######## design 1 ########
[src/rtl/keypad_pkg.sv]
// Shared definitions for the keypad pulse generator: key width, FSM encoding,
// default timing values and a saturating increment helper.
package keypad_pkg;

  localparam int KEY_W            = 4;
  localparam int DEBOUNCE_DEFAULT = 4;
  localparam int REPEAT_DEFAULT   = 16;

  typedef enum logic [1:0] {
    IDLE     = 2'd0,
    DEBOUNCE = 2'd1,
    HOLD     = 2'd2,
    RELEASE  = 2'd3
  } state_e;

  function automatic logic [7:0] satInc(input logic [7:0] v);
    return (v == 8'hFF) ? v : v + 8'd1;
  endfunction

endpackage

[src/rtl/key_sync.sv]
// Two-flop synchronizer bringing the raw push-button vector into the clk domain.
module key_sync #(
  parameter int WIDTH = 4
) (
  input  logic             clk,
  input  logic             reset,
  input  logic [WIDTH-1:0] async_i,
  output logic [WIDTH-1:0] sync_o
);

  logic [WIDTH-1:0] meta_q;
  logic [WIDTH-1:0] sync_q;

  always_ff @(posedge clk or negedge reset) begin
    if (!reset) begin
      meta_q <= '0;
      sync_q <= '0;
    end else begin
      meta_q <= async_i;
      sync_q <= meta_q;
    end
  end

  assign sync_o = sync_q;

endmodule

[src/rtl/key_pulse_gen.sv]
// Debounced one-hot key pulse generator with a held indicator.
// Optional auto-repeat while a key is held is enabled by defining KEYPAD_REPEAT_EN.
module key_pulse_gen
  import keypad_pkg::*;
#(
  parameter int DEBOUNCE_CYCLES = DEBOUNCE_DEFAULT
`ifdef KEYPAD_REPEAT_EN
  , parameter int REPEAT_CYCLES = REPEAT_DEFAULT
`endif
) (
  input  logic             clk,
  input  logic             reset,
  input  logic [KEY_W-1:0] buttons,
  output logic [KEY_W-1:0] keys,
  output logic             held
);

  localparam logic [7:0] DEB_LIM = 8'(DEBOUNCE_CYCLES);
`ifdef KEYPAD_REPEAT_EN
  localparam logic [7:0] RPT_LIM = 8'(REPEAT_CYCLES);
`endif

  logic [KEY_W-1:0] sb;
  state_e           state_q, state_d;
  logic [KEY_W-1:0] cand_q, cand_d;
  logic [7:0]       cnt_q, cnt_d;
  logic [KEY_W-1:0] keys_q, keys_d;
  logic             held_q, held_d;
`ifdef KEYPAD_REPEAT_EN
  logic [7:0]       rpt_q, rpt_d;
`endif

  key_sync #(.WIDTH(KEY_W)) u_sync (
    .clk     (clk),
    .reset   (reset),
    .async_i (buttons),
    .sync_o  (sb)
  );

  always_ff @(posedge clk or negedge reset) begin
    if (!reset) begin
      state_q <= IDLE;
      cand_q  <= '0;
      cnt_q   <= '0;
      keys_q  <= '0;
      held_q  <= 1'b0;
`ifdef KEYPAD_REPEAT_EN
      rpt_q   <= '0;
`endif
    end else begin
      state_q <= state_d;
      cand_q  <= cand_d;
      cnt_q   <= cnt_d;
      keys_q  <= keys_d;
      held_q  <= held_d;
`ifdef KEYPAD_REPEAT_EN
      rpt_q   <= rpt_d;
`endif
    end
  end

  // keys_d defaults to zero so every pulse lasts exactly one cycle.
  always_comb begin
    state_d = state_q;
    cand_d  = cand_q;
    cnt_d   = cnt_q;
    keys_d  = '0;
    held_d  = held_q;
`ifdef KEYPAD_REPEAT_EN
    rpt_d   = rpt_q;
`endif
    case (state_q)
      IDLE: begin
        if ($onehot(sb)) begin
          cand_d  = sb;
          cnt_d   = '0;
          state_d = DEBOUNCE;
        end
      end
      DEBOUNCE: begin
        if (sb != cand_q) begin
          state_d = IDLE;
        end else begin
          cnt_d = satInc(cnt_q);
          if (satInc(cnt_q) == DEB_LIM) begin
            keys_d  = cand_q;
            held_d  = 1'b1;
            state_d = HOLD;
`ifdef KEYPAD_REPEAT_EN
            rpt_d   = '0;
`endif
          end
        end
      end
      HOLD: begin
        // Extra keys or swaps while held are deliberately ignored.
        if (sb == '0) begin
          cnt_d   = '0;
          state_d = RELEASE;
        end
`ifdef KEYPAD_REPEAT_EN
        else if (sb == cand_q) begin
          rpt_d = satInc(rpt_q);
          if (satInc(rpt_q) == RPT_LIM) begin
            keys_d = cand_q;
            rpt_d  = '0;
          end
        end
`endif
      end
      RELEASE: begin
        if (sb != '0) begin
          state_d = HOLD;
`ifdef KEYPAD_REPEAT_EN
          rpt_d   = '0;
`endif
        end else begin
          cnt_d = satInc(cnt_q);
          if (satInc(cnt_q) == DEB_LIM) begin
            held_d  = 1'b0;
            state_d = IDLE;
          end
        end
      end
      default: state_d = IDLE;
    endcase
  end

  assign keys = keys_q;
  assign held = held_q;

endmodule

[config.mk]
export PLATFORM = sky130hd
export DESIGN_NAME = key_pulse_gen
export DESIGN_NICKNAME = d
export VERILOG_FILES = /design/src/rtl/keypad_pkg.sv /design/src/rtl/key_sync.sv /design/src/rtl/key_pulse_gen.sv
export SDC_FILE = /design/constraint.sdc
export NUM_CORES = 1
export LEC_CHECK = 0
export CAP_MARGIN = 0
export CORE_UTILIZATION = 40
export DETAILED_ROUTE_END_ITERATION = 8
export PLACE_DENSITY = 0.63
export SYNTH_ARGS = -nofsm -noshare
export SYNTH_HDL_FRONTEND = slang
export SYNTH_SLANG_ARGS = --single-unit
export TNS_END_PERCENT = 5
[constraint.sdc]
create_clock -name clk -period 2.9 [get_ports clk]
set_input_delay 0.87 -clock clk [delete_from_list [all_inputs] [get_ports clk]]
set_output_delay 0.87 -clock clk [all_outputs]
set_load 0.01 [all_outputs]
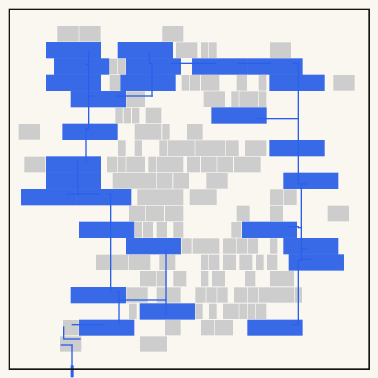
design_1/port_nets.png
(6 px per µm)
legend:
  `reset`:
    colour: blue
    bits: 1
    direction: input
    edge: bottom
    end_cells: 27
    buffers: 2
    wire: 174 µm
IO Port Bufs: 10
Top-Level Pins: 11

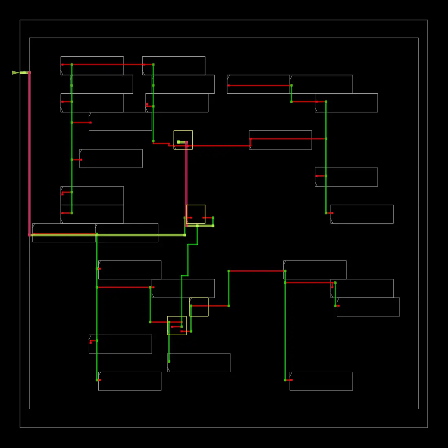
design_1/final_clocks.png
clock network power: 166 µW
clock buffer count from CTS: 3
Setup Skew: 2.21 ps
clk ins delay skew pair: 330 ps
clk sinks: 27

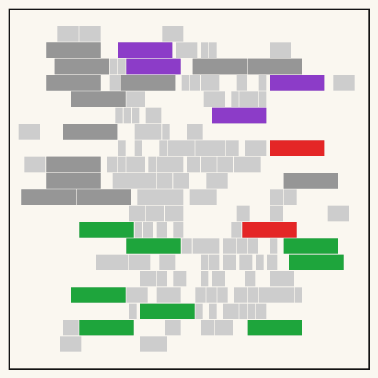
design_1/registers.png
(6 px per µm) Other sequential cells in the stronger grey, the rest of the logic in the fainter grey.
legend:
  `state_q`:
    colour: red
    placed_flops: 2
  `cnt_q`:
    colour: green
    placed_flops: 8
  `keys`:
    colour: purple
    placed_flops: 4
    where: top centre
not coloured: 13
Core Util, Final: 48.8%
register share of the cell area: 44.6%
Seq power: 457 µW
Flop area: 676 µm²

-- flip-flops by register name (all words and copies together), names as in the netlist --
signal / count
state_q: 2
keys: 4
u_sync.sync_o: 4
cnt_q: 8
held: 1
u_sync.meta_q: 4
cand_q: 4
-- layout by cell type (no fill, tap or decap), types with 4 or more instances in the layout --
cell             netlist  routed
ha_1                   4       4
inv_1                 10      10
dfrtp_1               27      27
xor2_1                 4       4
nand2_1                7       7
clkdlybuf4s50_1        0      10
a21oi_1                9       9
o21ai_0                6       6
nor2_1                11      11
a31oi_1                4       4
nand3_1                5       5
-- kinds of logic (layout without fill, tap and decap cells) --
| group | Yosys count | in the layout |
|---|---|---|
| DFF | 27 | 27 |
| adders and majority gates | 5 | 5 |
| buffers and inverters | 12 | 26 |
| muxes | 1 | 1 |
| AOI/OAI and AO/OA | 29 | 29 |
| and+or+nand+nor | 44 | 44 |
| xor gates and xnor gates | 4 | 4 |
-- metrics by stage --
step / cells / area [µm²] / hold WS, ps
2_1_floorplan: 122 / 1330 / 331
5_1_grt: 180 / 1520 / 370
6_report: 180 / 1520 / 370
3_5_place_dp: 176 / 1490 / 338
3_3_place_gp: 176 / 1490 / 332
4_1_cts: 180 / 1520 / 375
==> out/qor.csv <==
stage;metric;value;unit
outcome;status;completed;
power;power-top-group;registers;
cts;ctsHoldBuffers;0;
sta;slew_headroom;62.7;%
die;taps;44;
power;seq_power_share;56.7;%
global_route;grt_use_met3;1.95;%
detailed_routing;dr.max_layer_used;met4;
cells_and_area;comb_area_share;39.7;%
logic_synthesis;ys_cells;122;
setup_path;crit_buf_inv;2;
logic_synthesis;yosysUniqueCellTypes;37;
logic_synthesis;yosys_warnings;0;
cts;post_cts_resize_count;0;
cts;cts_tree;built;
setup_path;end_kind;flip-flop;
cells_and_area;flops;27;

######## design 2 ########
`src/rtl/varint_pkg.sv`:
```
// varint_pkg: shared constants and state type for the varint encoder
// front-end arbiter.
package varint_pkg;

    localparam int DATA_W = 32;
    localparam int IDX_W  = 3;

    typedef enum logic [0:0] {
        ARB = 1'b0,
        OWN = 1'b1
    } arb_state_e;

endpackage

```
`src/rtl/varint_rr_pick.sv`:
```
// varint_rr_pick: combinational round-robin picker. Finds the first set
// request at or above ptr, wrapping past NUM_REQ-1 back to 0.
module varint_rr_pick
    import varint_pkg::*;
#(
    parameter int NUM_REQ = 4
) (
    input  logic [NUM_REQ-1:0] req,
    input  logic [IDX_W-1:0]   ptr,
    output logic               gnt_valid,
    output logic [IDX_W-1:0]   gnt_idx
);

    localparam logic [IDX_W:0] NREQ = (IDX_W + 1)'(NUM_REQ);

    logic [2*NUM_REQ-1:0] dbl;
    logic [NUM_REQ-1:0]   rot;
    logic [IDX_W-1:0]     off;
    logic [IDX_W:0]       sum;

    // Rotate requests so ptr lands at bit 0, pick the lowest set bit,
    // then add ptr back modulo NUM_REQ.
    always_comb begin
        dbl       = {req, req};
        rot       = NUM_REQ'(dbl >> ptr);
        off       = '0;
        for (int i = NUM_REQ - 1; i >= 0; i--) begin
            if (rot[i]) begin
                off = IDX_W'(i);
            end
        end
        sum       = {1'b0, ptr} + {1'b0, off};
        gnt_valid = |req;
        gnt_idx   = (sum >= NREQ) ? IDX_W'(sum - NREQ) : IDX_W'(sum);
    end

endmodule

```
`src/rtl/varint_arb.sv`:
```
// varint_arb: round-robin owner arbiter feeding the varint encoder FIFO.
// Define VARINT_ARB_STATS_EN to add per-requester grant counters (stat_grants).
module varint_arb
    import varint_pkg::*;
#(
    parameter int NUM_REQ   = 4,
    parameter int MAX_BURST = 8,
    parameter int IDLE_TO   = 4
) (
    input  logic                      clk,
    input  logic                      reset,
    input  logic [NUM_REQ-1:0]        req_valid,
    input  logic [NUM_REQ*DATA_W-1:0] req_data,
    input  logic [NUM_REQ-1:0]        req_last,
    output logic [NUM_REQ-1:0]        req_ready,
    input  logic                      fifo_full,
    output logic                      fifo_push,
    output logic [DATA_W-1:0]         fifo_data,
    output logic [IDX_W-1:0]          fifo_index,
    output logic                      busy,
    output logic [IDX_W-1:0]          owner
`ifdef VARINT_ARB_STATS_EN
    ,
    output logic [NUM_REQ*16-1:0]     stat_grants
`endif
);

    localparam logic [7:0]       MAX_B8   = 8'(MAX_BURST);
    localparam logic [7:0]       IDLE8    = 8'(IDLE_TO);
    localparam logic [IDX_W-1:0] LAST_IDX = IDX_W'(NUM_REQ - 1);

    arb_state_e         state;
    logic [IDX_W-1:0]   rr_ptr;
    logic [IDX_W-1:0]   owner_q;
    logic [7:0]         beat_cnt;
    logic [7:0]         idle_cnt;

    logic               gnt_valid;
    logic [IDX_W-1:0]   gnt_idx;

    logic               active;
    logic               sel_valid;
    logic               sel_last;
    logic [DATA_W-1:0]  sel_data;
    logic               xfer;
    logic [7:0]         beat_nxt;
    logic [7:0]         idle_nxt;
    logic               rel;
    logic [IDX_W-1:0]   ptr_nxt;

    varint_rr_pick #(
        .NUM_REQ (NUM_REQ)
    ) u_pick (
        .req       (req_valid),
        .ptr       (rr_ptr),
        .gnt_valid (gnt_valid),
        .gnt_idx   (gnt_idx)
    );

    // Select the current owner's lane.
    always_comb begin
        sel_valid = 1'b0;
        sel_last  = 1'b0;
        sel_data  = '0;
        for (int i = 0; i < NUM_REQ; i++) begin
            if (owner_q == IDX_W'(i)) begin
                sel_valid = req_valid[i];
                sel_last  = req_last[i];
                sel_data  = req_data[i*DATA_W +: DATA_W];
            end
        end
    end

    // Handshake, push path and release decision; reset masks everything
    // so an interrupted burst never pushes in the reset cycle.
    always_comb begin
        active   = (state == OWN) && !reset;
        xfer     = active && sel_valid && !fifo_full;
        beat_nxt = beat_cnt + 8'd1;
        idle_nxt = (idle_cnt == IDLE8) ? idle_cnt : idle_cnt + 8'd1;
        rel      = (xfer && (sel_last || beat_nxt == MAX_B8))
                || (active && !xfer && !sel_valid && idle_nxt == IDLE8);
        ptr_nxt  = (owner_q == LAST_IDX) ? '0 : owner_q + 1'b1;
        for (int i = 0; i < NUM_REQ; i++) begin
            req_ready[i] = active && !fifo_full && (owner_q == IDX_W'(i));
        end
        fifo_push  = xfer;
        fifo_data  = sel_data;
        fifo_index = owner_q;
        busy       = active;
        owner      = owner_q;
    end

    // Arbitration FSM and owner counters.
    always_ff @(posedge clk) begin
        if (reset) begin
            state    <= ARB;
            rr_ptr   <= '0;
            owner_q  <= '0;
            beat_cnt <= '0;
            idle_cnt <= '0;
        end else begin
            unique case (state)
                ARB: begin
                    if (gnt_valid) begin
                        owner_q  <= gnt_idx;
                        beat_cnt <= '0;
                        idle_cnt <= '0;
                        state    <= OWN;
                    end
                end
                OWN: begin
                    if (xfer) begin
                        beat_cnt <= beat_nxt;
                        idle_cnt <= '0;
                    end else begin
                        idle_cnt <= idle_nxt;
                    end
                    if (rel) begin
                        state  <= ARB;
                        rr_ptr <= ptr_nxt;
                    end
                end
                default: state <= ARB;
            endcase
        end
    end

`ifdef VARINT_ARB_STATS_EN
    logic [15:0] grants [NUM_REQ];

    // Saturating grant counters, bumped on each ARB->OWN transition.
    always_ff @(posedge clk) begin
        if (reset) begin
            for (int i = 0; i < NUM_REQ; i++) begin
                grants[i] <= '0;
            end
        end else if (state == ARB && gnt_valid) begin
            for (int i = 0; i < NUM_REQ; i++) begin
                if (gnt_idx == IDX_W'(i) && grants[i] != 16'hFFFF) begin
                    grants[i] <= grants[i] + 16'd1;
                end
            end
        end
    end

    // Flatten counters onto the stats port.
    always_comb begin
        for (int i = 0; i < NUM_REQ; i++) begin
            stat_grants[i*16 +: 16] = grants[i];
        end
    end
`endif

endmodule

```
`config.mk`:
```
export PLATFORM = sky130hd
export DESIGN_NAME = varint_arb
export DESIGN_NICKNAME = d
export VERILOG_FILES = /design/src/rtl/varint_pkg.sv /design/src/rtl/varint_rr_pick.sv /design/src/rtl/varint_arb.sv
export SDC_FILE = /design/constraint.sdc
export NUM_CORES = 1
export LEC_CHECK = 0
export ABC_AREA = 0
export CORE_UTILIZATION = 35
export DETAILED_ROUTE_END_ITERATION = 8
export PLACE_DENSITY = 0.82
export SLEW_MARGIN = 20
export SYNTH_ARGS = -nofsm -noshare
export SYNTH_HDL_FRONTEND = slang
export SYNTH_SLANG_ARGS = --single-unit
```
`constraint.sdc`:
```
create_clock -name clk -period 2.9 [get_ports clk]
set_input_delay 0.87 -clock clk [delete_from_list [all_inputs] [get_ports clk]]
set_output_delay 0.87 -clock clk [all_outputs]
set_load 0.03 [all_outputs]
```
==> out/qor.csv <==
stage;metric;value;unit
outcome;status;completed;
logic_synthesis;ys_seq_share;18.5;%
place;hpwlAfterDp;8100;µm
logic_synthesis;mux_area_share;2.86;%
min_path;hp-start;beat_cnt[7];
cells_and_area;n_fill_cell;573;
cells_and_area;final_area;4800;µm²
cells_and_area;lay_top_count;clkdlybuf4s50_1;
cells_and_area;instances_no_fill;667;
detailed_routing;drc;0;
place;placed_cells_incl_taps;657;
sta;finalSetupTns;0;ps
cells_and_area;syn_to_final_growth;92.7;%
min_path;worstHoldEndpoint;beat_cnt[7];
cts;cts_root_buf;clkbuf_8;
die;rows;30;
global_route;grt_pass1_wl;14800;µm
logic_synthesis;yosys-top-cells-count;nand2_1 (82), o21ai_0 (82), a22oi_1 (35);
logic_synthesis;yosysTopAreaCell;dfxtp_1;
setup_path;cp.arrival;1970;ps
setup_path;cp_data_required_time;2030;ps
-- worst max-delay path: stages --
cell and delay [ps]:
dlygate4sd2_1 220, nand3b_1 80, a2111o_1 430, a21o_1 190, inv_2 70, buf_6 120
-- state kept, by name (all words and copies together) (netlist names) --
name and flops:
idle_cnt 8, state 1, fifo_index 3, rr_ptr 3
beat_cnt 8
-- cell type report --
| class | count | area (µm²) | area share [%] |
|---|---|---|---|
| Multi-Input combinational cell | 326 | 2030 | 42.4 |
| Timing Repair Buffer | 207 | 2090 | 43.5 |
| Tap cell | 96 | 120 | 2.50 |
| Clock buffer | 3 | 41.3 | 0.860 |
| Clock inverter | 1 | 5.00 | 0.104 |
| Sequential cell | 23 | 465 | 9.70 |
| Inverter | 11 | 43.8 | 0.913 |
-- power by group through the flow --
stage	Combinational [µW]	Sequential [µW]	Clock, µW
floorplan	509	342	0
global placement	933	341	0
detailed placement	946	341	0
CTS	950	334	201
global route	1120	338	218
finish	1060	336	201
-- per-layer routing --
metal  wire, µm  up-vias  track usage, %
met3        947       14            6.57
met1       4390     1636            31.0
met4        119        2            3.33
met2       5250      167            43.8
li1           -     1768               -
met5         13        -               0
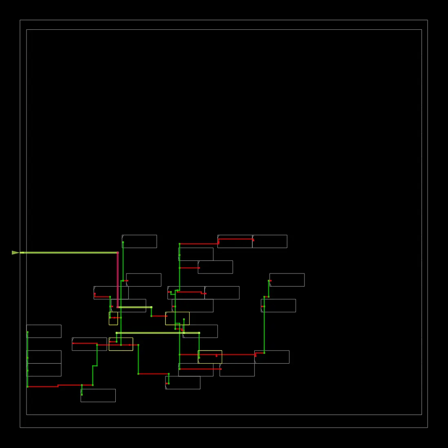
design_2/final_clocks.png
clk sinks: 23
Setup Skew: 0.947 ps

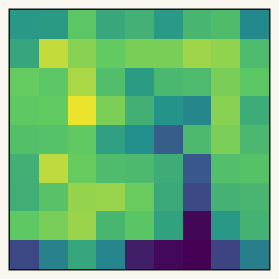
design_2/density.png
(3 px per µm) 9 x 9 tiles, from dark purple (low) to yellow (high), 0 to 100% covered.
emptiest ninth of the die: lower right
nearly empty tiles: 2.5%
tiles over 75% full: 28%
mean over tiles: 63%
Pre-Place Util: 36.4%
Core Util, Final: 70.2%
core box area: 6830 µm²

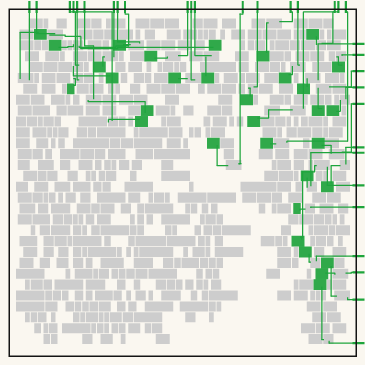
design_2/port_nets.png
(4 px per µm)
legend:
  `fifo_data`:
    colour: green
    bits: 32
    direction: output
    edge: 19 top, 13 right
    end_cells: 32
    buffers: 32
    wire: 745 µm
Top-Level Pins: 183
IO Port Bufs: 182


######## design 3 ########
design_3/port_nets.png
(6 px per µm)
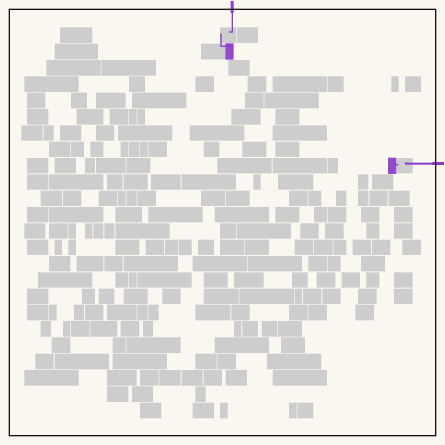
design_3/registers.png
(6 px per µm) Other sequential cells in the stronger grey, the rest of the logic in the fainter grey.
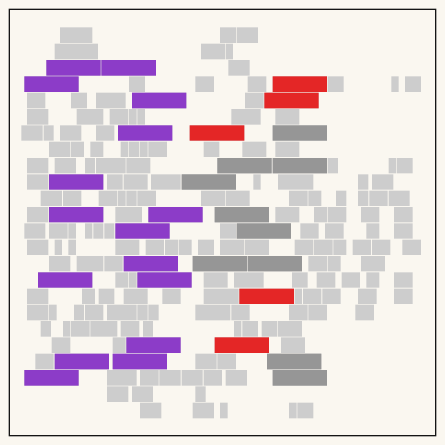
design_3/gate_families.png
(6 px per µm)
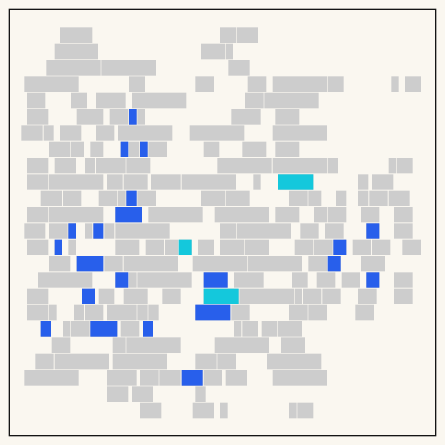
<file path="config.mk">
export PLATFORM = sky130hd
export DESIGN_NAME = hazard_ctrl
export DESIGN_NICKNAME = d
export VERILOG_FILES = /design/src/rtl/hazard_ctrl_pkg.sv /design/src/rtl/hazard_src_match.sv /design/src/rtl/hazard_ctrl.sv
export SDC_FILE = /design/constraint.sdc
export NUM_CORES = 1
export LEC_CHECK = 0
export CAP_MARGIN = 20
export CORE_MARGIN = 1.5
export CORE_UTILIZATION = 35
export DETAILED_ROUTE_END_ITERATION = 10
export GPL_TIMING_DRIVEN = 0
export PLACE_DENSITY = 0.71
export SLEW_MARGIN = 20
export SYNTH_ARGS = -nofsm -noshare
export SYNTH_HDL_FRONTEND = slang
export SYNTH_SLANG_ARGS = --single-unit
</file>
<file path="constraint.sdc">
create_clock -name clk -period 2.05 [get_ports clk]
set_input_delay 0.205 -clock clk [delete_from_list [all_inputs] [get_ports clk]]
set_output_delay 0.205 -clock clk [all_outputs]
set_load 0.02 [all_outputs]
</file>
<file path="src/rtl/hazard_ctrl_pkg.sv">
// Shared types and constants for the decode-stage hazard controller.
// Latency: n/a (types, constants and one pure function only).
// Backpressure: n/a.
package hazard_ctrl_pkg;

    localparam int REG_W    = 3;
    localparam int NUM_REGS = 8;

    // One in-flight pipeline slot (EX, MEM or WB).
    typedef struct packed {
        logic             valid;
        logic             wr_en;
        logic [REG_W-1:0] wr;
        logic             is_load;
    } slot_t;

    // Operand source select driven to the EX-stage operand muxes.
    typedef enum logic [1:0] {
        FWD_RF  = 2'd0,
        FWD_EXM = 2'd1,
        FWD_MWB = 2'd2
    } fwd_sel_t;

    // A slot supplies a source only if it really writes the register the source really reads.
    function automatic logic slot_hit(input slot_t s, input logic used, input logic [REG_W-1:0] src);
        return s.valid & s.wr_en & used & (s.wr == src);
    endfunction

endpackage

</file>
<file path="src/rtl/hazard_src_match.sv">
// Per-source match against the EX/MEM/WB slots plus the operand forwarding select.
// Latency: purely combinational, zero cycles.
// Backpressure: none; the parent decides stall/issue from the hit bits.
// Build option: HAZARD_FORWARD_EN enables forwarding selects (otherwise tied to regfile).
module hazard_src_match
    import hazard_ctrl_pkg::*;
(
    input  logic [REG_W-1:0] src_i,
    input  logic             used_i,
    input  slot_t            ex_i,
    input  slot_t            mem_i,
    input  slot_t            wb_i,
    output logic             ex_hit_o,
    output logic             mem_hit_o,
    output logic             wb_hit_o,
    output logic [1:0]       fwd_sel_o
);

    assign ex_hit_o  = slot_hit(ex_i,  used_i, src_i);
    assign mem_hit_o = slot_hit(mem_i, used_i, src_i);
    assign wb_hit_o  = slot_hit(wb_i,  used_i, src_i);

`ifdef HAZARD_FORWARD_EN
    // Youngest writer wins; a load still in EX has no data yet, so fall through to MEM.
    always_comb begin
        fwd_sel_o = FWD_RF;
        if (ex_hit_o && !ex_i.is_load) begin
            fwd_sel_o = FWD_EXM;
        end else if (mem_hit_o) begin
            fwd_sel_o = FWD_MWB;
        end
    end

    logic unused_bits;
    assign unused_bits = ^{mem_i.is_load, wb_i.is_load};
`else
    assign fwd_sel_o = FWD_RF;

    logic unused_bits;
    assign unused_bits = ^{ex_i.is_load, mem_i.is_load, wb_i.is_load};
`endif

endmodule

</file>
<file path="src/rtl/hazard_ctrl.sv">
// Decode-stage hazard detection: tracks EX/MEM/WB writers, stalls decode and selects forwarding.
// Latency: stall/issue/fwd are combinational (zero cycles); slot state and stall_cnt update on clk.
// Backpressure: mem_stall freezes all slots and the counter; flush kills decode and injects a bubble.
// Build option: HAZARD_FORWARD_EN (defined: load-use stall only + forwarding; undefined: stall on any in-flight writer).
module hazard_ctrl
    import hazard_ctrl_pkg::*;
(
    input  logic             clk,
    input  logic             rst_n,
    input  logic             id_valid,
    input  logic [REG_W-1:0] id_rs,
    input  logic [REG_W-1:0] id_rt,
    input  logic             id_rs_used,
    input  logic             id_rt_used,
    input  logic [REG_W-1:0] id_wr,
    input  logic             id_wr_en,
    input  logic             id_is_load,
    input  logic             flush,
    input  logic             mem_stall,
    output logic             stall,
    output logic             issue,
    output logic [1:0]       fwd_a_sel,
    output logic [1:0]       fwd_b_sel,
    output logic [15:0]      stall_cnt
);

    slot_t ex_q, mem_q, wb_q;
    slot_t ex_d, mem_d, wb_d;
    logic [15:0] stall_cnt_q, stall_cnt_d;

    logic a_ex, a_mem, a_wb, b_ex, b_mem, b_wb;
    logic [1:0] a_sel, b_sel;
    logic hazard, stall_int, issue_int;

    hazard_src_match u_match_rs (
        .src_i     (id_rs),
        .used_i    (id_rs_used),
        .ex_i      (ex_q),
        .mem_i     (mem_q),
        .wb_i      (wb_q),
        .ex_hit_o  (a_ex),
        .mem_hit_o (a_mem),
        .wb_hit_o  (a_wb),
        .fwd_sel_o (a_sel)
    );

    hazard_src_match u_match_rt (
        .src_i     (id_rt),
        .used_i    (id_rt_used),
        .ex_i      (ex_q),
        .mem_i     (mem_q),
        .wb_i      (wb_q),
        .ex_hit_o  (b_ex),
        .mem_hit_o (b_mem),
        .wb_hit_o  (b_wb),
        .fwd_sel_o (b_sel)
    );

`ifdef HAZARD_FORWARD_EN
    // Everything except a load still in EX can be forwarded.
    assign hazard = ex_q.is_load & (a_ex | b_ex);
`else
    // No forwarding and no regfile write-through: any in-flight writer blocks the read.
    assign hazard = a_ex | a_mem | a_wb | b_ex | b_mem | b_wb;
`endif

    assign stall_int = id_valid & ~flush & hazard;
    assign issue_int = id_valid & ~stall_int & ~flush & ~mem_stall;

    // Outputs are forced quiet while reset is held, even if decode shows a valid instruction.
    assign stall     = rst_n & stall_int;
    assign issue     = rst_n & issue_int;
    assign fwd_a_sel = rst_n ? a_sel : FWD_RF;
    assign fwd_b_sel = rst_n ? b_sel : FWD_RF;
    assign stall_cnt = stall_cnt_q;

    // Next-state: slots shift toward WB unless memory freezes the pipe; EX takes decode or a bubble.
    always_comb begin
        ex_d        = ex_q;
        mem_d       = mem_q;
        wb_d        = wb_q;
        stall_cnt_d = stall_cnt_q;
        if (!mem_stall) begin
            wb_d  = mem_q;
            mem_d = ex_q;
            ex_d  = '0;
            if (issue_int) begin
                ex_d.valid   = 1'b1;
                ex_d.wr_en   = id_wr_en;
                ex_d.wr      = id_wr;
                ex_d.is_load = id_is_load;
            end
            if (stall_int && (stall_cnt_q != 16'hFFFF)) begin
                stall_cnt_d = stall_cnt_q + 16'd1;
            end
        end
    end

    // Slot and counter registers; reset drops everything in flight.
    always_ff @(posedge clk or negedge rst_n) begin
        if (!rst_n) begin
            ex_q        <= '0;
            mem_q       <= '0;
            wb_q        <= '0;
            stall_cnt_q <= '0;
        end else begin
            ex_q        <= ex_d;
            mem_q       <= mem_d;
            wb_q        <= wb_d;
            stall_cnt_q <= stall_cnt_d;
        end
    end

    logic unused_bits;
    assign unused_bits = ^{a_mem, a_wb, b_mem, b_wb, mem_q.is_load, wb_q.is_load};

endmodule

</file>
==> out/qor.csv <==
stage;metric;value;unit
outcome;status;finished with violations;
outcome;violations;setup timing;
setup_path;cp.arrival;2370;ps
logic_synthesis;yosysUniqueCellTypes;31;
sta;setup_viol;17;
sta;timing.fmax;456;MHz
sta;hold_violations;0;
sta;fin_ws;-141;ps
setup_path;path_class;flip-flop to flip-flop;
logic_synthesis;topCombFamilyByArea;XOR/XNOR gates;
job;maxCapViolations;0;
setup_path;crit_buf_inv;2;
setup_path;cp_data_required_time;2230;ps
place;hpwlAfterDp;2410;µm
setup_path;regToRegSetupSlack;-140;ps
logic_synthesis;yosysTopAreaCell;dfrtp_1;
setup_path;r2r_end;stall_cnt[1];
cells_and_area;final_nets;219;
cts;ctsHoldBuffers;2;
min_path;hold_path_depth;2;
logic_synthesis;ys.flops;31;
detailed_routing;vias;1261;
setup_path;crit_start;ex_q[3];
Notes on design_3/port_nets.png above:
legend:
  `fwd_b_sel`:
    colour: purple
    bits: 2
    direction: output
    edge: 1 right, 1 top
    end_cells: 2
    buffers: 2
    wire: 12.6 µm

Notes on design_3/registers.png above:
legend:
  `stall_cnt`:
    colour: purple
    placed_flops: 16
  `ex_q`:
    colour: red
    placed_flops: 5
not coloured: 10

Notes on design_3/gate_families.png above:
legend:
  NOR gates:
    colour: blue
    cells: 21
  inverting AOI/OAI gates:
    colour: cyan
    cells: 3

## worst register-to-register path: stages, from the launching register on
cell	delay [ps]
dfrtp_1	400
xor2_1	180
nor4_1	70
or4_4	570
buf_4	170
o21ai_4	220
buf_6	170
mux2_4	300
## cell usage after synthesis (all sizes together)
library cell / n
dfrtp: 31
xor2: 23
mux2: 11
nand3: 10
xnor2: 10
nor4: 9
nor2: 6
buf: 5
nand2: 5
nor3: 5
a22o: 4
inv: 3
nand4: 3
and3: 2
and4: 2
clkbuf: 2
a21o: 1
a21oi: 1
a31oi: 1
and2: 1
conb: 1
ha: 1
nand2b: 1
nor4bb: 1
o21ai: 1
or3b: 1
or4: 1
## power by group through the flow
stage	combinational (µW)	clock [µW]	sequential (µW)
floorplan	84.6	0	685
global placement	161	0	686
detailed placement	162	0	687
CTS	177	543	675
global route	193	569	680
finish	176	529	674
## layout make-up
type | instances | area [µm²]
plain buffers | 7 | 48.8
clock buffers | 8 | 100
fillers | 404 | 2100
inverters | 3 | 11.3
multi-input cells | 104 | 830
flip-flops and latches | 31 | 776
well taps | 52 | 65.1
repair buffers | 48 | 453
## registers in the layout, summed over array words and instances, names as in the netlist
name,flops
ex_q,5
mem_q,5
stall_cnt,16
wb_q,5

######## design 4 ########
### src/rtl/membus_arbiter.sv
// Two-requester Membus arbiter (instruction fetch vs data) with one outstanding
// transaction and a response watchdog. Define MEMBUS_ARB_RR_EN for round-robin arbitration.
module membus_arbiter #(
    parameter int XLEN         = 32,
    parameter int RESP_TIMEOUT = 255
) (
    input  logic              clk,
    input  logic              rst,
    // instruction-fetch requester
    input  logic              i_membus_valid,
    output logic              i_membus_ready,
    input  logic [XLEN-1:0]   i_membus_addr,
    input  logic              i_membus_wen,
    input  logic [XLEN-1:0]   i_membus_wdata,
    input  logic [XLEN/8-1:0] i_membus_wmask,
    output logic              i_membus_rvalid,
    output logic [XLEN-1:0]   i_membus_rdata,
    // data requester
    input  logic              d_membus_valid,
    output logic              d_membus_ready,
    input  logic [XLEN-1:0]   d_membus_addr,
    input  logic              d_membus_wen,
    input  logic [XLEN-1:0]   d_membus_wdata,
    input  logic [XLEN/8-1:0] d_membus_wmask,
    output logic              d_membus_rvalid,
    output logic [XLEN-1:0]   d_membus_rdata,
    // shared downstream slave
    output logic              membus_valid,
    input  logic              membus_ready,
    output logic [XLEN-1:0]   membus_addr,
    output logic              membus_wen,
    output logic [XLEN-1:0]   membus_wdata,
    output logic [XLEN/8-1:0] membus_wmask,
    input  logic              membus_rvalid,
    input  logic [XLEN-1:0]   membus_rdata,
    // status
    output logic              busy,
    output logic              owner,
    output logic              timeout_err
);

    localparam int CW = (RESP_TIMEOUT > 0) ? $clog2(RESP_TIMEOUT + 1) : 1;
    localparam logic [CW-1:0] TIMEOUT_VAL = CW'(RESP_TIMEOUT);

    typedef enum logic {IDLE, WAIT} state_t;

    state_t        state, state_next;
    logic [CW-1:0] wait_cnt;
    logic          sel_d;
    logic          accept;
    logic          fire;
    logic          resp;

`ifdef MEMBUS_ARB_RR_EN
    // last_grant: 0 = i, 1 = d; under contention the other requester wins
    logic last_grant;

    assign sel_d = d_membus_valid && (!i_membus_valid || !last_grant);

    always_ff @(posedge clk) begin
        if (rst)
            last_grant <= 1'b0;
        else if (accept)
            last_grant <= sel_d;
    end
`else
    assign sel_d = d_membus_valid;
`endif

    assign accept = (state == IDLE) && (i_membus_valid || d_membus_valid) && membus_ready;
    // wait_cnt + 1 counts the current WAIT cycle, so the watchdog fires RESP_TIMEOUT cycles after acceptance
    assign fire   = (RESP_TIMEOUT != 0) && (state == WAIT) && !membus_rvalid
                    && ((wait_cnt + CW'(1)) == TIMEOUT_VAL);
    assign resp   = (state == WAIT) && (membus_rvalid || fire);
    assign busy   = (state == WAIT);

    assign membus_addr  = sel_d ? d_membus_addr  : i_membus_addr;
    assign membus_wen   = sel_d ? d_membus_wen   : i_membus_wen;
    assign membus_wdata = sel_d ? d_membus_wdata : i_membus_wdata;
    assign membus_wmask = sel_d ? d_membus_wmask : i_membus_wmask;

    always_comb begin
        state_next      = state;
        membus_valid    = 1'b0;
        i_membus_ready  = 1'b0;
        d_membus_ready  = 1'b0;
        i_membus_rvalid = 1'b0;
        d_membus_rvalid = 1'b0;
        i_membus_rdata  = '0;
        d_membus_rdata  = '0;
        case (state)
            IDLE: begin
                membus_valid   = i_membus_valid || d_membus_valid;
                d_membus_ready = sel_d && membus_ready;
                i_membus_ready = i_membus_valid && !sel_d && membus_ready;
                if (accept)
                    state_next = WAIT;
            end
            WAIT: begin
                if (resp) begin
                    if (owner) begin
                        d_membus_rvalid = 1'b1;
                        d_membus_rdata  = membus_rvalid ? membus_rdata : '0;
                    end else begin
                        i_membus_rvalid = 1'b1;
                        i_membus_rdata  = membus_rvalid ? membus_rdata : '0;
                    end
                    state_next = IDLE;
                end
            end
            default: state_next = IDLE;
        endcase
    end

    always_ff @(posedge clk) begin
        if (rst) begin
            state       <= IDLE;
            owner       <= 1'b0;
            wait_cnt    <= '0;
            timeout_err <= 1'b0;
        end else begin
            state <= state_next;
            if (accept) begin
                owner    <= sel_d;
                wait_cnt <= '0;
            end else if ((state == WAIT) && !membus_rvalid) begin
                wait_cnt <= wait_cnt + CW'(1);
            end
            if (fire)
                timeout_err <= 1'b1;
        end
    end

endmodule

### config.mk
export PLATFORM = sky130hd
export DESIGN_NAME = membus_arbiter
export DESIGN_NICKNAME = d
export VERILOG_FILES = /design/src/rtl/membus_arbiter.sv
export SDC_FILE = /design/constraint.sdc
export NUM_CORES = 1
export LEC_CHECK = 0
export CORE_AREA = 2 2 124 126
export CTS_CLUSTER_DIAMETER = 100
export DETAILED_ROUTE_END_ITERATION = 10
export DIE_AREA = 0 0 126 128
export PLACE_DENSITY = 0.53
export SETUP_SLACK_MARGIN = 0.5
export SYNTH_ARGS = -nofsm -noshare
export SYNTH_HDL_FRONTEND = slang
export SYNTH_SLANG_ARGS = --single-unit
### constraint.sdc
create_clock -name clk -period 3.75 [get_ports clk]
set_clock_uncertainty 0.05 [all_clocks]
set_input_delay 0.75 -clock clk [delete_from_list [all_inputs] [get_ports clk]]
set_output_delay 0.75 -clock clk [all_outputs]
set_load 0.01 [all_outputs]
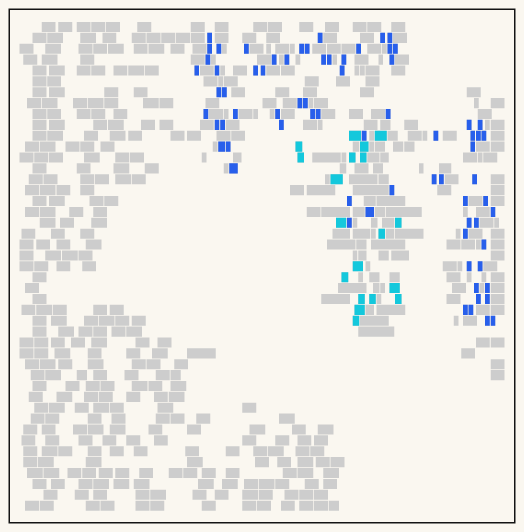
design_4/gate_families.png
(4 px per µm)
legend:
  inverting AOI/OAI gates:
    colour: cyan
    cells: 19
  NOR gates:
    colour: blue
    cells: 72

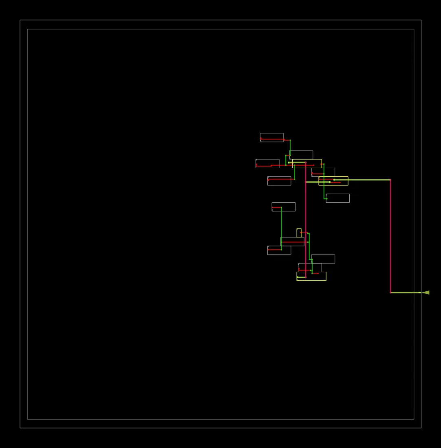
design_4/final_clocks.png
clk ins delay skew pair: 240 ps
clock buffer count from CTS: 3
clock buffers: 4
clk sinks: 11
seq_cells: 11

==> out/qor.csv <==
stage;metric;value;unit
setup_path;r2r_end;wait_cnt[0];
logic_synthesis;synth-adder-area-share;1.36;%
logic_synthesis;topCombFamilyByArea;multiplexers;
min_path;hp-class;flip-flop to flip-flop;
logic_synthesis;mux_area_share;42.3;%
cts;cts_tree;built;
min_path;hp-start;timeout_err;
place;placed_cells_incl_taps;752;
cells_and_area;finalCoreUtilization;35.7;%
sta;finalSetupTns;0;ps
setup_path;startpoint_type;primary input;
logic_synthesis;yosysUniqueCellTypes;27;
logic_synthesis;ys_sh_simple;29.2;%
global_route;grt_max_degree;35;
outcome;status;completed;
setup_path;regToRegSetupSlack;2140;ps
logic_synthesis;xor_share;1.91;%
sta;timing.fmax;330;MHz
cts;post_cts_resize_count;1;
power;ir_drop;112;µV
global_route;grt_remaining_overflow;0;
cells_and_area;final_cell_mix;clkdlybuf4s50_1 (313), nor2_1 (69), mux2_2 (69);
cells_and_area;logic_area;1500;µm²
detailed_routing;wl_met3;1330;µm
sta;whs;413;ps
cells_and_area;clk_share;1.49;%
sta;worst_pin_slew;621;ps
setup_path;rr_worst_depth;4;
==> worst max-delay path by stage <==
stage          depth (start not counted)  slack (ps)              end
3_5_place_dp                           5         460  i_membus_rvalid
4_1_cts                                5         540  d_membus_rvalid
2_1_floorplan                          3        1380   membus_addr[0]
3_3_place_gp                           5         500  i_membus_rvalid
5_1_grt                                4         660  membus_addr[31]
6_report                               4         720  membus_addr[31]
==> synthesized netlist by cell type, types with 3 or more instances <==
cell type,count
mux2_2,69
nor2_1,69
nand2_1,37
buf_2,11
dfxtp_1,11
clkbuf_1,8
inv_1,8
a21oi_1,6
nand3_1,4
nand3b_1,3
o21ai_0,3
o31ai_1,3
o32ai_1,3
or4_1,3
xor2_1,3
==> metal layers <==
layer  global-route usage (%)  up-vias
met5                        0        -
met4                     3.75        0
met3                     5.93       13
met2                     25.9      159
met1                     12.0     1338
li1                         -     1500
==> flip-flops by register name, indices dropped and copies added, names as in the netlist <==
signal	flops
busy	1
owner	1
timeout_err	1
wait_cnt	8
==> critical path: stages <==
cell and delay (ps):
clkbuf_4 310, buf_4 260, mux2_2 360, clkdlybuf4s50_1 530

######## design 5 ########
design_5/port_nets.png
(4 px per µm)
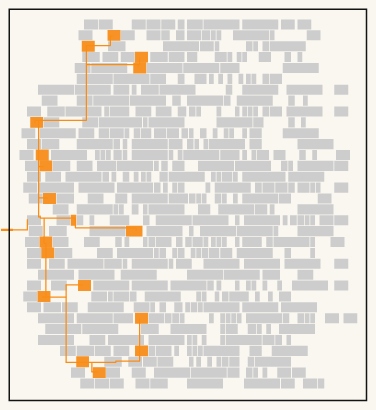
==> src/rtl/bk_addsub_pipe_pkg.sv <==
// Shared constants and types for the pipelined Brent-Kung adder/subtractor.
package bk_addsub_pipe_pkg;

  // Operand width. The prefix tree in the top module is wired for 16 bits.
  localparam int WIDTH = 16;

  // Pipeline depth in cycles (fixed by the three register stages).
  localparam int LATENCY = 3;

  localparam logic MODE_ADD = 1'b0;
  localparam logic MODE_SUB = 1'b1;

  // Group propagate/generate pair for one prefix-tree node.
  typedef struct packed {
    logic p;
    logic g;
  } gp_t;

endpackage

==> src/rtl/bk_addsub_pipe_if.sv <==
// Operand/result bus of the pipelined Brent-Kung adder/subtractor.
//
// Handshake: an operand set transfers on a rising clk edge where In_Valid and
// In_Ready are both high; a result transfers on an edge where Out_Valid and
// Out_Ready are both high. A source holding valid high keeps its payload
// stable until the transfer; ready never depends on the valid of its own side.
interface bk_addsub_pipe_if;
  import bk_addsub_pipe_pkg::*;

  logic             In_Valid;
  logic             In_Ready;
  logic [WIDTH-1:0] A;
  logic [WIDTH-1:0] B;
  logic             Mode;
  logic             Carry_in;
  logic             Out_Valid;
  logic             Out_Ready;
  logic [WIDTH-1:0] Result;
  logic             Carry_Out;
  logic             Borrow;
  logic             Overflow;

  // Operand producer / result consumer side.
  modport master (
    output In_Valid, A, B, Mode, Carry_in, Out_Ready,
    input  In_Ready, Out_Valid, Result, Carry_Out, Borrow, Overflow
  );

  // Arithmetic block side.
  modport slave (
    input  In_Valid, A, B, Mode, Carry_in, Out_Ready,
    output In_Ready, Out_Valid, Result, Carry_Out, Borrow, Overflow
  );

endinterface

==> src/rtl/bk_gp_cell.sv <==
// Group generate/propagate combine cell: (hi) o (lo).
module bk_gp_cell
  import bk_addsub_pipe_pkg::*;
(
  input  gp_t hi,
  input  gp_t lo,
  output gp_t grp
);

  // Span of hi extended downward by lo.
  always_comb begin
    grp.p = hi.p & lo.p;
    grp.g = hi.g | (hi.p & lo.g);
  end

endmodule

==> src/rtl/bk_addsub_pipe.sv <==
// 16-bit three-stage Brent-Kung adder/subtractor with valid/ready flow control.
// Stage 1 forms bitwise P/G, stage 2 runs the up-sweep, stage 3 runs the
// down-sweep and forms sum, carry, borrow and signed overflow.
module bk_addsub_pipe
  import bk_addsub_pipe_pkg::*;
(
  input logic             clk,
  input logic             rst,
  bk_addsub_pipe_if.slave bus
);

  localparam int HALF = WIDTH / 2;

  // Stage 1: bitwise propagate/generate.
  logic             v1_q, v1_d;
  logic [WIDTH-1:0] p1_q, p1_d;
  logic [WIDTH-1:0] g1_q, g1_d;
  logic             cin1_q, cin1_d;
  logic             mode1_q, mode1_d;

  // Stage 2: bit P, generate of odd bit positions (even-position generates
  // already live inside the up-sweep groups), and the up-sweep groups.
  logic             v2_q, v2_d;
  logic [WIDTH-1:0] p2_q, p2_d;
  logic [HALF-1:0]  godd2_q, godd2_d;
  gp_t  [HALF-1:0]  up2_q, up2_d;
  logic             cin2_q, cin2_d;
  logic             mode2_q, mode2_d;

  // Stage 3: registered result.
  logic             v3_q, v3_d;
  logic [WIDTH-1:0] result_q, result_d;
  logic             carry_out_q, carry_out_d;
  logic             borrow_q, borrow_d;
  logic             overflow_q, overflow_d;

  logic adv1, adv2, in_ready;

  // Advance chain: a stage may load when its successor is empty or moving.
  always_comb begin
    adv2     = ~v3_q | bus.Out_Ready;
    adv1     = ~v2_q | adv2;
    in_ready = ~v1_q | adv1;
  end

  assign bus.In_Ready  = in_ready;
  assign bus.Out_Valid = v3_q;
  assign bus.Result    = result_q;
  assign bus.Carry_Out = carry_out_q;
  assign bus.Borrow    = borrow_q;
  assign bus.Overflow  = overflow_q;

  // Stage 1 capture: subtract becomes A + ~B + 1.
  logic [WIDTH-1:0] b_eff;
  always_comb begin
    b_eff   = (bus.Mode == MODE_SUB) ? ~bus.B : bus.B;
    v1_d    = v1_q;
    p1_d    = p1_q;
    g1_d    = g1_q;
    cin1_d  = cin1_q;
    mode1_d = mode1_q;
    if (in_ready) begin
      v1_d = bus.In_Valid;
      if (bus.In_Valid) begin
        p1_d    = bus.A ^ b_eff;
        g1_d    = bus.A & b_eff;
        cin1_d  = (bus.Mode == MODE_SUB) ? 1'b1 : bus.Carry_in;
        mode1_d = bus.Mode;
      end
    end
  end

  // Up-sweep: spans 2, 4, 8 and 16 ending at even bit positions.
  gp_t s2n [HALF];
  gp_t s4n [4];
  gp_t s8n [2];
  gp_t s16;

  for (genvar j = 0; j < HALF; j++) begin : g_span2
    bk_gp_cell u_cell (
      .hi  ({p1_q[2*j+1], g1_q[2*j+1]}),
      .lo  ({p1_q[2*j],   g1_q[2*j]}),
      .grp (s2n[j])
    );
  end

  for (genvar j = 0; j < 4; j++) begin : g_span4
    bk_gp_cell u_cell (.hi(s2n[2*j+1]), .lo(s2n[2*j]), .grp(s4n[j]));
  end

  for (genvar j = 0; j < 2; j++) begin : g_span8
    bk_gp_cell u_cell (.hi(s4n[2*j+1]), .lo(s4n[2*j]), .grp(s8n[j]));
  end

  bk_gp_cell u_span16 (.hi(s8n[1]), .lo(s8n[0]), .grp(s16));

  // Final up-sweep group per even position: entry j covers position 2j+2.
  gp_t [HALF-1:0] up_now;
  always_comb begin
    up_now[0] = s2n[0];  // [2:1]
    up_now[1] = s4n[0];  // [4:1]
    up_now[2] = s2n[2];  // [6:5]
    up_now[3] = s8n[0];  // [8:1]
    up_now[4] = s2n[4];  // [10:9]
    up_now[5] = s4n[2];  // [12:9]
    up_now[6] = s2n[6];  // [14:13]
    up_now[7] = s16;     // [16:1]
  end

  // Stage 2 load.
  always_comb begin
    v2_d    = v2_q;
    p2_d    = p2_q;
    godd2_d = godd2_q;
    up2_d   = up2_q;
    cin2_d  = cin2_q;
    mode2_d = mode2_q;
    if (adv1) begin
      v2_d = v1_q;
      if (v1_q) begin
        p2_d = p1_q;
        for (int k = 0; k < HALF; k++) begin
          godd2_d[k] = g1_q[2*k];
        end
        up2_d   = up_now;
        cin2_d  = cin1_q;
        mode2_d = mode1_q;
      end
    end
  end

  // Down-sweep: pre[k] is the group [k+1:1].
  gp_t pre [WIDTH];

  assign pre[0]  = {p2_q[0], godd2_q[0]};
  assign pre[1]  = up2_q[0];
  assign pre[3]  = up2_q[1];
  assign pre[7]  = up2_q[3];
  assign pre[15] = up2_q[7];

  bk_gp_cell u_pre6  (.hi(up2_q[2]), .lo(up2_q[1]), .grp(pre[5]));
  bk_gp_cell u_pre10 (.hi(up2_q[4]), .lo(up2_q[3]), .grp(pre[9]));
  bk_gp_cell u_pre12 (.hi(up2_q[5]), .lo(up2_q[3]), .grp(pre[11]));
  bk_gp_cell u_pre14 (.hi(up2_q[6]), .lo(pre[11]),  .grp(pre[13]));

  for (genvar k = 1; k < HALF; k++) begin : g_odd
    bk_gp_cell u_cell (
      .hi  ({p2_q[2*k], godd2_q[k]}),
      .lo  (pre[2*k-1]),
      .grp (pre[2*k])
    );
  end

  // Carries, sum and stage 3 load.
  logic [WIDTH:0]   c;
  logic [WIDTH-1:0] sum;
  always_comb begin
    c[0] = cin2_q;
    for (int k = 0; k < WIDTH; k++) begin
      c[k+1] = pre[k].g | (cin2_q & pre[k].p);
    end
    sum         = p2_q ^ c[WIDTH-1:0];
    v3_d        = v3_q;
    result_d    = result_q;
    carry_out_d = carry_out_q;
    borrow_d    = borrow_q;
    overflow_d  = overflow_q;
    if (adv2) begin
      v3_d = v2_q;
      if (v2_q) begin
        result_d    = sum;
        carry_out_d = c[WIDTH];
        overflow_d  = c[WIDTH] ^ c[WIDTH-1];
        borrow_d    = (mode2_q == MODE_SUB) & ~c[WIDTH];
      end
    end
  end

  // All pipeline state; reset discards everything in flight.
  always_ff @(posedge clk or posedge rst) begin
    if (rst) begin
      v1_q        <= 1'b0;
      p1_q        <= '0;
      g1_q        <= '0;
      cin1_q      <= 1'b0;
      mode1_q     <= 1'b0;
      v2_q        <= 1'b0;
      p2_q        <= '0;
      godd2_q     <= '0;
      up2_q       <= '0;
      cin2_q      <= 1'b0;
      mode2_q     <= 1'b0;
      v3_q        <= 1'b0;
      result_q    <= '0;
      carry_out_q <= 1'b0;
      borrow_q    <= 1'b0;
      overflow_q  <= 1'b0;
    end else begin
      v1_q        <= v1_d;
      p1_q        <= p1_d;
      g1_q        <= g1_d;
      cin1_q      <= cin1_d;
      mode1_q     <= mode1_d;
      v2_q        <= v2_d;
      p2_q        <= p2_d;
      godd2_q     <= godd2_d;
      up2_q       <= up2_d;
      cin2_q      <= cin2_d;
      mode2_q     <= mode2_d;
      v3_q        <= v3_d;
      result_q    <= result_d;
      carry_out_q <= carry_out_d;
      borrow_q    <= borrow_d;
      overflow_q  <= overflow_d;
    end
  end

endmodule
==> src/flat_wrapper.sv <==
// flat-port wrapper written by rule: the top's interface ports become plain ports
module bk_addsub_pipe_flat import bk_addsub_pipe_pkg::*;
  (clk, rst, bus_In_Valid, bus_A, bus_B, bus_Mode, bus_Carry_in, bus_Out_Ready, bus_In_Ready, bus_Out_Valid, bus_Result, bus_Carry_Out, bus_Borrow, bus_Overflow);
  bk_addsub_pipe_if bus_i ();
  input logic clk;
  input logic rst;
  input wire logic [$bits(bus_i.In_Valid)-1:0] bus_In_Valid;
  input wire logic [$bits(bus_i.A)-1:0] bus_A;
  input wire logic [$bits(bus_i.B)-1:0] bus_B;
  input wire logic [$bits(bus_i.Mode)-1:0] bus_Mode;
  input wire logic [$bits(bus_i.Carry_in)-1:0] bus_Carry_in;
  input wire logic [$bits(bus_i.Out_Ready)-1:0] bus_Out_Ready;
  output wire logic [$bits(bus_i.In_Ready)-1:0] bus_In_Ready;
  output wire logic [$bits(bus_i.Out_Valid)-1:0] bus_Out_Valid;
  output wire logic [$bits(bus_i.Result)-1:0] bus_Result;
  output wire logic [$bits(bus_i.Carry_Out)-1:0] bus_Carry_Out;
  output wire logic [$bits(bus_i.Borrow)-1:0] bus_Borrow;
  output wire logic [$bits(bus_i.Overflow)-1:0] bus_Overflow;
  assign bus_i.In_Valid = bus_In_Valid;
  assign bus_i.A = bus_A;
  assign bus_i.B = bus_B;
  assign bus_i.Mode = bus_Mode;
  assign bus_i.Carry_in = bus_Carry_in;
  assign bus_i.Out_Ready = bus_Out_Ready;
  assign bus_In_Ready = bus_i.In_Ready;
  assign bus_Out_Valid = bus_i.Out_Valid;
  assign bus_Result = bus_i.Result;
  assign bus_Carry_Out = bus_i.Carry_Out;
  assign bus_Borrow = bus_i.Borrow;
  assign bus_Overflow = bus_i.Overflow;
  bk_addsub_pipe u_core (.clk(clk), .rst(rst), .bus(bus_i));
endmodule
==> config.mk <==
export PLATFORM = sky130hd
export DESIGN_NAME = bk_addsub_pipe_flat
export DESIGN_NICKNAME = d
export VERILOG_FILES = /design/src/rtl/bk_addsub_pipe_pkg.sv /design/src/rtl/bk_addsub_pipe_if.sv /design/src/rtl/bk_gp_cell.sv /design/src/rtl/bk_addsub_pipe.sv /design/src/flat_wrapper.sv
export SDC_FILE = /design/constraint.sdc
export NUM_CORES = 1
export LEC_CHECK = 0
export ABC_CLOCK_PERIOD_IN_PS = 4900
export CAP_MARGIN = 10
export CORE_ASPECT_RATIO = 1.1
export CORE_MARGIN = 2
export CORE_UTILIZATION = 55
export CTS_CLUSTER_SIZE = 10
export DETAILED_ROUTE_END_ITERATION = 12
export PLACE_DENSITY = 0.8
export SYNTH_ARGS = -nofsm -noshare
export SYNTH_HDL_FRONTEND = slang
export SYNTH_SLANG_ARGS = --single-unit
==> constraint.sdc <==
create_clock -name clk -period 4.9 [get_ports clk]
set_input_delay 0.98 -clock clk [delete_from_list [all_inputs] [get_ports clk]]
set_output_delay 0.98 -clock clk [all_outputs]
set_load 0.02 [all_outputs]
==> out/qor.csv <==
stage;metric;value;unit
cells_and_area;flops;98;
cells_and_area;instances_no_fill;575;
min_path;hp-class;flip-flop to flip-flop;
power;p_clk_share;22.5;%
cts;cts_made_buffers;9;
power;seq_cell_power;1180;µW
setup_path;rr_worst_depth;3;
logic_synthesis;mux_area_share;9.28;%
place;gp_congestion;0.790;
logic_synthesis;ys_top_cells_by_area;dfrtp_1 (56%), nand2_1 (10%), mux2_1 (7.2%), ha_1 (4.9%), xor2_1 (4.8%);
cells_and_area;nonClkBufAreaFrac;11.5;%
sta;finalClockPeriodUsage;67.2;%
cells_and_area;comb_cells;288;
setup_path;path_cells;clkdlybuf4s50_1 > nor2b_2 > nand3_1 > clkdlybuf4s50_1;
job;maxCapViolations;0;
outcome;status;completed;
setup_path;worst_path_max_delay_cell;clkdlybuf4s50_1;
power;p_leak;0.00246;µW
detailed_routing;drc;0;
## Picture notes: design_5/port_nets.png
legend:
  `bus_Mode`:
    colour: orange
    bits: 1
    direction: input
    edge: left
    end_cells: 18
    buffers: 1
    wire: 202 µm

[flip-flops by register name, summed over array words and instances, names as in the netlist]
register,cells
u_core.bus.Borrow,1
u_core.bus.Carry_Out,1
u_core.bus.Out_Valid,1
u_core.bus.Overflow,1
u_core.bus.Result,16
u_core.cin1_q,1
u_core.cin2_q,1
u_core.g1_q,16
u_core.godd2_q,8
u_core.mode1_q,1
u_core.mode2_q,1
u_core.p1_q,16
u_core.p2_q,16
u_core.pre,8
u_core.up2_q,8
u_core.v1_q,1
u_core.v2_q,1
[synth_stat cells, types with 2 or more instances]
cell and count:
mux2_2 8, buf_4 3, ha_1 17, nand2_1 117, o21ai_1 13, nand4_1 3
xor2_1 24, nand2b_1 2, nand3_1 5, a21oi_1 15, dfrtp_1 98, xnor2_1 8
buf_2 7, inv_1 3, clkbuf_1 5, o21ai_0 21, a21o_2 3, o21bai_1 2
nor2b_1 2, mux2_1 28, nor2_1 8
[metal layers]
metal / vias up / track usage, % / part of all wire [%]
met5: - / 0 / 0
met4: 0 / 7.92 / 1.6
met3: 9 / 2.55 / 3.6
met2: 65 / 29.0 / 47
met1: 1391 / 27.9 / 48
li1: 1466 / - / -

######## design 6 ########
design_6/gate_families.png
(2 px per µm)
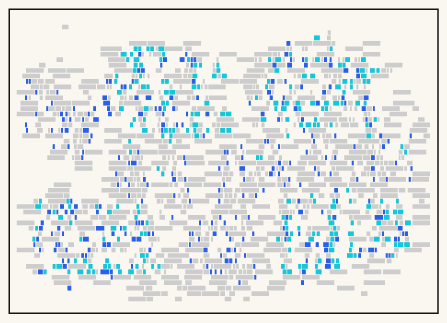
design_6/final_clocks.png
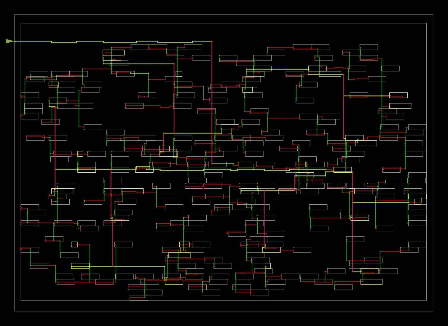
===== config.mk =====
export PLATFORM = sky130hd
export DESIGN_NAME = button_conditioner
export DESIGN_NICKNAME = d
export VERILOG_FILES = /design/src/rtl/button_conditioner.sv
export SDC_FILE = /design/constraint.sdc
export NUM_CORES = 1
export LEC_CHECK = 0
export CAP_MARGIN = 20
export CORE_ASPECT_RATIO = 0.7
export CORE_MARGIN = 3
export CORE_UTILIZATION = 40
export CTS_BUF_LIST = sky130_fd_sc_hd__clkbuf_4 sky130_fd_sc_hd__clkbuf_8 sky130_fd_sc_hd__clkbuf_16
export DETAILED_ROUTE_END_ITERATION = 10
export MAX_ROUTING_LAYER = met4
export SYNTH_ARGS = -nofsm -noshare
export SYNTH_HDL_FRONTEND = slang
export SYNTH_SLANG_ARGS = --single-unit
export TNS_END_PERCENT = 10

===== constraint.sdc =====
create_clock -name sysclk -period 6.4 [get_ports sysclk]
set_input_delay 0.64 -clock sysclk [delete_from_list [all_inputs] [get_ports sysclk]]
set_output_delay 0.64 -clock sysclk [all_outputs]
set_load 0.01 [all_outputs]

===== src/rtl/button_conditioner.sv =====
`default_nettype none
// ============================================================================
// Module   : button_conditioner
// Brief    : Synchronises and debounces four direction buttons and a function
//            button, producing one-cycle move strobes with hold-to-repeat and
//            a function-mode level toggled by each debounced press.
// Revision : 1.0 - initial release
// ============================================================================
module button_conditioner #(
    parameter int DEBOUNCE_CYCLES = 500000,
    parameter int REPEAT_DELAY    = 25000000,
    parameter int REPEAT_RATE     = 5000000
) (
    input  logic       sysclk,
    input  logic       rst,
    input  logic       East,
    input  logic       West,
    input  logic       North,
    input  logic       South,
    input  logic       func_switch,
    output logic       east_pulse,
    output logic       west_pulse,
    output logic       north_pulse,
    output logic       south_pulse,
    output logic [3:0] dir_held,
    output logic       func_mode
);

    // Channel order: 0=West, 1=East, 2=South, 3=North, 4=function.
    // Bits 3:0 therefore line up directly with dir_held {N,S,E,W}.
    localparam int c_NCH  = 5;
    localparam int c_DB_W = (DEBOUNCE_CYCLES > 1) ? $clog2(DEBOUNCE_CYCLES) : 1;
    localparam int c_RP_MAX = (REPEAT_DELAY > REPEAT_RATE) ? REPEAT_DELAY : REPEAT_RATE;
    localparam int c_RP_W = (c_RP_MAX > 1) ? $clog2(c_RP_MAX) : 1;

    localparam logic [c_DB_W-1:0] c_DB_LAST   = c_DB_W'(DEBOUNCE_CYCLES - 1);
    localparam logic [c_RP_W-1:0] c_RP_DELAY  = c_RP_W'(REPEAT_DELAY - 1);
    localparam logic [c_RP_W-1:0] c_RP_RATE   = c_RP_W'(REPEAT_RATE - 1);

    localparam logic [1:0] c_IDLE   = 2'd0;
    localparam logic [1:0] c_DELAY  = 2'd1;
    localparam logic [1:0] c_REPEAT = 2'd2;

    logic [c_NCH-1:0] w_raw;
    logic [c_NCH-1:0] r_s1;
    logic [c_NCH-1:0] r_s2;
    logic [c_NCH-1:0] w_stable;
    logic [c_NCH-1:0] w_stable_nxt;
    logic [3:0]       w_pulse;
    logic             r_func_mode;

    assign w_raw = {func_switch, North, South, East, West};

    // Two-flop synchroniser for every raw pin.
    always_ff @(posedge sysclk or posedge rst) begin
        if (rst) begin
            r_s1 <= '0;
            r_s2 <= '0;
        end else begin
            r_s1 <= w_raw;
            r_s2 <= r_s1;
        end
    end

    for (genvar g = 0; g < c_NCH; g++) begin : g_chan
        logic [c_DB_W-1:0] r_db_cnt;
        logic              r_stable;
        logic              w_flip;

        // The level flips only after the synchronised input has disagreed
        // with it for DEBOUNCE_CYCLES consecutive cycles.
        assign w_flip = (r_s2[g] != r_stable) && (r_db_cnt == c_DB_LAST);

        // Debounce counter and stable level.
        always_ff @(posedge sysclk or posedge rst) begin
            if (rst) begin
                r_db_cnt <= '0;
                r_stable <= 1'b0;
            end else if (r_s2[g] == r_stable) begin
                r_db_cnt <= '0;
            end else if (w_flip) begin
                r_db_cnt <= '0;
                r_stable <= r_s2[g];
            end else begin
                r_db_cnt <= r_db_cnt + c_DB_W'(1);
            end
        end

        assign w_stable[g]     = r_stable;
        assign w_stable_nxt[g] = w_flip ? r_s2[g] : r_stable;
    end

    for (genvar g = 0; g < 4; g++) begin : g_dir
        logic [1:0]        r_state;
        logic [1:0]        w_state_nxt;
        logic [c_RP_W-1:0] r_rcnt;
        logic [c_RP_W-1:0] w_rcnt_nxt;
        logic              r_pulse;
        logic              w_pulse_nxt;

        // Repeat state, counter and registered move strobe.
        always_ff @(posedge sysclk or posedge rst) begin
            if (rst) begin
                r_state <= c_IDLE;
                r_rcnt  <= '0;
                r_pulse <= 1'b0;
            end else begin
                r_state <= w_state_nxt;
                r_rcnt  <= w_rcnt_nxt;
                r_pulse <= w_pulse_nxt;
            end
        end

        // Next state works from the level the debouncer is about to
        // register, so a release suppresses a coincident repeat pulse.
        always_comb begin
            w_state_nxt = r_state;
            w_rcnt_nxt  = r_rcnt;
            w_pulse_nxt = 1'b0;
            if (!w_stable_nxt[g]) begin
                w_state_nxt = c_IDLE;
                w_rcnt_nxt  = '0;
            end else begin
                case (r_state)
                    c_IDLE: begin
                        if (!w_stable[g]) begin
                            w_state_nxt = c_DELAY;
                            w_rcnt_nxt  = c_RP_DELAY;
                            w_pulse_nxt = 1'b1;
                        end
                    end
                    c_DELAY, c_REPEAT: begin
                        if (r_rcnt == '0) begin
                            w_state_nxt = c_REPEAT;
                            w_rcnt_nxt  = c_RP_RATE;
                            w_pulse_nxt = 1'b1;
                        end else begin
                            w_rcnt_nxt = r_rcnt - c_RP_W'(1);
                        end
                    end
                    default: begin
                        w_state_nxt = c_IDLE;
                        w_rcnt_nxt  = '0;
                    end
                endcase
            end
        end

        assign w_pulse[g] = r_pulse;
    end

    // Function mode toggles on each debounced press; release is ignored.
    always_ff @(posedge sysclk or posedge rst) begin
        if (rst) begin
            r_func_mode <= 1'b0;
        end else if (w_stable_nxt[4] && !w_stable[4]) begin
            r_func_mode <= ~r_func_mode;
        end
    end

    assign west_pulse  = w_pulse[0];
    assign east_pulse  = w_pulse[1];
    assign south_pulse = w_pulse[2];
    assign north_pulse = w_pulse[3];
    assign dir_held    = w_stable[3:0];
    assign func_mode   = r_func_mode;

endmodule
`default_nettype wire

==> out/qor.csv <==
stage;metric;value;unit
die;ios;16;
detailed_routing;drc;0;
cells_and_area;seq_area_share;41.2;%
logic_synthesis;edf_count;0;
setup_path;path_delay_family;simple AND/OR/NAND/NOR gates;
cells_and_area;instances_no_fill;1726;
outcome;status;completed;
logic_synthesis;yosysTopAreaCellShare;46.3;%
cells_and_area;finalCoreUtilization;46.3;%
detailed_routing;drtPass1Iterations;5;
sta;slew_headroom;30.7;%
cts;cts_tree;built;
setup_path;crit_end;g_dir[2].r_rcnt[13];
place;pre_cts_slack;3180;ps
cells_and_area;final_cell_mix;dfrtp_1 (223), nor2_1 (167), nand2_1 (113);
power;seq_power_share;44.9;%
cells_and_area;clk_share;7.26;%
global_route;grtUsageMet1;27.7;%
## Picture notes: design_6/gate_families.png
legend:
  inverting AOI/OAI gates:
    colour: cyan
    cells: 232
    where: spread over the die
  NOR gates:
    colour: blue
    cells: 287

## Picture notes: design_6/final_clocks.png
Setup Skew: 11.1 ps
clock buffers: 31
seq_cells: 223
clk ins delay skew pair: 520 ps
clock buffer count from CTS: 24

-- power by group through the flow --
| stage | logic, µW | clock network (µW) | registers, µW |
|---|---|---|---|
| final | 59.0 | 1700 | 1430 |
| after global routing | 70.5 | 1800 | 1430 |
| after CTS | 62.8 | 1750 | 1430 |
| after detailed placement | 62.6 | 0 | 1460 |
| after global placement | 62.6 | 0 | 1460 |
| after floorplan | 44.4 | 0 | 1460 |
-- logic make-up (layout without fill, tap and decap cells) --
logic type | count (synthesis) | after routing | synth area share (%)
flops | 223 | 223 | 46.3
compound gates | 284 | 284 | 15.6
xor+xnor | 92 | 92 | 6.68
simple gates | 612 | 612 | 25.9
buf+inv | 97 | 113 | 3.23
fa+ha+maj | 18 | 18 | 1.87
mux | 6 | 6 | 0.519
-- sequential cells by signal (all words and copies together), names as in the netlist --
| name | count |
|---|---|
| r_s1 | 5 |
| r_s2 | 5 |
| south_pulse | 1 |
| func_mode | 1 |
| north_pulse | 1 |
| g_chan.r_stable | 5 |
| east_pulse | 1 |
| west_pulse | 1 |
| g_chan.r_db_cnt | 95 |
| g_dir.r_rcnt | 100 |
| g_dir.r_state | 8 |

######## design 7 ########
design_7/port_nets.png
(3 px per µm)
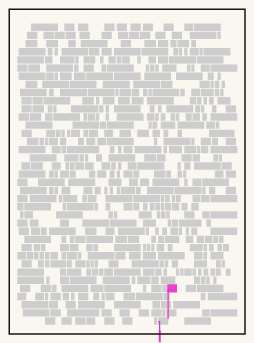
## src/rtl/panel_loader_pkg.sv

```systemverilog
`default_nettype none
// ============================================================================
// Module   : panel_loader_pkg
// Purpose  : Shared types and constants for the front-panel image loader:
//            sequencer state encodings, press phase and button-select types,
//            and the default start PC.
// Ports    : none (package)
// Revision : 1.0 - initial release
// ============================================================================
package panel_loader_pkg;

  // Conventional PDP-8 program origin.
  localparam logic [11:0] DEFAULT_START_PC = 12'o0200;

  typedef enum logic [1:0] {
    PH_SETUP   = 2'd0,
    PH_PRESS   = 2'd1,
    PH_RELEASE = 2'd2
  } press_phase_t;

  typedef enum logic {
    SEL_LOADPC  = 1'b0,
    SEL_DEPOSIT = 1'b1
  } btn_sel_t;

  typedef logic [2:0] panel_state_t;

  localparam panel_state_t ST_IDLE      = 3'd0;
  localparam panel_state_t ST_CHECK     = 3'd1;
  localparam panel_state_t ST_LOADPC    = 3'd2;
  localparam panel_state_t ST_DEPOSIT   = 3'd3;
  localparam panel_state_t ST_START     = 3'd4;
  localparam panel_state_t ST_RUN       = 3'd5;
  localparam panel_state_t ST_WAIT_HALT = 3'd6;
  localparam panel_state_t ST_DONE      = 3'd7;

endpackage
`default_nettype wire

```

## src/rtl/panel_press.sv

```systemverilog
`default_nettype none
// ============================================================================
// Module   : panel_press
// Purpose  : Performs one timed front-panel button press: switches set up for
//            HOLD cycles, selected button high for HOLD cycles, released for
//            HOLD cycles (3*HOLD cycles in total).
// Ports    : clock, resetN   - clock, async active-low reset
//            start          - begin a press (ignored while one is active)
//            btn_sel, value - which button to press and switch value to show
//            sw_val         - switch value, held from press entry onward
//            load_pc_btn, deposit_btn - panel buttons
//            finished       - high in the last cycle of a press
// Revision : 1.0 - initial release
// ============================================================================
module panel_press
  import panel_loader_pkg::*;
#(
  parameter int WORD_W = 12,
  parameter int HOLD   = 10
) (
  input  logic              clock,
  input  logic              resetN,
  input  logic              start,
  input  btn_sel_t          btn_sel,
  input  logic [WORD_W-1:0] value,
  output logic [WORD_W-1:0] sw_val,
  output logic              load_pc_btn,
  output logic              deposit_btn,
  output logic              finished
);

  localparam logic [7:0] HOLD_M1 = 8'(HOLD - 1);

  logic         active;
  press_phase_t phase;
  logic [7:0]   cnt;
  btn_sel_t     sel;
  logic [WORD_W-1:0] val;

  always_ff @(posedge clock or negedge resetN) begin
    if (!resetN) begin
      active <= 1'b0;
      phase  <= PH_SETUP;
      cnt    <= 8'd0;
      sel    <= SEL_LOADPC;
      val    <= '0;
    end else if (!active) begin
      if (start) begin
        active <= 1'b1;
        phase  <= PH_SETUP;
        cnt    <= HOLD_M1;
        sel    <= btn_sel;
        val    <= value;
      end
    end else if (cnt == 8'd0) begin
      cnt <= HOLD_M1;
      case (phase)
        PH_SETUP: phase <= PH_PRESS;
        PH_PRESS: phase <= PH_RELEASE;
        default: begin
          active <= 1'b0;
          phase  <= PH_SETUP;
        end
      endcase
    end else begin
      cnt <= cnt - 8'd1;
    end
  end

  // Buttons are decoded from registered state so an async reset drops them
  // in the same cycle.
  logic btn_on;
  assign btn_on      = active && (phase == PH_PRESS);
  assign load_pc_btn = btn_on && (sel == SEL_LOADPC);
  assign deposit_btn = btn_on && (sel == SEL_DEPOSIT);
  assign finished    = active && (phase == PH_RELEASE) && (cnt == 8'd0);
  assign sw_val      = val;

endmodule
`default_nettype wire

```

## src/rtl/panel_loader.sv

```systemverilog
`default_nettype none
// ============================================================================
// Module   : panel_loader
// Purpose  : Front-panel sequencer. Takes (address, data) records over a
//            valid/ready stream, deposits each word via Load PC / Deposit
//            presses (Load PC skipped when the panel's auto-incremented
//            address already matches), then loads START_PC, raises run and
//            reports done once the CPU run LED falls.
// Ports    : clock, resetN                 - clock, async active-low reset
//            rec_valid/ready/addr/data/last - record stream
//            run_led                       - CPU run indicator
//            sw, load_pc_btn, deposit_btn  - panel controls (sw[WORD_W]=run)
//            busy, done, dep_count         - status
// Revision : 1.0 - initial release
// ============================================================================
module panel_loader
  import panel_loader_pkg::*;
#(
  parameter int                WORD_W   = 12,
  parameter int                HOLD     = 10,
  parameter logic [WORD_W-1:0] START_PC = WORD_W'(DEFAULT_START_PC),
  parameter int                CNT_W    = 16
) (
  input  logic              clock,
  input  logic              resetN,
  input  logic              rec_valid,
  output logic              rec_ready,
  input  logic [WORD_W-1:0] rec_addr,
  input  logic [WORD_W-1:0] rec_data,
  input  logic              rec_last,
  input  logic              run_led,
  output logic [WORD_W:0]   sw,
  output logic              load_pc_btn,
  output logic              deposit_btn,
  output logic              busy,
  output logic              done,
  output logic [CNT_W-1:0]  dep_count
);

  localparam logic [7:0] HOLD_M1 = 8'(HOLD - 1);

  panel_state_t      state;
  logic              armed;      // keeps rec_ready low until the first clock after reset
  logic [WORD_W-1:0] addr_q;
  logic [WORD_W-1:0] data_q;
  logic              last_q;
  logic [WORD_W-1:0] exp_addr;
  logic              exp_valid;
  logic              pressing;   // a press for the current state has been launched
  logic [7:0]        run_cnt;
  logic              seen_high;

  logic              press_start;
  btn_sel_t          press_sel;
  logic [WORD_W-1:0] press_value;
  logic [WORD_W-1:0] press_sw;
  logic              press_finished;

  always_comb begin
    press_start = 1'b0;
    press_sel   = SEL_LOADPC;
    press_value = addr_q;
    case (state)
      ST_LOADPC: press_start = !pressing;
      ST_DEPOSIT: begin
        press_start = !pressing;
        press_sel   = SEL_DEPOSIT;
        press_value = data_q;
      end
      ST_START: begin
        press_start = !pressing;
        press_value = START_PC;
      end
      default: ;
    endcase
  end

  panel_press #(
    .WORD_W (WORD_W),
    .HOLD   (HOLD)
  ) u_press (
    .clock       (clock),
    .resetN      (resetN),
    .start       (press_start),
    .btn_sel     (press_sel),
    .value       (press_value),
    .sw_val      (press_sw),
    .load_pc_btn (load_pc_btn),
    .deposit_btn (deposit_btn),
    .finished    (press_finished)
  );

  always_ff @(posedge clock or negedge resetN) begin
    if (!resetN) begin
      state     <= ST_IDLE;
      armed     <= 1'b0;
      addr_q    <= '0;
      data_q    <= '0;
      last_q    <= 1'b0;
      exp_addr  <= '0;
      exp_valid <= 1'b0;
      pressing  <= 1'b0;
      run_cnt   <= 8'd0;
      seen_high <= 1'b0;
      dep_count <= '0;
    end else begin
      armed <= 1'b1;

      if (press_start) begin
        pressing <= 1'b1;
      end else if (press_finished) begin
        pressing <= 1'b0;
      end

      case (state)
        ST_IDLE: begin
          if (rec_valid && rec_ready) begin
            addr_q <= rec_addr;
            data_q <= rec_data;
            last_q <= rec_last;
            state  <= ST_CHECK;
          end
        end
        ST_CHECK: begin
          if (!exp_valid || (addr_q != exp_addr)) begin
            state <= ST_LOADPC;
          end else begin
            state <= ST_DEPOSIT;
          end
        end
        ST_LOADPC: begin
          if (press_finished) state <= ST_DEPOSIT;
        end
        ST_DEPOSIT: begin
          if (press_finished) begin
            // The panel auto-increments after a deposit; track where it points.
            exp_addr  <= addr_q + 1'b1;
            exp_valid <= 1'b1;
            if (dep_count != '1) dep_count <= dep_count + 1'b1;
            state <= last_q ? ST_START : ST_IDLE;
          end
        end
        ST_START: begin
          if (press_finished) begin
            run_cnt   <= HOLD_M1;
            seen_high <= 1'b0;
            state     <= ST_RUN;
          end
        end
        ST_RUN: begin
          if (run_cnt == 8'd0) begin
            state <= ST_WAIT_HALT;
          end else begin
            run_cnt <= run_cnt - 8'd1;
          end
        end
        ST_WAIT_HALT: begin
          // A LED already high on entry counts as seen; only a fall after
          // that means the program halted.
          seen_high <= seen_high | run_led;
          if (seen_high && !run_led) state <= ST_DONE;
        end
        default: ;
      endcase
    end
  end

  logic run_sw;
  assign run_sw    = (state == ST_RUN) || (state == ST_WAIT_HALT);
  assign sw        = {run_sw, press_sw};
  assign rec_ready = armed && (state == ST_IDLE);
  assign busy      = (state != ST_IDLE) && (state != ST_DONE);
  assign done      = (state == ST_DONE);

endmodule
`default_nettype wire

```

## config.mk

```make
export PLATFORM = sky130hd
export DESIGN_NAME = panel_loader
export DESIGN_NICKNAME = d
export VERILOG_FILES = /design/src/rtl/panel_loader_pkg.sv /design/src/rtl/panel_press.sv /design/src/rtl/panel_loader.sv
export SDC_FILE = /design/constraint.sdc
export NUM_CORES = 1
export LEC_CHECK = 0
export CAP_MARGIN = 10
export CORE_ASPECT_RATIO = 1.4
export CORE_MARGIN = 2
export CORE_UTILIZATION = 59
export CTS_CLUSTER_DIAMETER = 30
export CTS_CLUSTER_SIZE = 16
export DETAILED_ROUTE_END_ITERATION = 7
export GPL_TIMING_DRIVEN = 0
export HOLD_SLACK_MARGIN = 0.02
export PLACE_DENSITY_LB_ADDON = 0.05
export SYNTH_ARGS = -nofsm -noshare
export SYNTH_HDL_FRONTEND = slang
export SYNTH_SLANG_ARGS = --single-unit
```

## constraint.sdc

```tcl
create_clock -name clock -period 5.9 [get_ports clock]
set_input_delay 1.475 -clock clock [delete_from_list [all_inputs] [get_ports clock]]
set_output_delay 1.475 -clock clock [all_outputs]
set_load 0.05 [all_outputs]
```

==> out/qor.csv <==
stage;metric;value;unit
sta;period_minus_slack;4060;ps
logic_synthesis;ys_sh_aoi;11.9;%
cells_and_area;instances_no_fill;604;
cts;cts_root_buf;clkbuf_8;
cells_and_area;logic_area;2110;µm²
power;p_comb_share;42.7;%
logic_synthesis;ys_top_cells_by_area;dfrtp_1 (51%), mux2_2 (7.2%), xnor2_1 (4.4%), xor2_1 (3.5%), nand2_1 (3.2%);
global_route;antenna_found_initial;0;
sta;rsz0062_at_grt;false;
setup_path;regToRegSetupSlack;3470;ps
die;dieWidth;78.1;µm
logic_synthesis;yosysTopAreaCell;dfrtp_1;
detailed_routing;viasPerCell;5.68;
logic_synthesis;synth-adder-area-share;2.76;%
sta;whs;490;ps
cts;h-tree-depth;3;
setup_path;path_delay_family;buffers and inverters;
detailed_routing;drt_iter0_drc;199;
cells_and_area;buffers;81;
outcome;status;completed;
global_route;grt_remaining_overflow;0;
logic_synthesis;topCombFamilyByArea;simple AND/OR/NAND/NOR gates;
place;placed_cells_incl_taps;589;
logic_synthesis;ys_cells;429;
cells_and_area;comb_cells;305;
Notes on design_7/port_nets.png above:
legend:
  `rec_valid`:
    colour: magenta
    bits: 1
    direction: input
    edge: bottom
    end_cells: 1
    buffers: 1
    wire: 14.8 µm
IO Port Bufs: 62
Top-Level Pins: 63

==> synth_stat cells, types with 2 or more instances <==
cell	instances
and2_1	2
or3_1	2
a21o_1	3
a22oi_1	11
o211ai_1	4
nand2_1	39
xor2_1	18
xnor2_1	23
nand2b_1	5
dfrtp_1	92
nor2b_1	3
ha_1	10
and3_1	8
and4_1	4
inv_1	14
clkbuf_1	14
nand3_1	15
nor3_2	6
buf_2	3
nor4_1	3
mux2_2	29
a21oi_1	29
nor2_1	26
o21ai_0	21
a31oi_1	5
o31ai_1	5
nand4_1	8
nor3_1	8
==> metal layers <==
layer  part of all wire (%)  global-route usage [%]  up-vias  wire [µm]
met5                      0                       0        -          0
met4                    3.2                    14.8        0        318
met2                     53                    44.9       68       5270
li1                       -                       -     1653          -
met3                    3.2                    2.94       23        315
met1                     40                    29.7     1685       4000
==> cell usage in the layout, fill, tap and decap left out, types with 10 or more instances in the layout <==
cell type	instances
nand3_1	15
dfrtp_1	92
mux2_2	29
a22oi_1	11
o21ai_0	21
inv_1	14
clkbuf_1	15
xnor2_1	23
nor2_1	26
ha_1	10
nand2_1	39
a21oi_1	29
clkdlybuf4s50_1	61
xor2_1	18

######## design 8 ########
<file path="config.mk">
export PLATFORM = sky130hd
export DESIGN_NAME = led_panel_ctrl
export DESIGN_NICKNAME = d
export VERILOG_FILES = /design/src/rtl/led_panel_ctrl.sv
export SDC_FILE = /design/constraint.sdc
export NUM_CORES = 1
export LEC_CHECK = 0
export ABC_CLOCK_PERIOD_IN_PS = 2100
export CORE_MARGIN = 1
export CORE_UTILIZATION = 57
export CTS_BUF_LIST = sky130_fd_sc_hd__clkbuf_2 sky130_fd_sc_hd__clkbuf_4 sky130_fd_sc_hd__clkbuf_8
export CTS_CLUSTER_DIAMETER = 50
export DETAILED_ROUTE_END_ITERATION = 10
export PLACE_DENSITY = 0.8
export SLEW_MARGIN = 20
export SYNTH_ARGS = -nofsm -noshare
export SYNTH_HDL_FRONTEND = slang
export SYNTH_SLANG_ARGS = --single-unit
</file>
<file path="constraint.sdc">
create_clock -name clk -period 2.1 [get_ports clk]
set_clock_uncertainty 0.1 [all_clocks]
set_input_delay 0.315 -clock clk [delete_from_list [all_inputs] [get_ports clk]]
set_output_delay 0.315 -clock clk [all_outputs]
set_load 0.02 [all_outputs]
</file>
<file path="src/rtl/led_panel_ctrl.sv">
// led_panel_ctrl: lab-board sequencer that synchronizes the 4 switches and debounces the push-button.
// Each debounced button press steps the LED display mode PASS -> BLINK -> CHASE -> HOLD -> PASS.
// All LEDs are blanked while the button is held.
// Optional build macro LED_PANEL_CHASE_DIR_EN: in CHASE, sw[0] picks the rotate direction at each tick.
module led_panel_ctrl #(
  parameter int DEB_CYCLES  = 4,
  parameter int TICK_CYCLES = 3
) (
  input  logic       clk,
  input  logic       rst_n,
  input  logic [3:0] sw,
  input  logic       btn,
  output logic [3:0] led,
  output logic [1:0] mode
);
  localparam int DW = $clog2(DEB_CYCLES);
  localparam int TW = $clog2(TICK_CYCLES);

  typedef enum logic [1:0] {
    PASS  = 2'd0,
    BLINK = 2'd1,
    CHASE = 2'd2,
    HOLD  = 2'd3
  } mode_t;

  mode_t         r_mode;
  mode_t         w_mode_nxt;
  logic [3:0]    r_sw_meta;
  logic [3:0]    r_sw_s;
  logic          r_btn_meta;
  logic          r_btn_s;
  logic          r_btn_db;
  logic          r_btn_db_d;
  logic [DW-1:0] r_deb_cnt;
  logic [TW-1:0] r_tick_cnt;
  logic          r_phase;
  logic [3:0]    r_pattern;
  logic [3:0]    r_snap;
  logic [3:0]    r_led;
  logic          w_deb_diff;
  logic          w_deb_hit;
  logic          w_press;
  logic          w_tick;
  logic [3:0]    w_rot;
  logic [3:0]    w_led_nxt;

  assign w_deb_diff = r_btn_s != r_btn_db;
  assign w_deb_hit  = w_deb_diff && (r_deb_cnt == DW'(DEB_CYCLES - 1));
  assign w_press    = r_btn_db && !r_btn_db_d;
  assign w_tick     = r_tick_cnt == TW'(TICK_CYCLES - 1);

`ifdef LED_PANEL_CHASE_DIR_EN
  assign w_rot = r_sw_s[0] ? {r_pattern[2:0], r_pattern[3]} : {r_pattern[0], r_pattern[3:1]};
`else
  assign w_rot = {r_pattern[2:0], r_pattern[3]};
`endif

  assign led  = r_led;
  assign mode = r_mode;

  // two-flop synchronizers for the asynchronous switch and button pins
  always_ff @(posedge clk or negedge rst_n) begin
    if (!rst_n) begin
      r_sw_meta  <= 4'b0000;
      r_sw_s     <= 4'b0000;
      r_btn_meta <= 1'b0;
      r_btn_s    <= 1'b0;
    end else begin
      r_sw_meta  <= sw;
      r_sw_s     <= r_sw_meta;
      r_btn_meta <= btn;
      r_btn_s    <= r_btn_meta;
    end
  end

  // debounce: the level is accepted only after DEB_CYCLES consecutive differing samples
  always_ff @(posedge clk or negedge rst_n) begin
    if (!rst_n) begin
      r_btn_db   <= 1'b0;
      r_btn_db_d <= 1'b0;
      r_deb_cnt  <= '0;
    end else begin
      r_btn_db   <= w_deb_hit ? r_btn_s : r_btn_db;
      r_btn_db_d <= r_btn_db;
      r_deb_cnt  <= (w_deb_diff && !w_deb_hit) ? r_deb_cnt + DW'(1) : '0;
    end
  end

  // mode state register
  always_ff @(posedge clk or negedge rst_n) begin
    if (!rst_n) r_mode <= PASS;
    else        r_mode <= w_mode_nxt;
  end

  // mode sequencing: advance one step per press, otherwise hold
  always_comb begin
    w_mode_nxt = r_mode;
    if (w_press)
      case (r_mode)
        PASS:    w_mode_nxt = BLINK;
        BLINK:   w_mode_nxt = CHASE;
        CHASE:   w_mode_nxt = HOLD;
        default: w_mode_nxt = PASS;
      endcase
  end

  // animation tick counter; a press restarts the period so every mode begins with a full step
  always_ff @(posedge clk or negedge rst_n) begin
    if (!rst_n) r_tick_cnt <= '0;
    else        r_tick_cnt <= (w_press || w_tick) ? '0 : r_tick_cnt + TW'(1);
  end

  // per-mode state: blink phase, chase pattern and hold snapshot; a press overrides a coincident tick
  always_ff @(posedge clk or negedge rst_n) begin
    if (!rst_n) begin
      r_phase   <= 1'b0;
      r_pattern <= 4'b0001;
      r_snap    <= 4'b0000;
    end else if (w_press) begin
      r_phase   <= (w_mode_nxt == BLINK) ? 1'b1 : r_phase;
      r_pattern <= (w_mode_nxt == CHASE) ? 4'b0001 : r_pattern;
      r_snap    <= (w_mode_nxt == HOLD) ? r_sw_s : r_snap;
    end else if (w_tick) begin
      r_phase   <= (r_mode == BLINK) ? ~r_phase : r_phase;
      r_pattern <= (r_mode == CHASE) ? w_rot : r_pattern;
    end
  end

  // next LED value: blank while the button is held, otherwise the current mode's view
  always_comb begin
    w_led_nxt = 4'b0000;
    if (!r_btn_db)
      case (r_mode)
        PASS:    w_led_nxt = r_sw_s;
        BLINK:   w_led_nxt = r_phase ? r_sw_s : 4'b0000;
        CHASE:   w_led_nxt = r_pattern;
        default: w_led_nxt = r_snap;
      endcase
  end

  // registered LED drive
  always_ff @(posedge clk or negedge rst_n) begin
    if (!rst_n) r_led <= 4'b0000;
    else        r_led <= w_led_nxt;
  end

endmodule

</file>
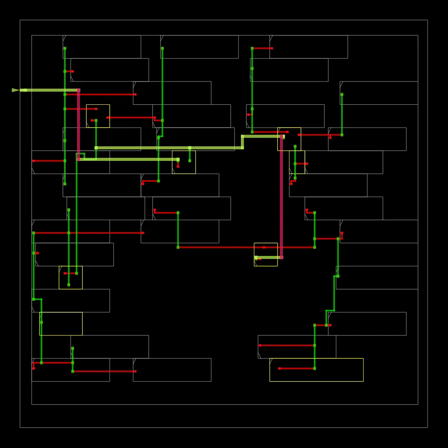
design_8/final_clocks.png
seq_cells: 31
clock buffers: 6
clk ins delay skew pair: 320 ps
clock buffer count from CTS: 5

==> out/qor.csv <==
stage;metric;value;unit
sta;rsz0062_at_grt;false;
logic_synthesis;yosysUniqueCellTypes;26;
outcome;status;completed;
die;chip_area;2310;µm²
setup_path;startpoint_type;flip-flop;
detailed_routing;wl_met2;981;µm
sta;period_minus_slack;1800;ps
global_route;grt_pass1_vias;646;
global_route;grt_pass1_wl;2820;µm
logic_synthesis;synthArstFlopShare;100;%
cts;h-tree-depth;2;
setup_path;cp.arrival;1380;ps
global_route;grt_use_met3;10.2;%
logic_synthesis;ys_top_cells_by_area;dfrtp_1 (62%), ha_1 (6.2%), mux2_2 (4.7%), a221oi_1 (2.9%), nor3_1 (2.9%);
sta;finalClockPeriodUsage;85.7;%
die;taps;27;
cells_and_area;syn_to_final_growth;19.6;%
setup_path;rr_worst_depth;5;
setup_path;crit_end;mode[0];
==> metrics by stage <==
stage                     util [%]  cell area, µm²  instances  setup slack, ps
after global placement        68.6            1360        124              435
after floorplan                  -            1210         85              375
after detailed placement      68.6            1360        124              348
after CTS                     72.9            1450        132              282
final                         72.9            1450        132              301
after global routing          72.9            1450        132              233
==> cells by family after synthesis <==
kind of cell | Yosys count | synth area share [%]
and+or+nand+nor | 22 | 11.7
buffers and inverters | 6 | 2.48
AOI/OAI and AO/OA | 14 | 9.94
DFF | 31 | 64.3
adders and majority gates | 6 | 6.21
muxes | 5 | 4.66
xor gates and xnor gates | 1 | 0.725
==> flip-flops by register name, indices dropped and copies added (netlist names), 2 cells and up <==
name	cells
r_deb_cnt	2
led	4
r_tick_cnt	2
mode	2
r_sw_meta	4
r_pattern	4
r_snap	4
r_sw_s	4
==> power by group <==
group | internal [µW] | switching, µW | leakage, µW | total [µW]
clock | 281 | 190 | 0.0000482 | 471
combinational | 366 | 367 | 0.000236 | 733
sequential | 782 | 135 | 0.000378 | 917
total | 1430 | 692 | 0.000662 | 2120

######## design 9 ########
design_9/density.png
(4 px per µm) 12 x 12 tiles, from dark purple (low) to yellow (high), 0 to 100% covered.
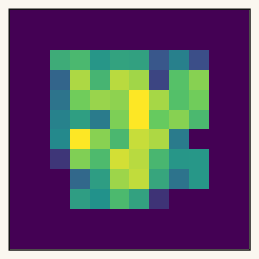
design_9/registers.png
(6 px per µm) Other sequential cells in the stronger grey, the rest of the logic in the fainter grey.
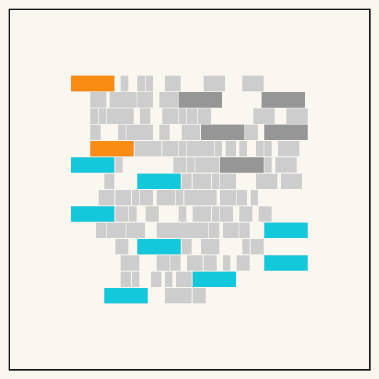
design_9/port_nets.png
(6 px per µm)
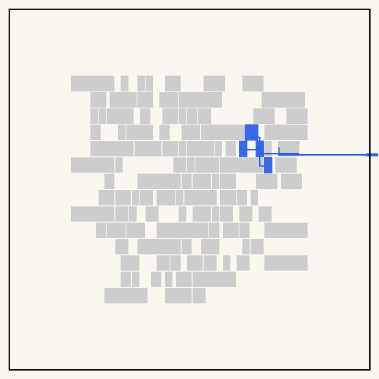
==> src/rtl/button_event_pkg.sv <==
// Shared definitions for the pushbutton event block: state encoding and the
// system-wide tick rate produced by the common clock divider.
package button_event_pkg;

  typedef enum logic [1:0] {
    ST_IDLE    = 2'd0,
    ST_PRESSED = 2'd1,
    ST_REPEAT  = 2'd2
  } btn_state_e;

  // Clock cycles per tick strobe, shared by every button instance.
  localparam int unsigned TICK_DIV = 32'd500000;

endpackage

==> src/rtl/button_event.sv <==
// Turns one debounced button level into registered single-cycle press,
// release, long-press and auto-repeat events, timed by a shared tick strobe.
module button_event
  import button_event_pkg::*;
#(
  parameter int unsigned LONG_TICKS   = 100,
  parameter int unsigned REPEAT_TICKS = 20,
  parameter int unsigned CNT_W        = 8
) (
  input  logic clk,
  input  logic reset,
  input  logic btn_level,
  input  logic tick,
  output logic press_pulse,
  output logic release_pulse,
  output logic long_pulse,
  output logic repeat_pulse,
  output logic held
);

  localparam logic [CNT_W-1:0] LONG_LAST   = CNT_W'(LONG_TICKS - 1);
  localparam logic [CNT_W-1:0] REPEAT_LAST = CNT_W'(REPEAT_TICKS - 1);
  localparam logic [CNT_W-1:0] CNT_ZERO    = {CNT_W{1'b0}};
  localparam logic [CNT_W-1:0] CNT_ONE     = CNT_W'(1);

  btn_state_e       state_r, state_s;
  logic [CNT_W-1:0] cnt_r, cnt_s;
  logic             press_r, release_r, long_r, repeat_r, held_r;
  logic             press_s, release_s, long_s, repeat_s;

  // Next-state, counter and pulse decode; release always wins over tick.
  always_comb begin
    state_s   = state_r;
    cnt_s     = cnt_r;
    press_s   = 1'b0;
    release_s = 1'b0;
    long_s    = 1'b0;
    repeat_s  = 1'b0;
    case (state_r)
      ST_IDLE: begin
        if (btn_level) begin
          state_s = ST_PRESSED;
          cnt_s   = CNT_ZERO;
          press_s = 1'b1;
        end else begin
          state_s = ST_IDLE;
          cnt_s   = CNT_ZERO;
        end
      end
      ST_PRESSED: begin
        if (!btn_level) begin
          state_s   = ST_IDLE;
          cnt_s     = CNT_ZERO;
          release_s = 1'b1;
        end else if (tick) begin
          if (cnt_r == LONG_LAST) begin
            state_s = ST_REPEAT;
            cnt_s   = CNT_ZERO;
            long_s  = 1'b1;
          end else begin
            cnt_s = cnt_r + CNT_ONE;
          end
        end else begin
          cnt_s = cnt_r;
        end
      end
      ST_REPEAT: begin
        if (!btn_level) begin
          state_s   = ST_IDLE;
          cnt_s     = CNT_ZERO;
          release_s = 1'b1;
        end else if (tick) begin
          if (cnt_r == REPEAT_LAST) begin
            cnt_s    = CNT_ZERO;
            repeat_s = 1'b1;
          end else begin
            cnt_s = cnt_r + CNT_ONE;
          end
        end else begin
          cnt_s = cnt_r;
        end
      end
      default: begin
        state_s = ST_IDLE;
        cnt_s   = CNT_ZERO;
      end
    endcase
  end

  // State, counter and registered outputs; reset drops to IDLE with no release.
  always_ff @(posedge clk) begin
    if (!reset) begin
      state_r   <= ST_IDLE;
      cnt_r     <= CNT_ZERO;
      press_r   <= 1'b0;
      release_r <= 1'b0;
      long_r    <= 1'b0;
      repeat_r  <= 1'b0;
      held_r    <= 1'b0;
    end else begin
      state_r   <= state_s;
      cnt_r     <= cnt_s;
      press_r   <= press_s;
      release_r <= release_s;
      long_r    <= long_s;
      repeat_r  <= repeat_s;
      held_r    <= (state_s != ST_IDLE);
    end
  end

  assign press_pulse   = press_r;
  assign release_pulse = release_r;
  assign long_pulse    = long_r;
  assign repeat_pulse  = repeat_r;
  assign held          = held_r;

endmodule

==> config.mk <==
export PLATFORM = sky130hd
export DESIGN_NAME = button_event
export DESIGN_NICKNAME = d
export VERILOG_FILES = /design/src/rtl/button_event_pkg.sv /design/src/rtl/button_event.sv
export SDC_FILE = /design/constraint.sdc
export NUM_CORES = 1
export LEC_CHECK = 0
export CORE_MARGIN = 10
export CORE_UTILIZATION = 54
export CTS_CLUSTER_SIZE = 28
export DETAILED_ROUTE_END_ITERATION = 10
export PLACE_DENSITY = 0.76
export SLEW_MARGIN = 30
export SYNTH_ARGS = -nofsm -noshare
export SYNTH_HDL_FRONTEND = slang
export SYNTH_SLANG_ARGS = --single-unit
==> constraint.sdc <==
create_clock -name clk -period 2.4 [get_ports clk]
set_clock_uncertainty 0.15 [all_clocks]
set_input_delay 0.24 -clock clk [delete_from_list [all_inputs] [get_ports clk]]
set_output_delay 0.24 -clock clk [all_outputs]
set_load 0.005 [all_outputs]
==> out/qor.csv <==
stage;metric;value;unit
setup_path;startpoint_type;flip-flop;
setup_path;crit_start;state_r[0];
power;p_switching;119;µW
power;switching_share;26.4;%
power;cellPowerDensity;468;nW/µm²
power;power;450;µW
setup_path;path_class;flip-flop to flip-flop;
logic_synthesis;avgSynthCellArea;8.49;µm²
power;pg_comb;42.4;µW
detailed_routing;drtPass1Iterations;4;
logic_synthesis;synth_area;857;µm²
sta;period_minus_slack;2010;ps
logic_synthesis;yosysMostFrequentCell;nand2_1;
cts;post_cts_resize_count;0;
cells_and_area;logic_area;518;µm²
outcome;status;completed;
detailed_routing;vias;767;
cells_and_area;n_clock_buffer;3;
Notes on design_9/density.png above:
nearly empty tiles: 59%
mean over tiles: 26%
tiles over 75% full: 16%
densest ninth of the die: centre
Core Util, Final: 63.8%
Pre-Place Util: 56.9%

Notes on design_9/registers.png above:
legend:
  `cnt_r`:
    colour: cyan
    placed_flops: 8
  `state_r`:
    colour: orange
    placed_flops: 2
not coloured: 5

Notes on design_9/port_nets.png above:
legend:
  `reset`:
    colour: blue
    bits: 1
    direction: input
    edge: right
    end_cells: 4
    buffers: 1
    wire: 33.3 µm
IO Port Bufs: 8
Top-Level Pins: 9

metrics by stage:
stage	std cells	instance area [µm²]	setup slack, ps	hold slack (ps)	utilization, %
CTS	125	961	398	334	63.8
detailed placement	121	933	422	321	62.0
global route	125	961	235	363	63.8
floorplan	101	857	574	162	-
global placement	121	933	444	310	62.0
finish	125	961	393	342	63.8
logic make-up (layout without fill, tap and decap cells):
| kind of cell | count (synthesis) | in the layout | synth area share [%] |
|---|---|---|---|
| AND/OR/NAND/NOR | 48 | 48 | 31.7 |
| AND-OR/OR-AND | 25 | 25 | 21.5 |
| flip-flops | 15 | 15 | 35.0 |
| buffers and inverters | 8 | 16 | 4.52 |
| adder cells (fa/ha/maj) | 5 | 5 | 7.30 |
per-layer routing:
metal  global-route usage (%)  vias to the layer above  wire length, µm
met3                     2.97                        5               66
li1                         -                      394                -
met5                        0                        -                0
met2                     13.8                        9              703
met1                     14.9                      359              949
met4                     4.81                        0               35
worst reg2reg max path, delay by kind of cell, from the launching register on:
family | cells | cell delay [ps]
buffers and inverters | 1 | 100
flip-flops | 1 | 410
AND-OR/OR-AND | 3 | 630
AND/OR/NAND/NOR | 1 | 370
adder cells (fa/ha/maj) | 1 | 280

######## design 10 ########
design_10/final_clocks.png
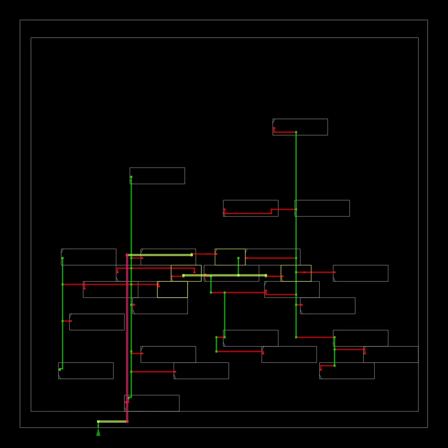
==> src/rtl/kaipokrandt_mem_ctrl.sv <==
// Shared memory port controller: arbitrates fetch and data requesters onto one MAR/memory pair.
// Define MEMCTRL_RR_EN for round-robin arbitration; otherwise fetch has fixed priority.
module kaipokrandt_mem_ctrl #(
  parameter int unsigned MEM_LAT = 2
) (
  input  logic        clk,
  input  logic        reset,
  input  logic        f_req,
  input  logic [15:0] f_addr,
  output logic        f_ack,
  input  logic        d_req,
  input  logic        d_we,
  input  logic [15:0] d_addr,
  input  logic [15:0] d_wdata,
  output logic        d_ack,
  output logic [15:0] rdata,
  output logic        mar_load,
  output logic [15:0] mar_bus,
  output logic        mem_rd,
  output logic        mem_wr,
  output logic [15:0] mem_wdata,
  input  logic [15:0] mem_rdata,
  output logic        busy
);

  typedef enum logic [1:0] {StIdle, StLoad, StAccess, StDone} state_e;

  localparam logic [3:0] LastCnt = 4'(MEM_LAT - 1);

  state_e      state_q, state_d;
  logic        grant_q, grant_d;  // 0 = fetch, 1 = data
  logic        we_q, we_d;
  logic [3:0]  cnt_q, cnt_d;
  logic [15:0] rdata_q, rdata_d;
  logic        grant_sel;

`ifdef MEMCTRL_RR_EN
  logic last_q, last_d;

  // On a conflict the requester that was not granted last time wins.
  always_comb begin
    grant_sel = (f_req && d_req) ? ~last_q : d_req;
  end
`else
  always_comb begin
    grant_sel = ~f_req;
  end
`endif

  always_comb begin
    state_d = state_q;
    grant_d = grant_q;
    we_d    = we_q;
    cnt_d   = cnt_q;
    rdata_d = rdata_q;
`ifdef MEMCTRL_RR_EN
    last_d  = last_q;
`endif
    case (state_q)
      StIdle: begin
        if (f_req || d_req) begin
          grant_d = grant_sel;
          we_d    = grant_sel & d_we;
`ifdef MEMCTRL_RR_EN
          last_d  = grant_sel;
`endif
          state_d = StLoad;
        end
      end
      StLoad: begin
        cnt_d   = 4'd0;
        state_d = StAccess;
      end
      StAccess: begin
        cnt_d = cnt_q + 4'd1;
        if (cnt_q == LastCnt) begin
          state_d = StDone;
          if (!(grant_q && we_q)) begin
            rdata_d = mem_rdata;
          end
        end
      end
      StDone: begin
        state_d = StIdle;
      end
      default: begin
        state_d = StIdle;
      end
    endcase
  end

  always_ff @(posedge clk or posedge reset) begin
    if (reset) begin
      state_q <= StIdle;
      grant_q <= 1'b0;
      we_q    <= 1'b0;
      cnt_q   <= 4'd0;
      rdata_q <= 16'h0000;
`ifdef MEMCTRL_RR_EN
      last_q  <= 1'b1;
`endif
    end else begin
      state_q <= state_d;
      grant_q <= grant_d;
      we_q    <= we_d;
      cnt_q   <= cnt_d;
      rdata_q <= rdata_d;
`ifdef MEMCTRL_RR_EN
      last_q  <= last_d;
`endif
    end
  end

  logic in_load, in_access, in_done;

  always_comb begin
    in_load   = (state_q == StLoad);
    in_access = (state_q == StAccess);
    in_done   = (state_q == StDone);
    mar_load  = in_load;
    mar_bus   = (in_load || in_access) ? (grant_q ? d_addr : f_addr) : 16'h0000;
    mem_rd    = in_access && !(grant_q && we_q);
    mem_wr    = in_access && grant_q && we_q;
    mem_wdata = grant_q ? d_wdata : 16'h0000;
    f_ack     = in_done && !grant_q;
    d_ack     = in_done && grant_q;
    busy      = (state_q != StIdle);
    rdata     = rdata_q;
  end

endmodule
==> config.mk <==
export PLATFORM = sky130hd
export DESIGN_NAME = kaipokrandt_mem_ctrl
export DESIGN_NICKNAME = d
export VERILOG_FILES = /design/src/rtl/kaipokrandt_mem_ctrl.sv
export SDC_FILE = /design/constraint.sdc
export NUM_CORES = 1
export LEC_CHECK = 0
export CAP_MARGIN = 10
export CORE_MARGIN = 1.5
export CORE_UTILIZATION = 35
export CTS_CLUSTER_SIZE = 25
export DETAILED_ROUTE_END_ITERATION = 7
export GPL_TIMING_DRIVEN = 0
export PLACE_DENSITY = 0.95
export SLEW_MARGIN = 20
export SYNTH_ARGS = -nofsm -noshare
export SYNTH_HDL_FRONTEND = slang
export SYNTH_SLANG_ARGS = --single-unit
export TNS_END_PERCENT = 20
==> constraint.sdc <==
create_clock -name clk -period 3.4 [get_ports clk]
set_clock_uncertainty 0.1 [all_clocks]
set_input_delay 0.51 -clock clk [delete_from_list [all_inputs] [get_ports clk]]
set_output_delay 0.51 -clock clk [all_outputs]
set_load 0.005 [all_outputs]
==> out/qor.csv <==
stage;metric;value;unit
global_route;grtUsageMet1;21.2;%
die;ios;123;
sta;finalSetupTns;0;ps
job;tool_warnings;31;
cts;cts_setup_buffers;0;
setup_path;cp.arrival;2400;ps
global_route;use_met2;32.2;%
setup_path;cp_data_required_time;2790;ps
power;seq_power_share;23.0;%
logic_synthesis;edf_count;0;
power;p_switching;718;µW
logic_synthesis;ys.flops;24;
outcome;status;completed;
logic_synthesis;avgSynthCellArea;10.8;µm²
place;place_area;2770;µm²
setup_path;path_class;flip-flop to primary output;
About design_10/final_clocks.png:
clk ins delay skew pair: 260 ps
clock buffers: 4
seq_cells: 24
clock network power: 191 µW
clock buffer count from CTS: 3

## registers in the layout, indices dropped and copies added (netlist names)
signal / flops
we_q: 1
cnt_q: 4
grant_q: 1
rdata: 16
state_q: 2
## worst paths after layout
path | endpoint | slack [ps] | depth (start not counted)
setup / recovery | mar_bus[13] | 390 | 6
setup reg to reg | rdata[15] | 1450 | 6
hold / removal | rdata[6] | 410 | 1
min in group asynchronous | rdata[2] | 680 | 2
hold reg to reg | rdata[6] | 410 | 1
max in group asynchronous | cnt_q[3] | 1970 | 2
## logic make-up (layout without fill, tap and decap cells)
group           count (synthesis)  after routing  synth area share, %
simple gates                   48             48                 17.4
mux                            33             33                 26.0
flops                          24             24                 40.3
buf+inv                        14            140                 4.37
compound gates                 12             12                 6.05
fa+ha+maj                       7              7                 5.88
## cells in the final DEF, fill, tap and decap left out, drive strengths merged, types with 2 or more instances in the layout
cell type,instances
mux2,16
a21oi,2
o21ai,4
mux2i,17
nor2,18
and3,2
nand2,2
clkdlybuf4s50,122
ha,7
inv,7
nor2b,3
dfrtp,24
buf,3
clkbuf,7
nand3,4
and2,17

######## design 11 ########
$ cat src/rtl/dma_desc_sched.sv
// Descriptor scheduler: walks enabled descriptor slots lowest-index first and hands
// each non-empty one to a transfer engine, with abort/drain and error capture.
module dma_desc_sched #(
  parameter int NUM_DESC = 2,
  parameter int ADDR_W   = 32,
  localparam int IDX_W   = (NUM_DESC > 1) ? $clog2(NUM_DESC) : 1
) (
  input  logic                       clk,
  input  logic                       rst,
  input  logic                       go_i,
  input  logic                       abort_i,
  input  logic [NUM_DESC*ADDR_W-1:0] desc_src_i,
  input  logic [NUM_DESC*ADDR_W-1:0] desc_dst_i,
  input  logic [NUM_DESC*ADDR_W-1:0] desc_bytes_i,
  input  logic [NUM_DESC-1:0]        desc_wr_mode_i,
  input  logic [NUM_DESC-1:0]        desc_rd_mode_i,
  input  logic [NUM_DESC-1:0]        desc_en_i,
  output logic                       xfer_valid_o,
  input  logic                       xfer_ready_i,
  output logic [ADDR_W-1:0]          xfer_src_o,
  output logic [ADDR_W-1:0]          xfer_dst_o,
  output logic [ADDR_W-1:0]          xfer_bytes_o,
  output logic                       xfer_wr_mode_o,
  output logic                       xfer_rd_mode_o,
  output logic [IDX_W-1:0]           xfer_idx_o,
  input  logic                       xfer_done_i,
  input  logic                       xfer_err_i,
  output logic                       xfer_abort_o,
  output logic                       busy_o,
  output logic                       done_o,
  output logic                       error_o,
  output logic [IDX_W-1:0]           err_idx_o
);

  typedef enum logic [2:0] {IDLE, SCAN, ISSUE, WAIT, DRAIN, FIN} state_t;

  state_t              state_q;
  logic                go_q;
  logic [NUM_DESC-1:0] pend_q;
  logic                valid_q, abort_q, busy_q, done_q, error_q;
  logic [ADDR_W-1:0]   src_q, dst_q, bytes_q;
  logic                wr_q, rd_q;
  logic [IDX_W-1:0]    idx_q, err_idx_q;

  logic                go_edge_d;
  logic                sel_vld_d;
  logic [IDX_W-1:0]    sel_idx_d;
  logic [ADDR_W-1:0]   sel_src_d, sel_dst_d, sel_bytes_d;
  logic                sel_wr_d, sel_rd_d;

  assign go_edge_d = go_i & ~go_q;

  // Priority pick: scanning downwards leaves the lowest pending slot selected.
  always_comb begin
    sel_vld_d = 1'b0;
    sel_idx_d = '0;
    for (int i = NUM_DESC - 1; i >= 0; i--) begin
      if (pend_q[i]) begin
        sel_vld_d = 1'b1;
        sel_idx_d = IDX_W'(i);
      end
    end
    sel_src_d   = desc_src_i[int'(sel_idx_d)*ADDR_W +: ADDR_W];
    sel_dst_d   = desc_dst_i[int'(sel_idx_d)*ADDR_W +: ADDR_W];
    sel_bytes_d = desc_bytes_i[int'(sel_idx_d)*ADDR_W +: ADDR_W];
    sel_wr_d    = desc_wr_mode_i[sel_idx_d];
    sel_rd_d    = desc_rd_mode_i[sel_idx_d];
  end

  always_ff @(posedge clk) begin
    if (rst) begin
      state_q   <= IDLE;
      go_q      <= 1'b0;
      pend_q    <= '0;
      valid_q   <= 1'b0;
      abort_q   <= 1'b0;
      busy_q    <= 1'b0;
      done_q    <= 1'b0;
      error_q   <= 1'b0;
      err_idx_q <= '0;
      src_q     <= '0;
      dst_q     <= '0;
      bytes_q   <= '0;
      wr_q      <= 1'b0;
      rd_q      <= 1'b0;
      idx_q     <= '0;
    end else begin
      go_q <= go_i;
      case (state_q)
        IDLE, FIN: begin
          if (go_edge_d) begin
            pend_q    <= desc_en_i;
            done_q    <= 1'b0;
            error_q   <= 1'b0;
            err_idx_q <= '0;
            busy_q    <= 1'b1;
            state_q   <= SCAN;
          end
        end
        SCAN: begin
          if (abort_i || !sel_vld_d) begin
            busy_q  <= 1'b0;
            done_q  <= 1'b1;
            state_q <= FIN;
          end else if (sel_bytes_d == '0) begin
            pend_q[sel_idx_d] <= 1'b0;
          end else begin
            src_q   <= sel_src_d;
            dst_q   <= sel_dst_d;
            bytes_q <= sel_bytes_d;
            wr_q    <= sel_wr_d;
            rd_q    <= sel_rd_d;
            idx_q   <= sel_idx_d;
            valid_q <= 1'b1;
            state_q <= ISSUE;
          end
        end
        ISSUE: begin
          // valid_q is always high here, so ready alone marks the handshake.
          if (xfer_ready_i) begin
            valid_q       <= 1'b0;
            pend_q[idx_q] <= 1'b0;
            if (abort_i) begin
              abort_q <= 1'b1;
              state_q <= DRAIN;
            end else begin
              state_q <= WAIT;
            end
          end else if (abort_i) begin
            valid_q <= 1'b0;
            busy_q  <= 1'b0;
            done_q  <= 1'b1;
            state_q <= FIN;
          end
        end
        WAIT: begin
          if (xfer_done_i) begin
            if (xfer_err_i) begin
              error_q   <= 1'b1;
              err_idx_q <= idx_q;
            end
            if (xfer_err_i || abort_i) begin
              busy_q  <= 1'b0;
              done_q  <= 1'b1;
              state_q <= FIN;
            end else begin
              state_q <= SCAN;
            end
          end else if (abort_i) begin
            abort_q <= 1'b1;
            state_q <= DRAIN;
          end
        end
        DRAIN: begin
          if (xfer_done_i) begin
            if (xfer_err_i) begin
              error_q   <= 1'b1;
              err_idx_q <= idx_q;
            end
            abort_q <= 1'b0;
            busy_q  <= 1'b0;
            done_q  <= 1'b1;
            state_q <= FIN;
          end
        end
        default: state_q <= IDLE;
      endcase
    end
  end

  assign xfer_valid_o   = valid_q;
  assign xfer_src_o     = src_q;
  assign xfer_dst_o     = dst_q;
  assign xfer_bytes_o   = bytes_q;
  assign xfer_wr_mode_o = wr_q;
  assign xfer_rd_mode_o = rd_q;
  assign xfer_idx_o     = idx_q;
  assign xfer_abort_o   = abort_q;
  assign busy_o         = busy_q;
  assign done_o         = done_q;
  assign error_o        = error_q;
  assign err_idx_o      = err_idx_q;

endmodule
$ cat config.mk
export PLATFORM = sky130hd
export DESIGN_NAME = dma_desc_sched
export DESIGN_NICKNAME = d
export VERILOG_FILES = /design/src/rtl/dma_desc_sched.sv
export SDC_FILE = /design/constraint.sdc
export NUM_CORES = 1
export LEC_CHECK = 0
export CAP_MARGIN = 20
export CORE_AREA = 2 2 120 122
export CTS_BUF_LIST = sky130_fd_sc_hd__clkbuf_8
export DETAILED_ROUTE_END_ITERATION = 10
export DIE_AREA = 0 0 122 124
export PLACE_DENSITY = 0.82
export SLEW_MARGIN = 30
export SYNTH_ARGS = -nofsm -noshare
export SYNTH_HDL_FRONTEND = slang
export SYNTH_SLANG_ARGS = --single-unit
$ cat constraint.sdc
create_clock -name clk -period 2.2 [get_ports clk]
set_input_delay 0.33 -clock clk [delete_from_list [all_inputs] [get_ports clk]]
set_output_delay 0.33 -clock clk [all_outputs]
set_load 0.02 [all_outputs]
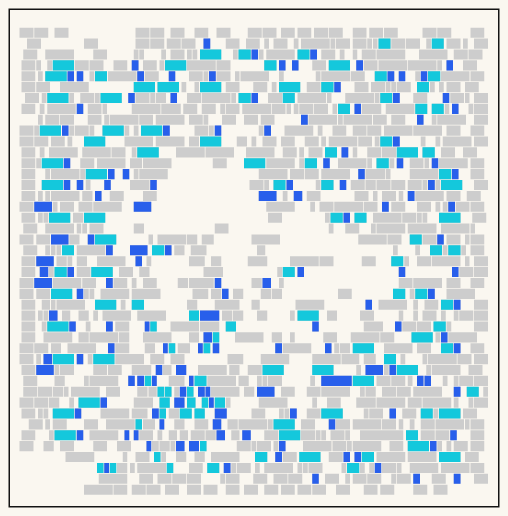
design_11/gate_families.png
(4 px per µm)
legend:
  NOR gates:
    colour: blue
    cells: 145
    where: spread over the die
  inverting AOI/OAI gates:
    colour: cyan
    cells: 122
    where: spread over the die

==> out/qor.csv <==
stage;metric;value;unit
sta;timing.fmax;452;MHz
outcome;status;finished with violations;
detailed_routing;vias;6612;
outcome;violations;setup timing;
sta;setup_viol;2;
cts;clock_sinks;111;
setup_path;crit_cells;8;
global_route;grt_remaining_overflow;0;
sta;hold_violations;0;
power;seq_cell_power;2400;µW
sta;fin_ws;-14.0;ps
sta;period_minus_slack;2210;ps
die;rows;43;
cells_and_area;drive_gt1_share;13.9;%
logic_synthesis;ys_sh_simple;30.0;%
setup_path;crit_buf_inv;3;
detailed_routing;wl_met2;10900;µm
power;p_int;4230;µW
detailed_routing;drt_iter0_drc;529;
logic_synthesis;synthArstFlopShare;0;%
cts;cts_made_buffers;9;
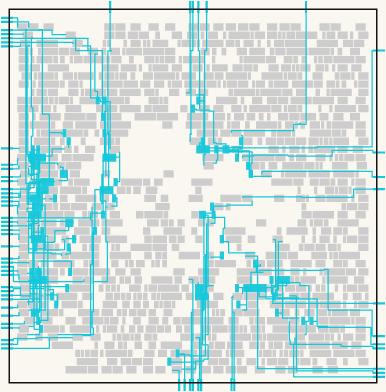
design_11/port_nets.png
(3 px per µm)
legend:
  `desc_bytes_i`:
    colour: cyan
    bits: 64
    direction: input
    edge: 39 left, 11 right, 8 bottom, 6 top
    end_cells: 80
    buffers: 78
    wire: 3090 µm
Top-Level Pins: 310
IO Port Bufs: 309

state kept, by name, summed over array words and instances, names as in the netlist:
| signal | flops |
|---|---|
| error_o | 1 |
| xfer_src_o | 32 |
| xfer_bytes_o | 32 |
| xfer_rd_mode_o | 1 |
| xfer_idx_o | 1 |
| go_q | 1 |
| done_o | 1 |
| xfer_wr_mode_o | 1 |
| err_idx_o | 1 |
| state_q | 3 |
| busy_o | 1 |
| xfer_abort_o | 1 |
| xfer_valid_o | 1 |
| xfer_dst_o | 32 |
| pend_q | 2 |
synth_stat cells (all sizes together) (3+ instances only):
library cell | count | area (µm²)
nand4 | 4 | 25.0
nor2b | 4 | 25.0
nor2 | 13 | 51.3
buf | 35 | 220
nor3 | 107 | 536
nand2 | 201 | 754
nor3b | 3 | 22.5
nand3b | 3 | 22.5
o21ai | 4 | 20.0
a311oi | 99 | 992
clkbuf | 36 | 135
dfxtp | 111 | 2220
a21oi | 12 | 60.1
nor4 | 17 | 106
nand2b | 5 | 31.3
layout make-up:
class	instances	share of cell area [%]
inverters	2	0.0801
well taps	180	2.40
repair buffers	360	38.1
clock inverters	7	0.867
multi-input cells	496	33.6
flip-flops and latches	111	23.7
clock buffers	9	1.32

######## design 12 ########
design_12/port_nets.png
(3 px per µm)
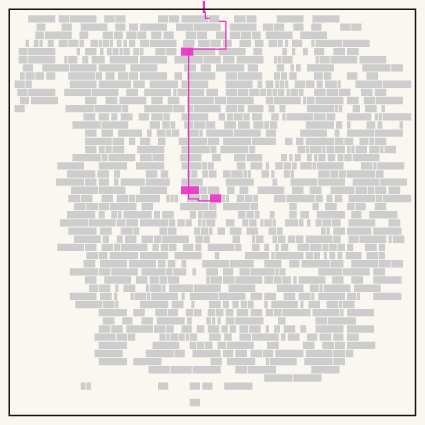
design_12/final_clocks.png
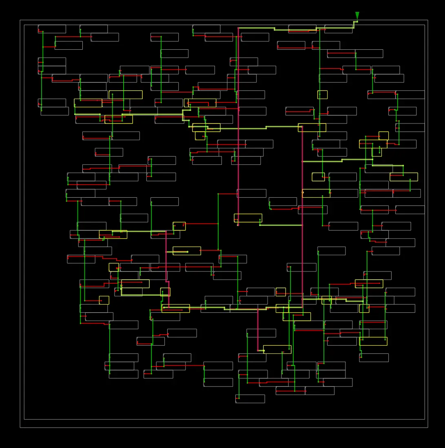
$ cat config.mk
export PLATFORM = sky130hd
export DESIGN_NAME = gshare_predictor_flat
export DESIGN_NICKNAME = d
export VERILOG_FILES = /design/src/rtl/gshare_predictor_if.sv /design/src/rtl/gshare_predictor.sv /design/src/flat_wrapper.sv
export SDC_FILE = /design/constraint.sdc
export NUM_CORES = 1
export LEC_CHECK = 0
export CAP_MARGIN = 20
export CELL_PAD_IN_SITES_DETAIL_PLACEMENT = 0
export CELL_PAD_IN_SITES_GLOBAL_PLACEMENT = 1
export CORE_UTILIZATION = 47
export CTS_CLUSTER_SIZE = 12
export DETAILED_ROUTE_END_ITERATION = 7
export PLACE_DENSITY = 0.9
export RECOVER_POWER = 100
export SLEW_MARGIN = 20
export SYNTH_ARGS = -nofsm -noshare
export SYNTH_HDL_FRONTEND = slang
export SYNTH_SLANG_ARGS = --single-unit
$ cat constraint.sdc
create_clock -name clk -period 4 [get_ports clk]
set_input_delay 0.8 -clock clk [delete_from_list [all_inputs] [get_ports clk]]
set_output_delay 0.8 -clock clk [all_outputs]
set_load 0.02 [all_outputs]
$ cat src/rtl/gshare_predictor_if.sv
// Request/update/status bundle for the gshare direction predictor.
// The fetch/resolution side uses master; the predictor uses slave.
interface gshare_predictor_if #(
  parameter int unsigned PC_W   = 32,
  parameter int unsigned IDX_W  = 6,
  parameter int unsigned HIST_W = 6,
  parameter int unsigned STAT_W = 16
);
  logic              req_valid;
  logic [PC_W-1:0]   req_pc;
  logic              pred_valid;
  logic              pred_taken;
  logic [IDX_W-1:0]  pred_idx;
  logic              upd_valid;
  logic [IDX_W-1:0]  upd_idx;
  logic              upd_taken;
  logic              upd_mispred;
  logic [HIST_W-1:0] ghr;
  logic [STAT_W-1:0] stat_mispred;

  modport master (
    output req_valid, req_pc, upd_valid, upd_idx, upd_taken, upd_mispred,
    input  pred_valid, pred_taken, pred_idx, ghr, stat_mispred
  );

  modport slave (
    input  req_valid, req_pc, upd_valid, upd_idx, upd_taken, upd_mispred,
    output pred_valid, pred_taken, pred_idx, ghr, stat_mispred
  );
endinterface

$ cat src/rtl/gshare_predictor.sv
// Gshare branch direction predictor: flop table of saturating counters indexed
// by PC ^ GHR, registered 1-cycle prediction, one resolved update per cycle.
module gshare_predictor #(
  parameter int unsigned PC_W     = 32,
  parameter int unsigned IDX_W    = 6,
  parameter int unsigned HIST_W   = 6,
  parameter int unsigned CTR_W    = 2,
  parameter int unsigned INIT_CTR = 2**(CTR_W-1)-1,
  parameter int unsigned STAT_W   = 16
) (
  input  logic               clk,
  input  logic               rst_n,
  gshare_predictor_if.slave  bus
);

  localparam int unsigned DEPTH = 2**IDX_W;
  localparam logic [CTR_W-1:0] CTR_INIT = CTR_W'(INIT_CTR);

  if (HIST_W > IDX_W || HIST_W < 1 || CTR_W < 2) begin : g_bad_params
    $error("gshare_predictor: illegal parameters (need 1<=HIST_W<=IDX_W, CTR_W>=2)");
  end

  logic [DEPTH-1:0][CTR_W-1:0] table_q;
  logic [HIST_W-1:0]           ghr_q;
  logic [STAT_W-1:0]           stat_q;
  logic                        pv_q;
  logic                        pt_q;
  logic [IDX_W-1:0]            pidx_q;

  logic [IDX_W-1:0]            req_idx;
  logic [HIST_W:0]             ghr_shift;
  logic [CTR_W-1:0]            upd_ctr;
  logic                        unused_pc_bits;

  assign req_idx        = bus.req_pc[IDX_W+1:2] ^ IDX_W'(ghr_q);
  // Shifting through a one-wider vector keeps HIST_W=1 legal without a special case.
  assign ghr_shift      = {ghr_q, bus.upd_taken};
  assign upd_ctr        = table_q[bus.upd_idx];
  assign unused_pc_bits = ^{bus.req_pc[PC_W-1:IDX_W+2], bus.req_pc[1:0]};

  // Nonblocking writes give read-before-write: a same-cycle request sees the old counter.
  always_ff @(posedge clk or negedge rst_n) begin
    if (!rst_n) begin
      table_q <= {DEPTH{CTR_INIT}};
    end else if (bus.upd_valid) begin
      if (bus.upd_taken) begin
        if (upd_ctr != '1) table_q[bus.upd_idx] <= upd_ctr + CTR_W'(1);
      end else begin
        if (upd_ctr != '0) table_q[bus.upd_idx] <= upd_ctr - CTR_W'(1);
      end
    end
  end

  always_ff @(posedge clk or negedge rst_n) begin
    if (!rst_n) begin
      ghr_q  <= '0;
      stat_q <= '0;
    end else if (bus.upd_valid) begin
      ghr_q <= ghr_shift[HIST_W-1:0];
      if (bus.upd_mispred && stat_q != '1) stat_q <= stat_q + STAT_W'(1);
    end
  end

  always_ff @(posedge clk or negedge rst_n) begin
    if (!rst_n) begin
      pv_q   <= 1'b0;
      pt_q   <= 1'b0;
      pidx_q <= '0;
    end else begin
      pv_q <= bus.req_valid;
      if (bus.req_valid) begin
        pidx_q <= req_idx;
        pt_q   <= table_q[req_idx][CTR_W-1];
      end
    end
  end

  assign bus.pred_valid   = pv_q;
  assign bus.pred_taken   = pt_q;
  assign bus.pred_idx     = pidx_q;
  assign bus.ghr          = ghr_q;
  assign bus.stat_mispred = stat_q;

endmodule

$ cat src/flat_wrapper.sv
// flat-port wrapper written by rule: the top's interface ports become plain ports
module gshare_predictor_flat 
#(
  parameter int unsigned PC_W     = 32,
  parameter int unsigned IDX_W    = 6,
  parameter int unsigned HIST_W   = 6,
  parameter int unsigned CTR_W    = 2,
  parameter int unsigned INIT_CTR = 2**(CTR_W-1)-1,
  parameter int unsigned STAT_W   = 16
)
  (clk, rst_n, bus_req_valid, bus_req_pc, bus_upd_valid, bus_upd_idx, bus_upd_taken, bus_upd_mispred, bus_pred_valid, bus_pred_taken, bus_pred_idx, bus_ghr, bus_stat_mispred);
  gshare_predictor_if #(.PC_W(PC_W), .IDX_W(IDX_W), .HIST_W(HIST_W), .STAT_W(STAT_W)) bus_i ();
  input  logic clk;
  input  logic rst_n;
  input wire logic [$bits(bus_i.req_valid)-1:0] bus_req_valid;
  input wire logic [$bits(bus_i.req_pc)-1:0] bus_req_pc;
  input wire logic [$bits(bus_i.upd_valid)-1:0] bus_upd_valid;
  input wire logic [$bits(bus_i.upd_idx)-1:0] bus_upd_idx;
  input wire logic [$bits(bus_i.upd_taken)-1:0] bus_upd_taken;
  input wire logic [$bits(bus_i.upd_mispred)-1:0] bus_upd_mispred;
  output wire logic [$bits(bus_i.pred_valid)-1:0] bus_pred_valid;
  output wire logic [$bits(bus_i.pred_taken)-1:0] bus_pred_taken;
  output wire logic [$bits(bus_i.pred_idx)-1:0] bus_pred_idx;
  output wire logic [$bits(bus_i.ghr)-1:0] bus_ghr;
  output wire logic [$bits(bus_i.stat_mispred)-1:0] bus_stat_mispred;
  assign bus_i.req_valid = bus_req_valid;
  assign bus_i.req_pc = bus_req_pc;
  assign bus_i.upd_valid = bus_upd_valid;
  assign bus_i.upd_idx = bus_upd_idx;
  assign bus_i.upd_taken = bus_upd_taken;
  assign bus_i.upd_mispred = bus_upd_mispred;
  assign bus_pred_valid = bus_i.pred_valid;
  assign bus_pred_taken = bus_i.pred_taken;
  assign bus_pred_idx = bus_i.pred_idx;
  assign bus_ghr = bus_i.ghr;
  assign bus_stat_mispred = bus_i.stat_mispred;
  gshare_predictor #(.PC_W(PC_W), .IDX_W(IDX_W), .HIST_W(HIST_W), .CTR_W(CTR_W), .INIT_CTR(INIT_CTR), .STAT_W(STAT_W)) u_core (.clk(clk), .rst_n(rst_n), .bus(bus_i));
endmodule
==> out/qor.csv <==
stage;metric;value;unit
outcome;status;finished with violations;
outcome;violations;capacitance limit, slew limit;
cells_and_area;logic_area;4170;µm²
setup_path;path_max_fanout;9;
power;power;5090;µW
power;p_clk_share;31.8;%
setup_path;crit_cells;19;
logic_synthesis;synthArstFlopShare;100;%
cells_and_area;n_fill_cell;1404;
sta;slew_headroom;-57.4;%
cts;cts_root_buf;clkbuf_16;
cells_and_area;finalCoreUtilization;58.9;%
sta;report.final.slew_viol_count;94;
detailed_routing;drt_iter0_drc;565;
logic_synthesis;yosys_area;8300;µm²
place;hpwlAfterDp;15800;µm
cells_and_area;final_nets;832;
job;maxCapViolations;1;
sta;period_minus_slack;3970;ps
Notes on design_12/port_nets.png above:
legend:
  `bus_upd_taken`:
    colour: magenta
    bits: 1
    direction: input
    edge: top
    end_cells: 3
    buffers: 1
    wire: 90.7 µm
IO Port Bufs: 47
Top-Level Pins: 74

Notes on design_12/final_clocks.png above:
clk ins delay skew pair: 440 ps
seq_cells: 158
clock buffer count from CTS: 17
clock buffers: 18
clk sinks: 158

cell families after synthesis:
group,share of synthesized area (%)
compound gates,7.99
xor+xnor,2.41
fa+ha+maj,0.452
buf+inv,3.06
flops,48.6
mux,27.8
simple gates,9.68
final timing paths:
check | start | endpoint
min in group asynchronous | rst_n | u_core.table_q[87]
worst min register to register | u_core.bus.stat_mispred[13] | u_core.bus.stat_mispred[13]
worst max register to register | u_core.table_q[27] | u_core.table_q[9]
worst min-delay path | u_core.bus.stat_mispred[13] | u_core.bus.stat_mispred[13]
worst max-delay path | bus_upd_idx[1] | u_core.table_q[9]
max in group asynchronous | rst_n | u_core.bus.pred_idx[1]
final cells by class:
cell class	instances	area share (%)
Multi-Input combinational cell	480	41.0
Sequential cell	158	39.6
Timing Repair Buffer	120	10.6
Clock buffer	18	4.21
Tap cell	225	2.76
Clock inverter	14	1.49
Inverter	8	0.295
metal layers:
metal / wire (µm) / vias to the layer above / part of all wire, % / GRT usage, %
li1: - / 2715 / - / -
met1: 9330 / 3140 / 41 / 33.3
met2: 10700 / 212 / 48 / 40.1
met3: 1320 / 71 / 5.9 / 6.04
met4: 1090 / 0 / 4.8 / 13.5
met5: 0 / - / 0 / 0


==> notes/layouts.md <==
Pictures saved along the way, in no particular order.

Local utilization.
picture 1
(4 px per µm) 12 x 12 tiles, from dark purple (low) to yellow (high), 0 to 100% covered.
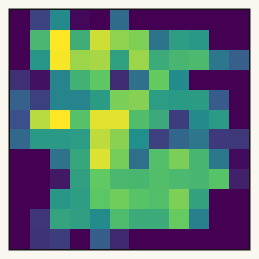
picture 2
(2 px per µm) 8 x 11 tiles, from dark purple (low) to yellow (high), 0 to 100% covered.
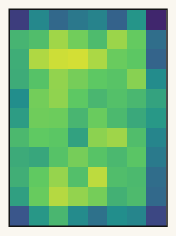
picture 3
(1 px per µm) 21 x 15 tiles, from dark purple (low) to yellow (high), 0 to 100% covered.
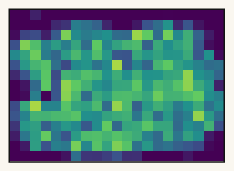
picture 4
(6 px per µm) 10 x 10 tiles, from dark purple (low) to yellow (high), 0 to 100% covered.
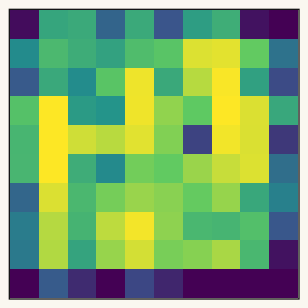
picture 5
(2 px per µm) 13 x 13 tiles, from dark purple (low) to yellow (high), 0 to 100% covered.
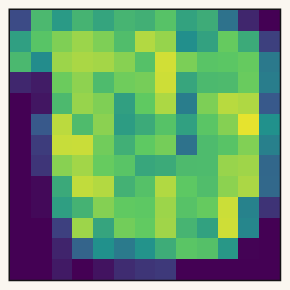
picture 6
(2 px per µm) 13 x 13 tiles, from dark purple (low) to yellow (high), 0 to 100% covered.
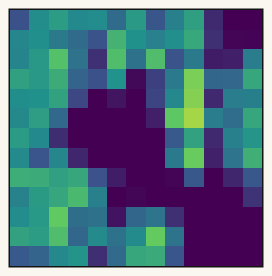
design 8: picture 4
design 4: picture 6
design 6: picture 3
design 7: picture 2
design 1: picture 1
design 12: picture 5

Key to picture 2:
tiles over 75% full: 32%
mean over tiles: 64%
fullest tile: 93%


==> screenshots <==
Clock wiring as the flow saved it.
(a)
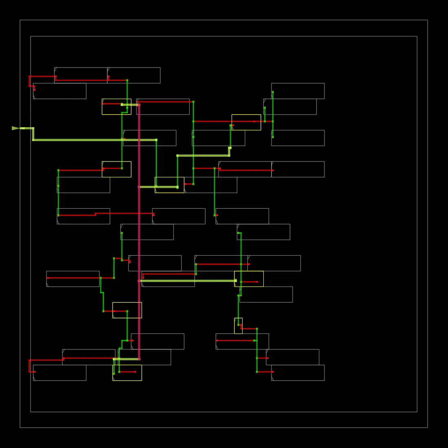
(b)
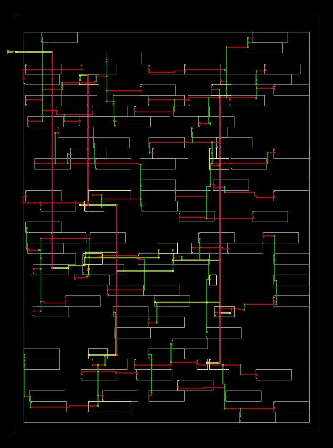
(c)
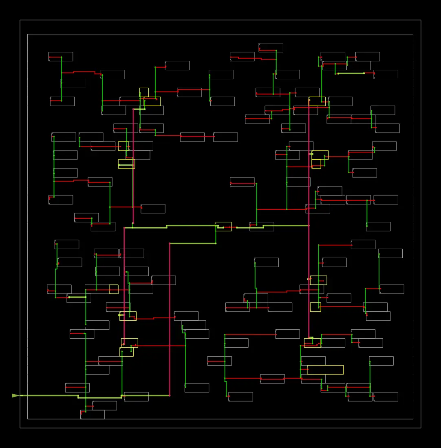
(d)
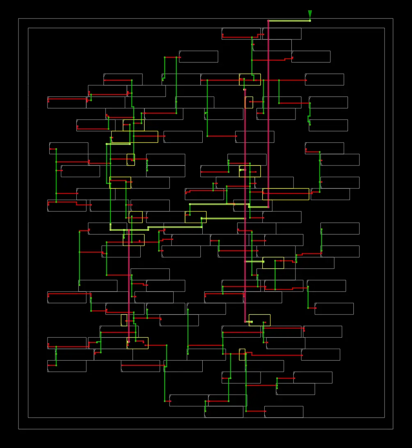
For design 3, see (a).
For design 11, see (c).
For design 7, see (b).
For design 5, see (d).

Power and IR drop assume default switching activity.
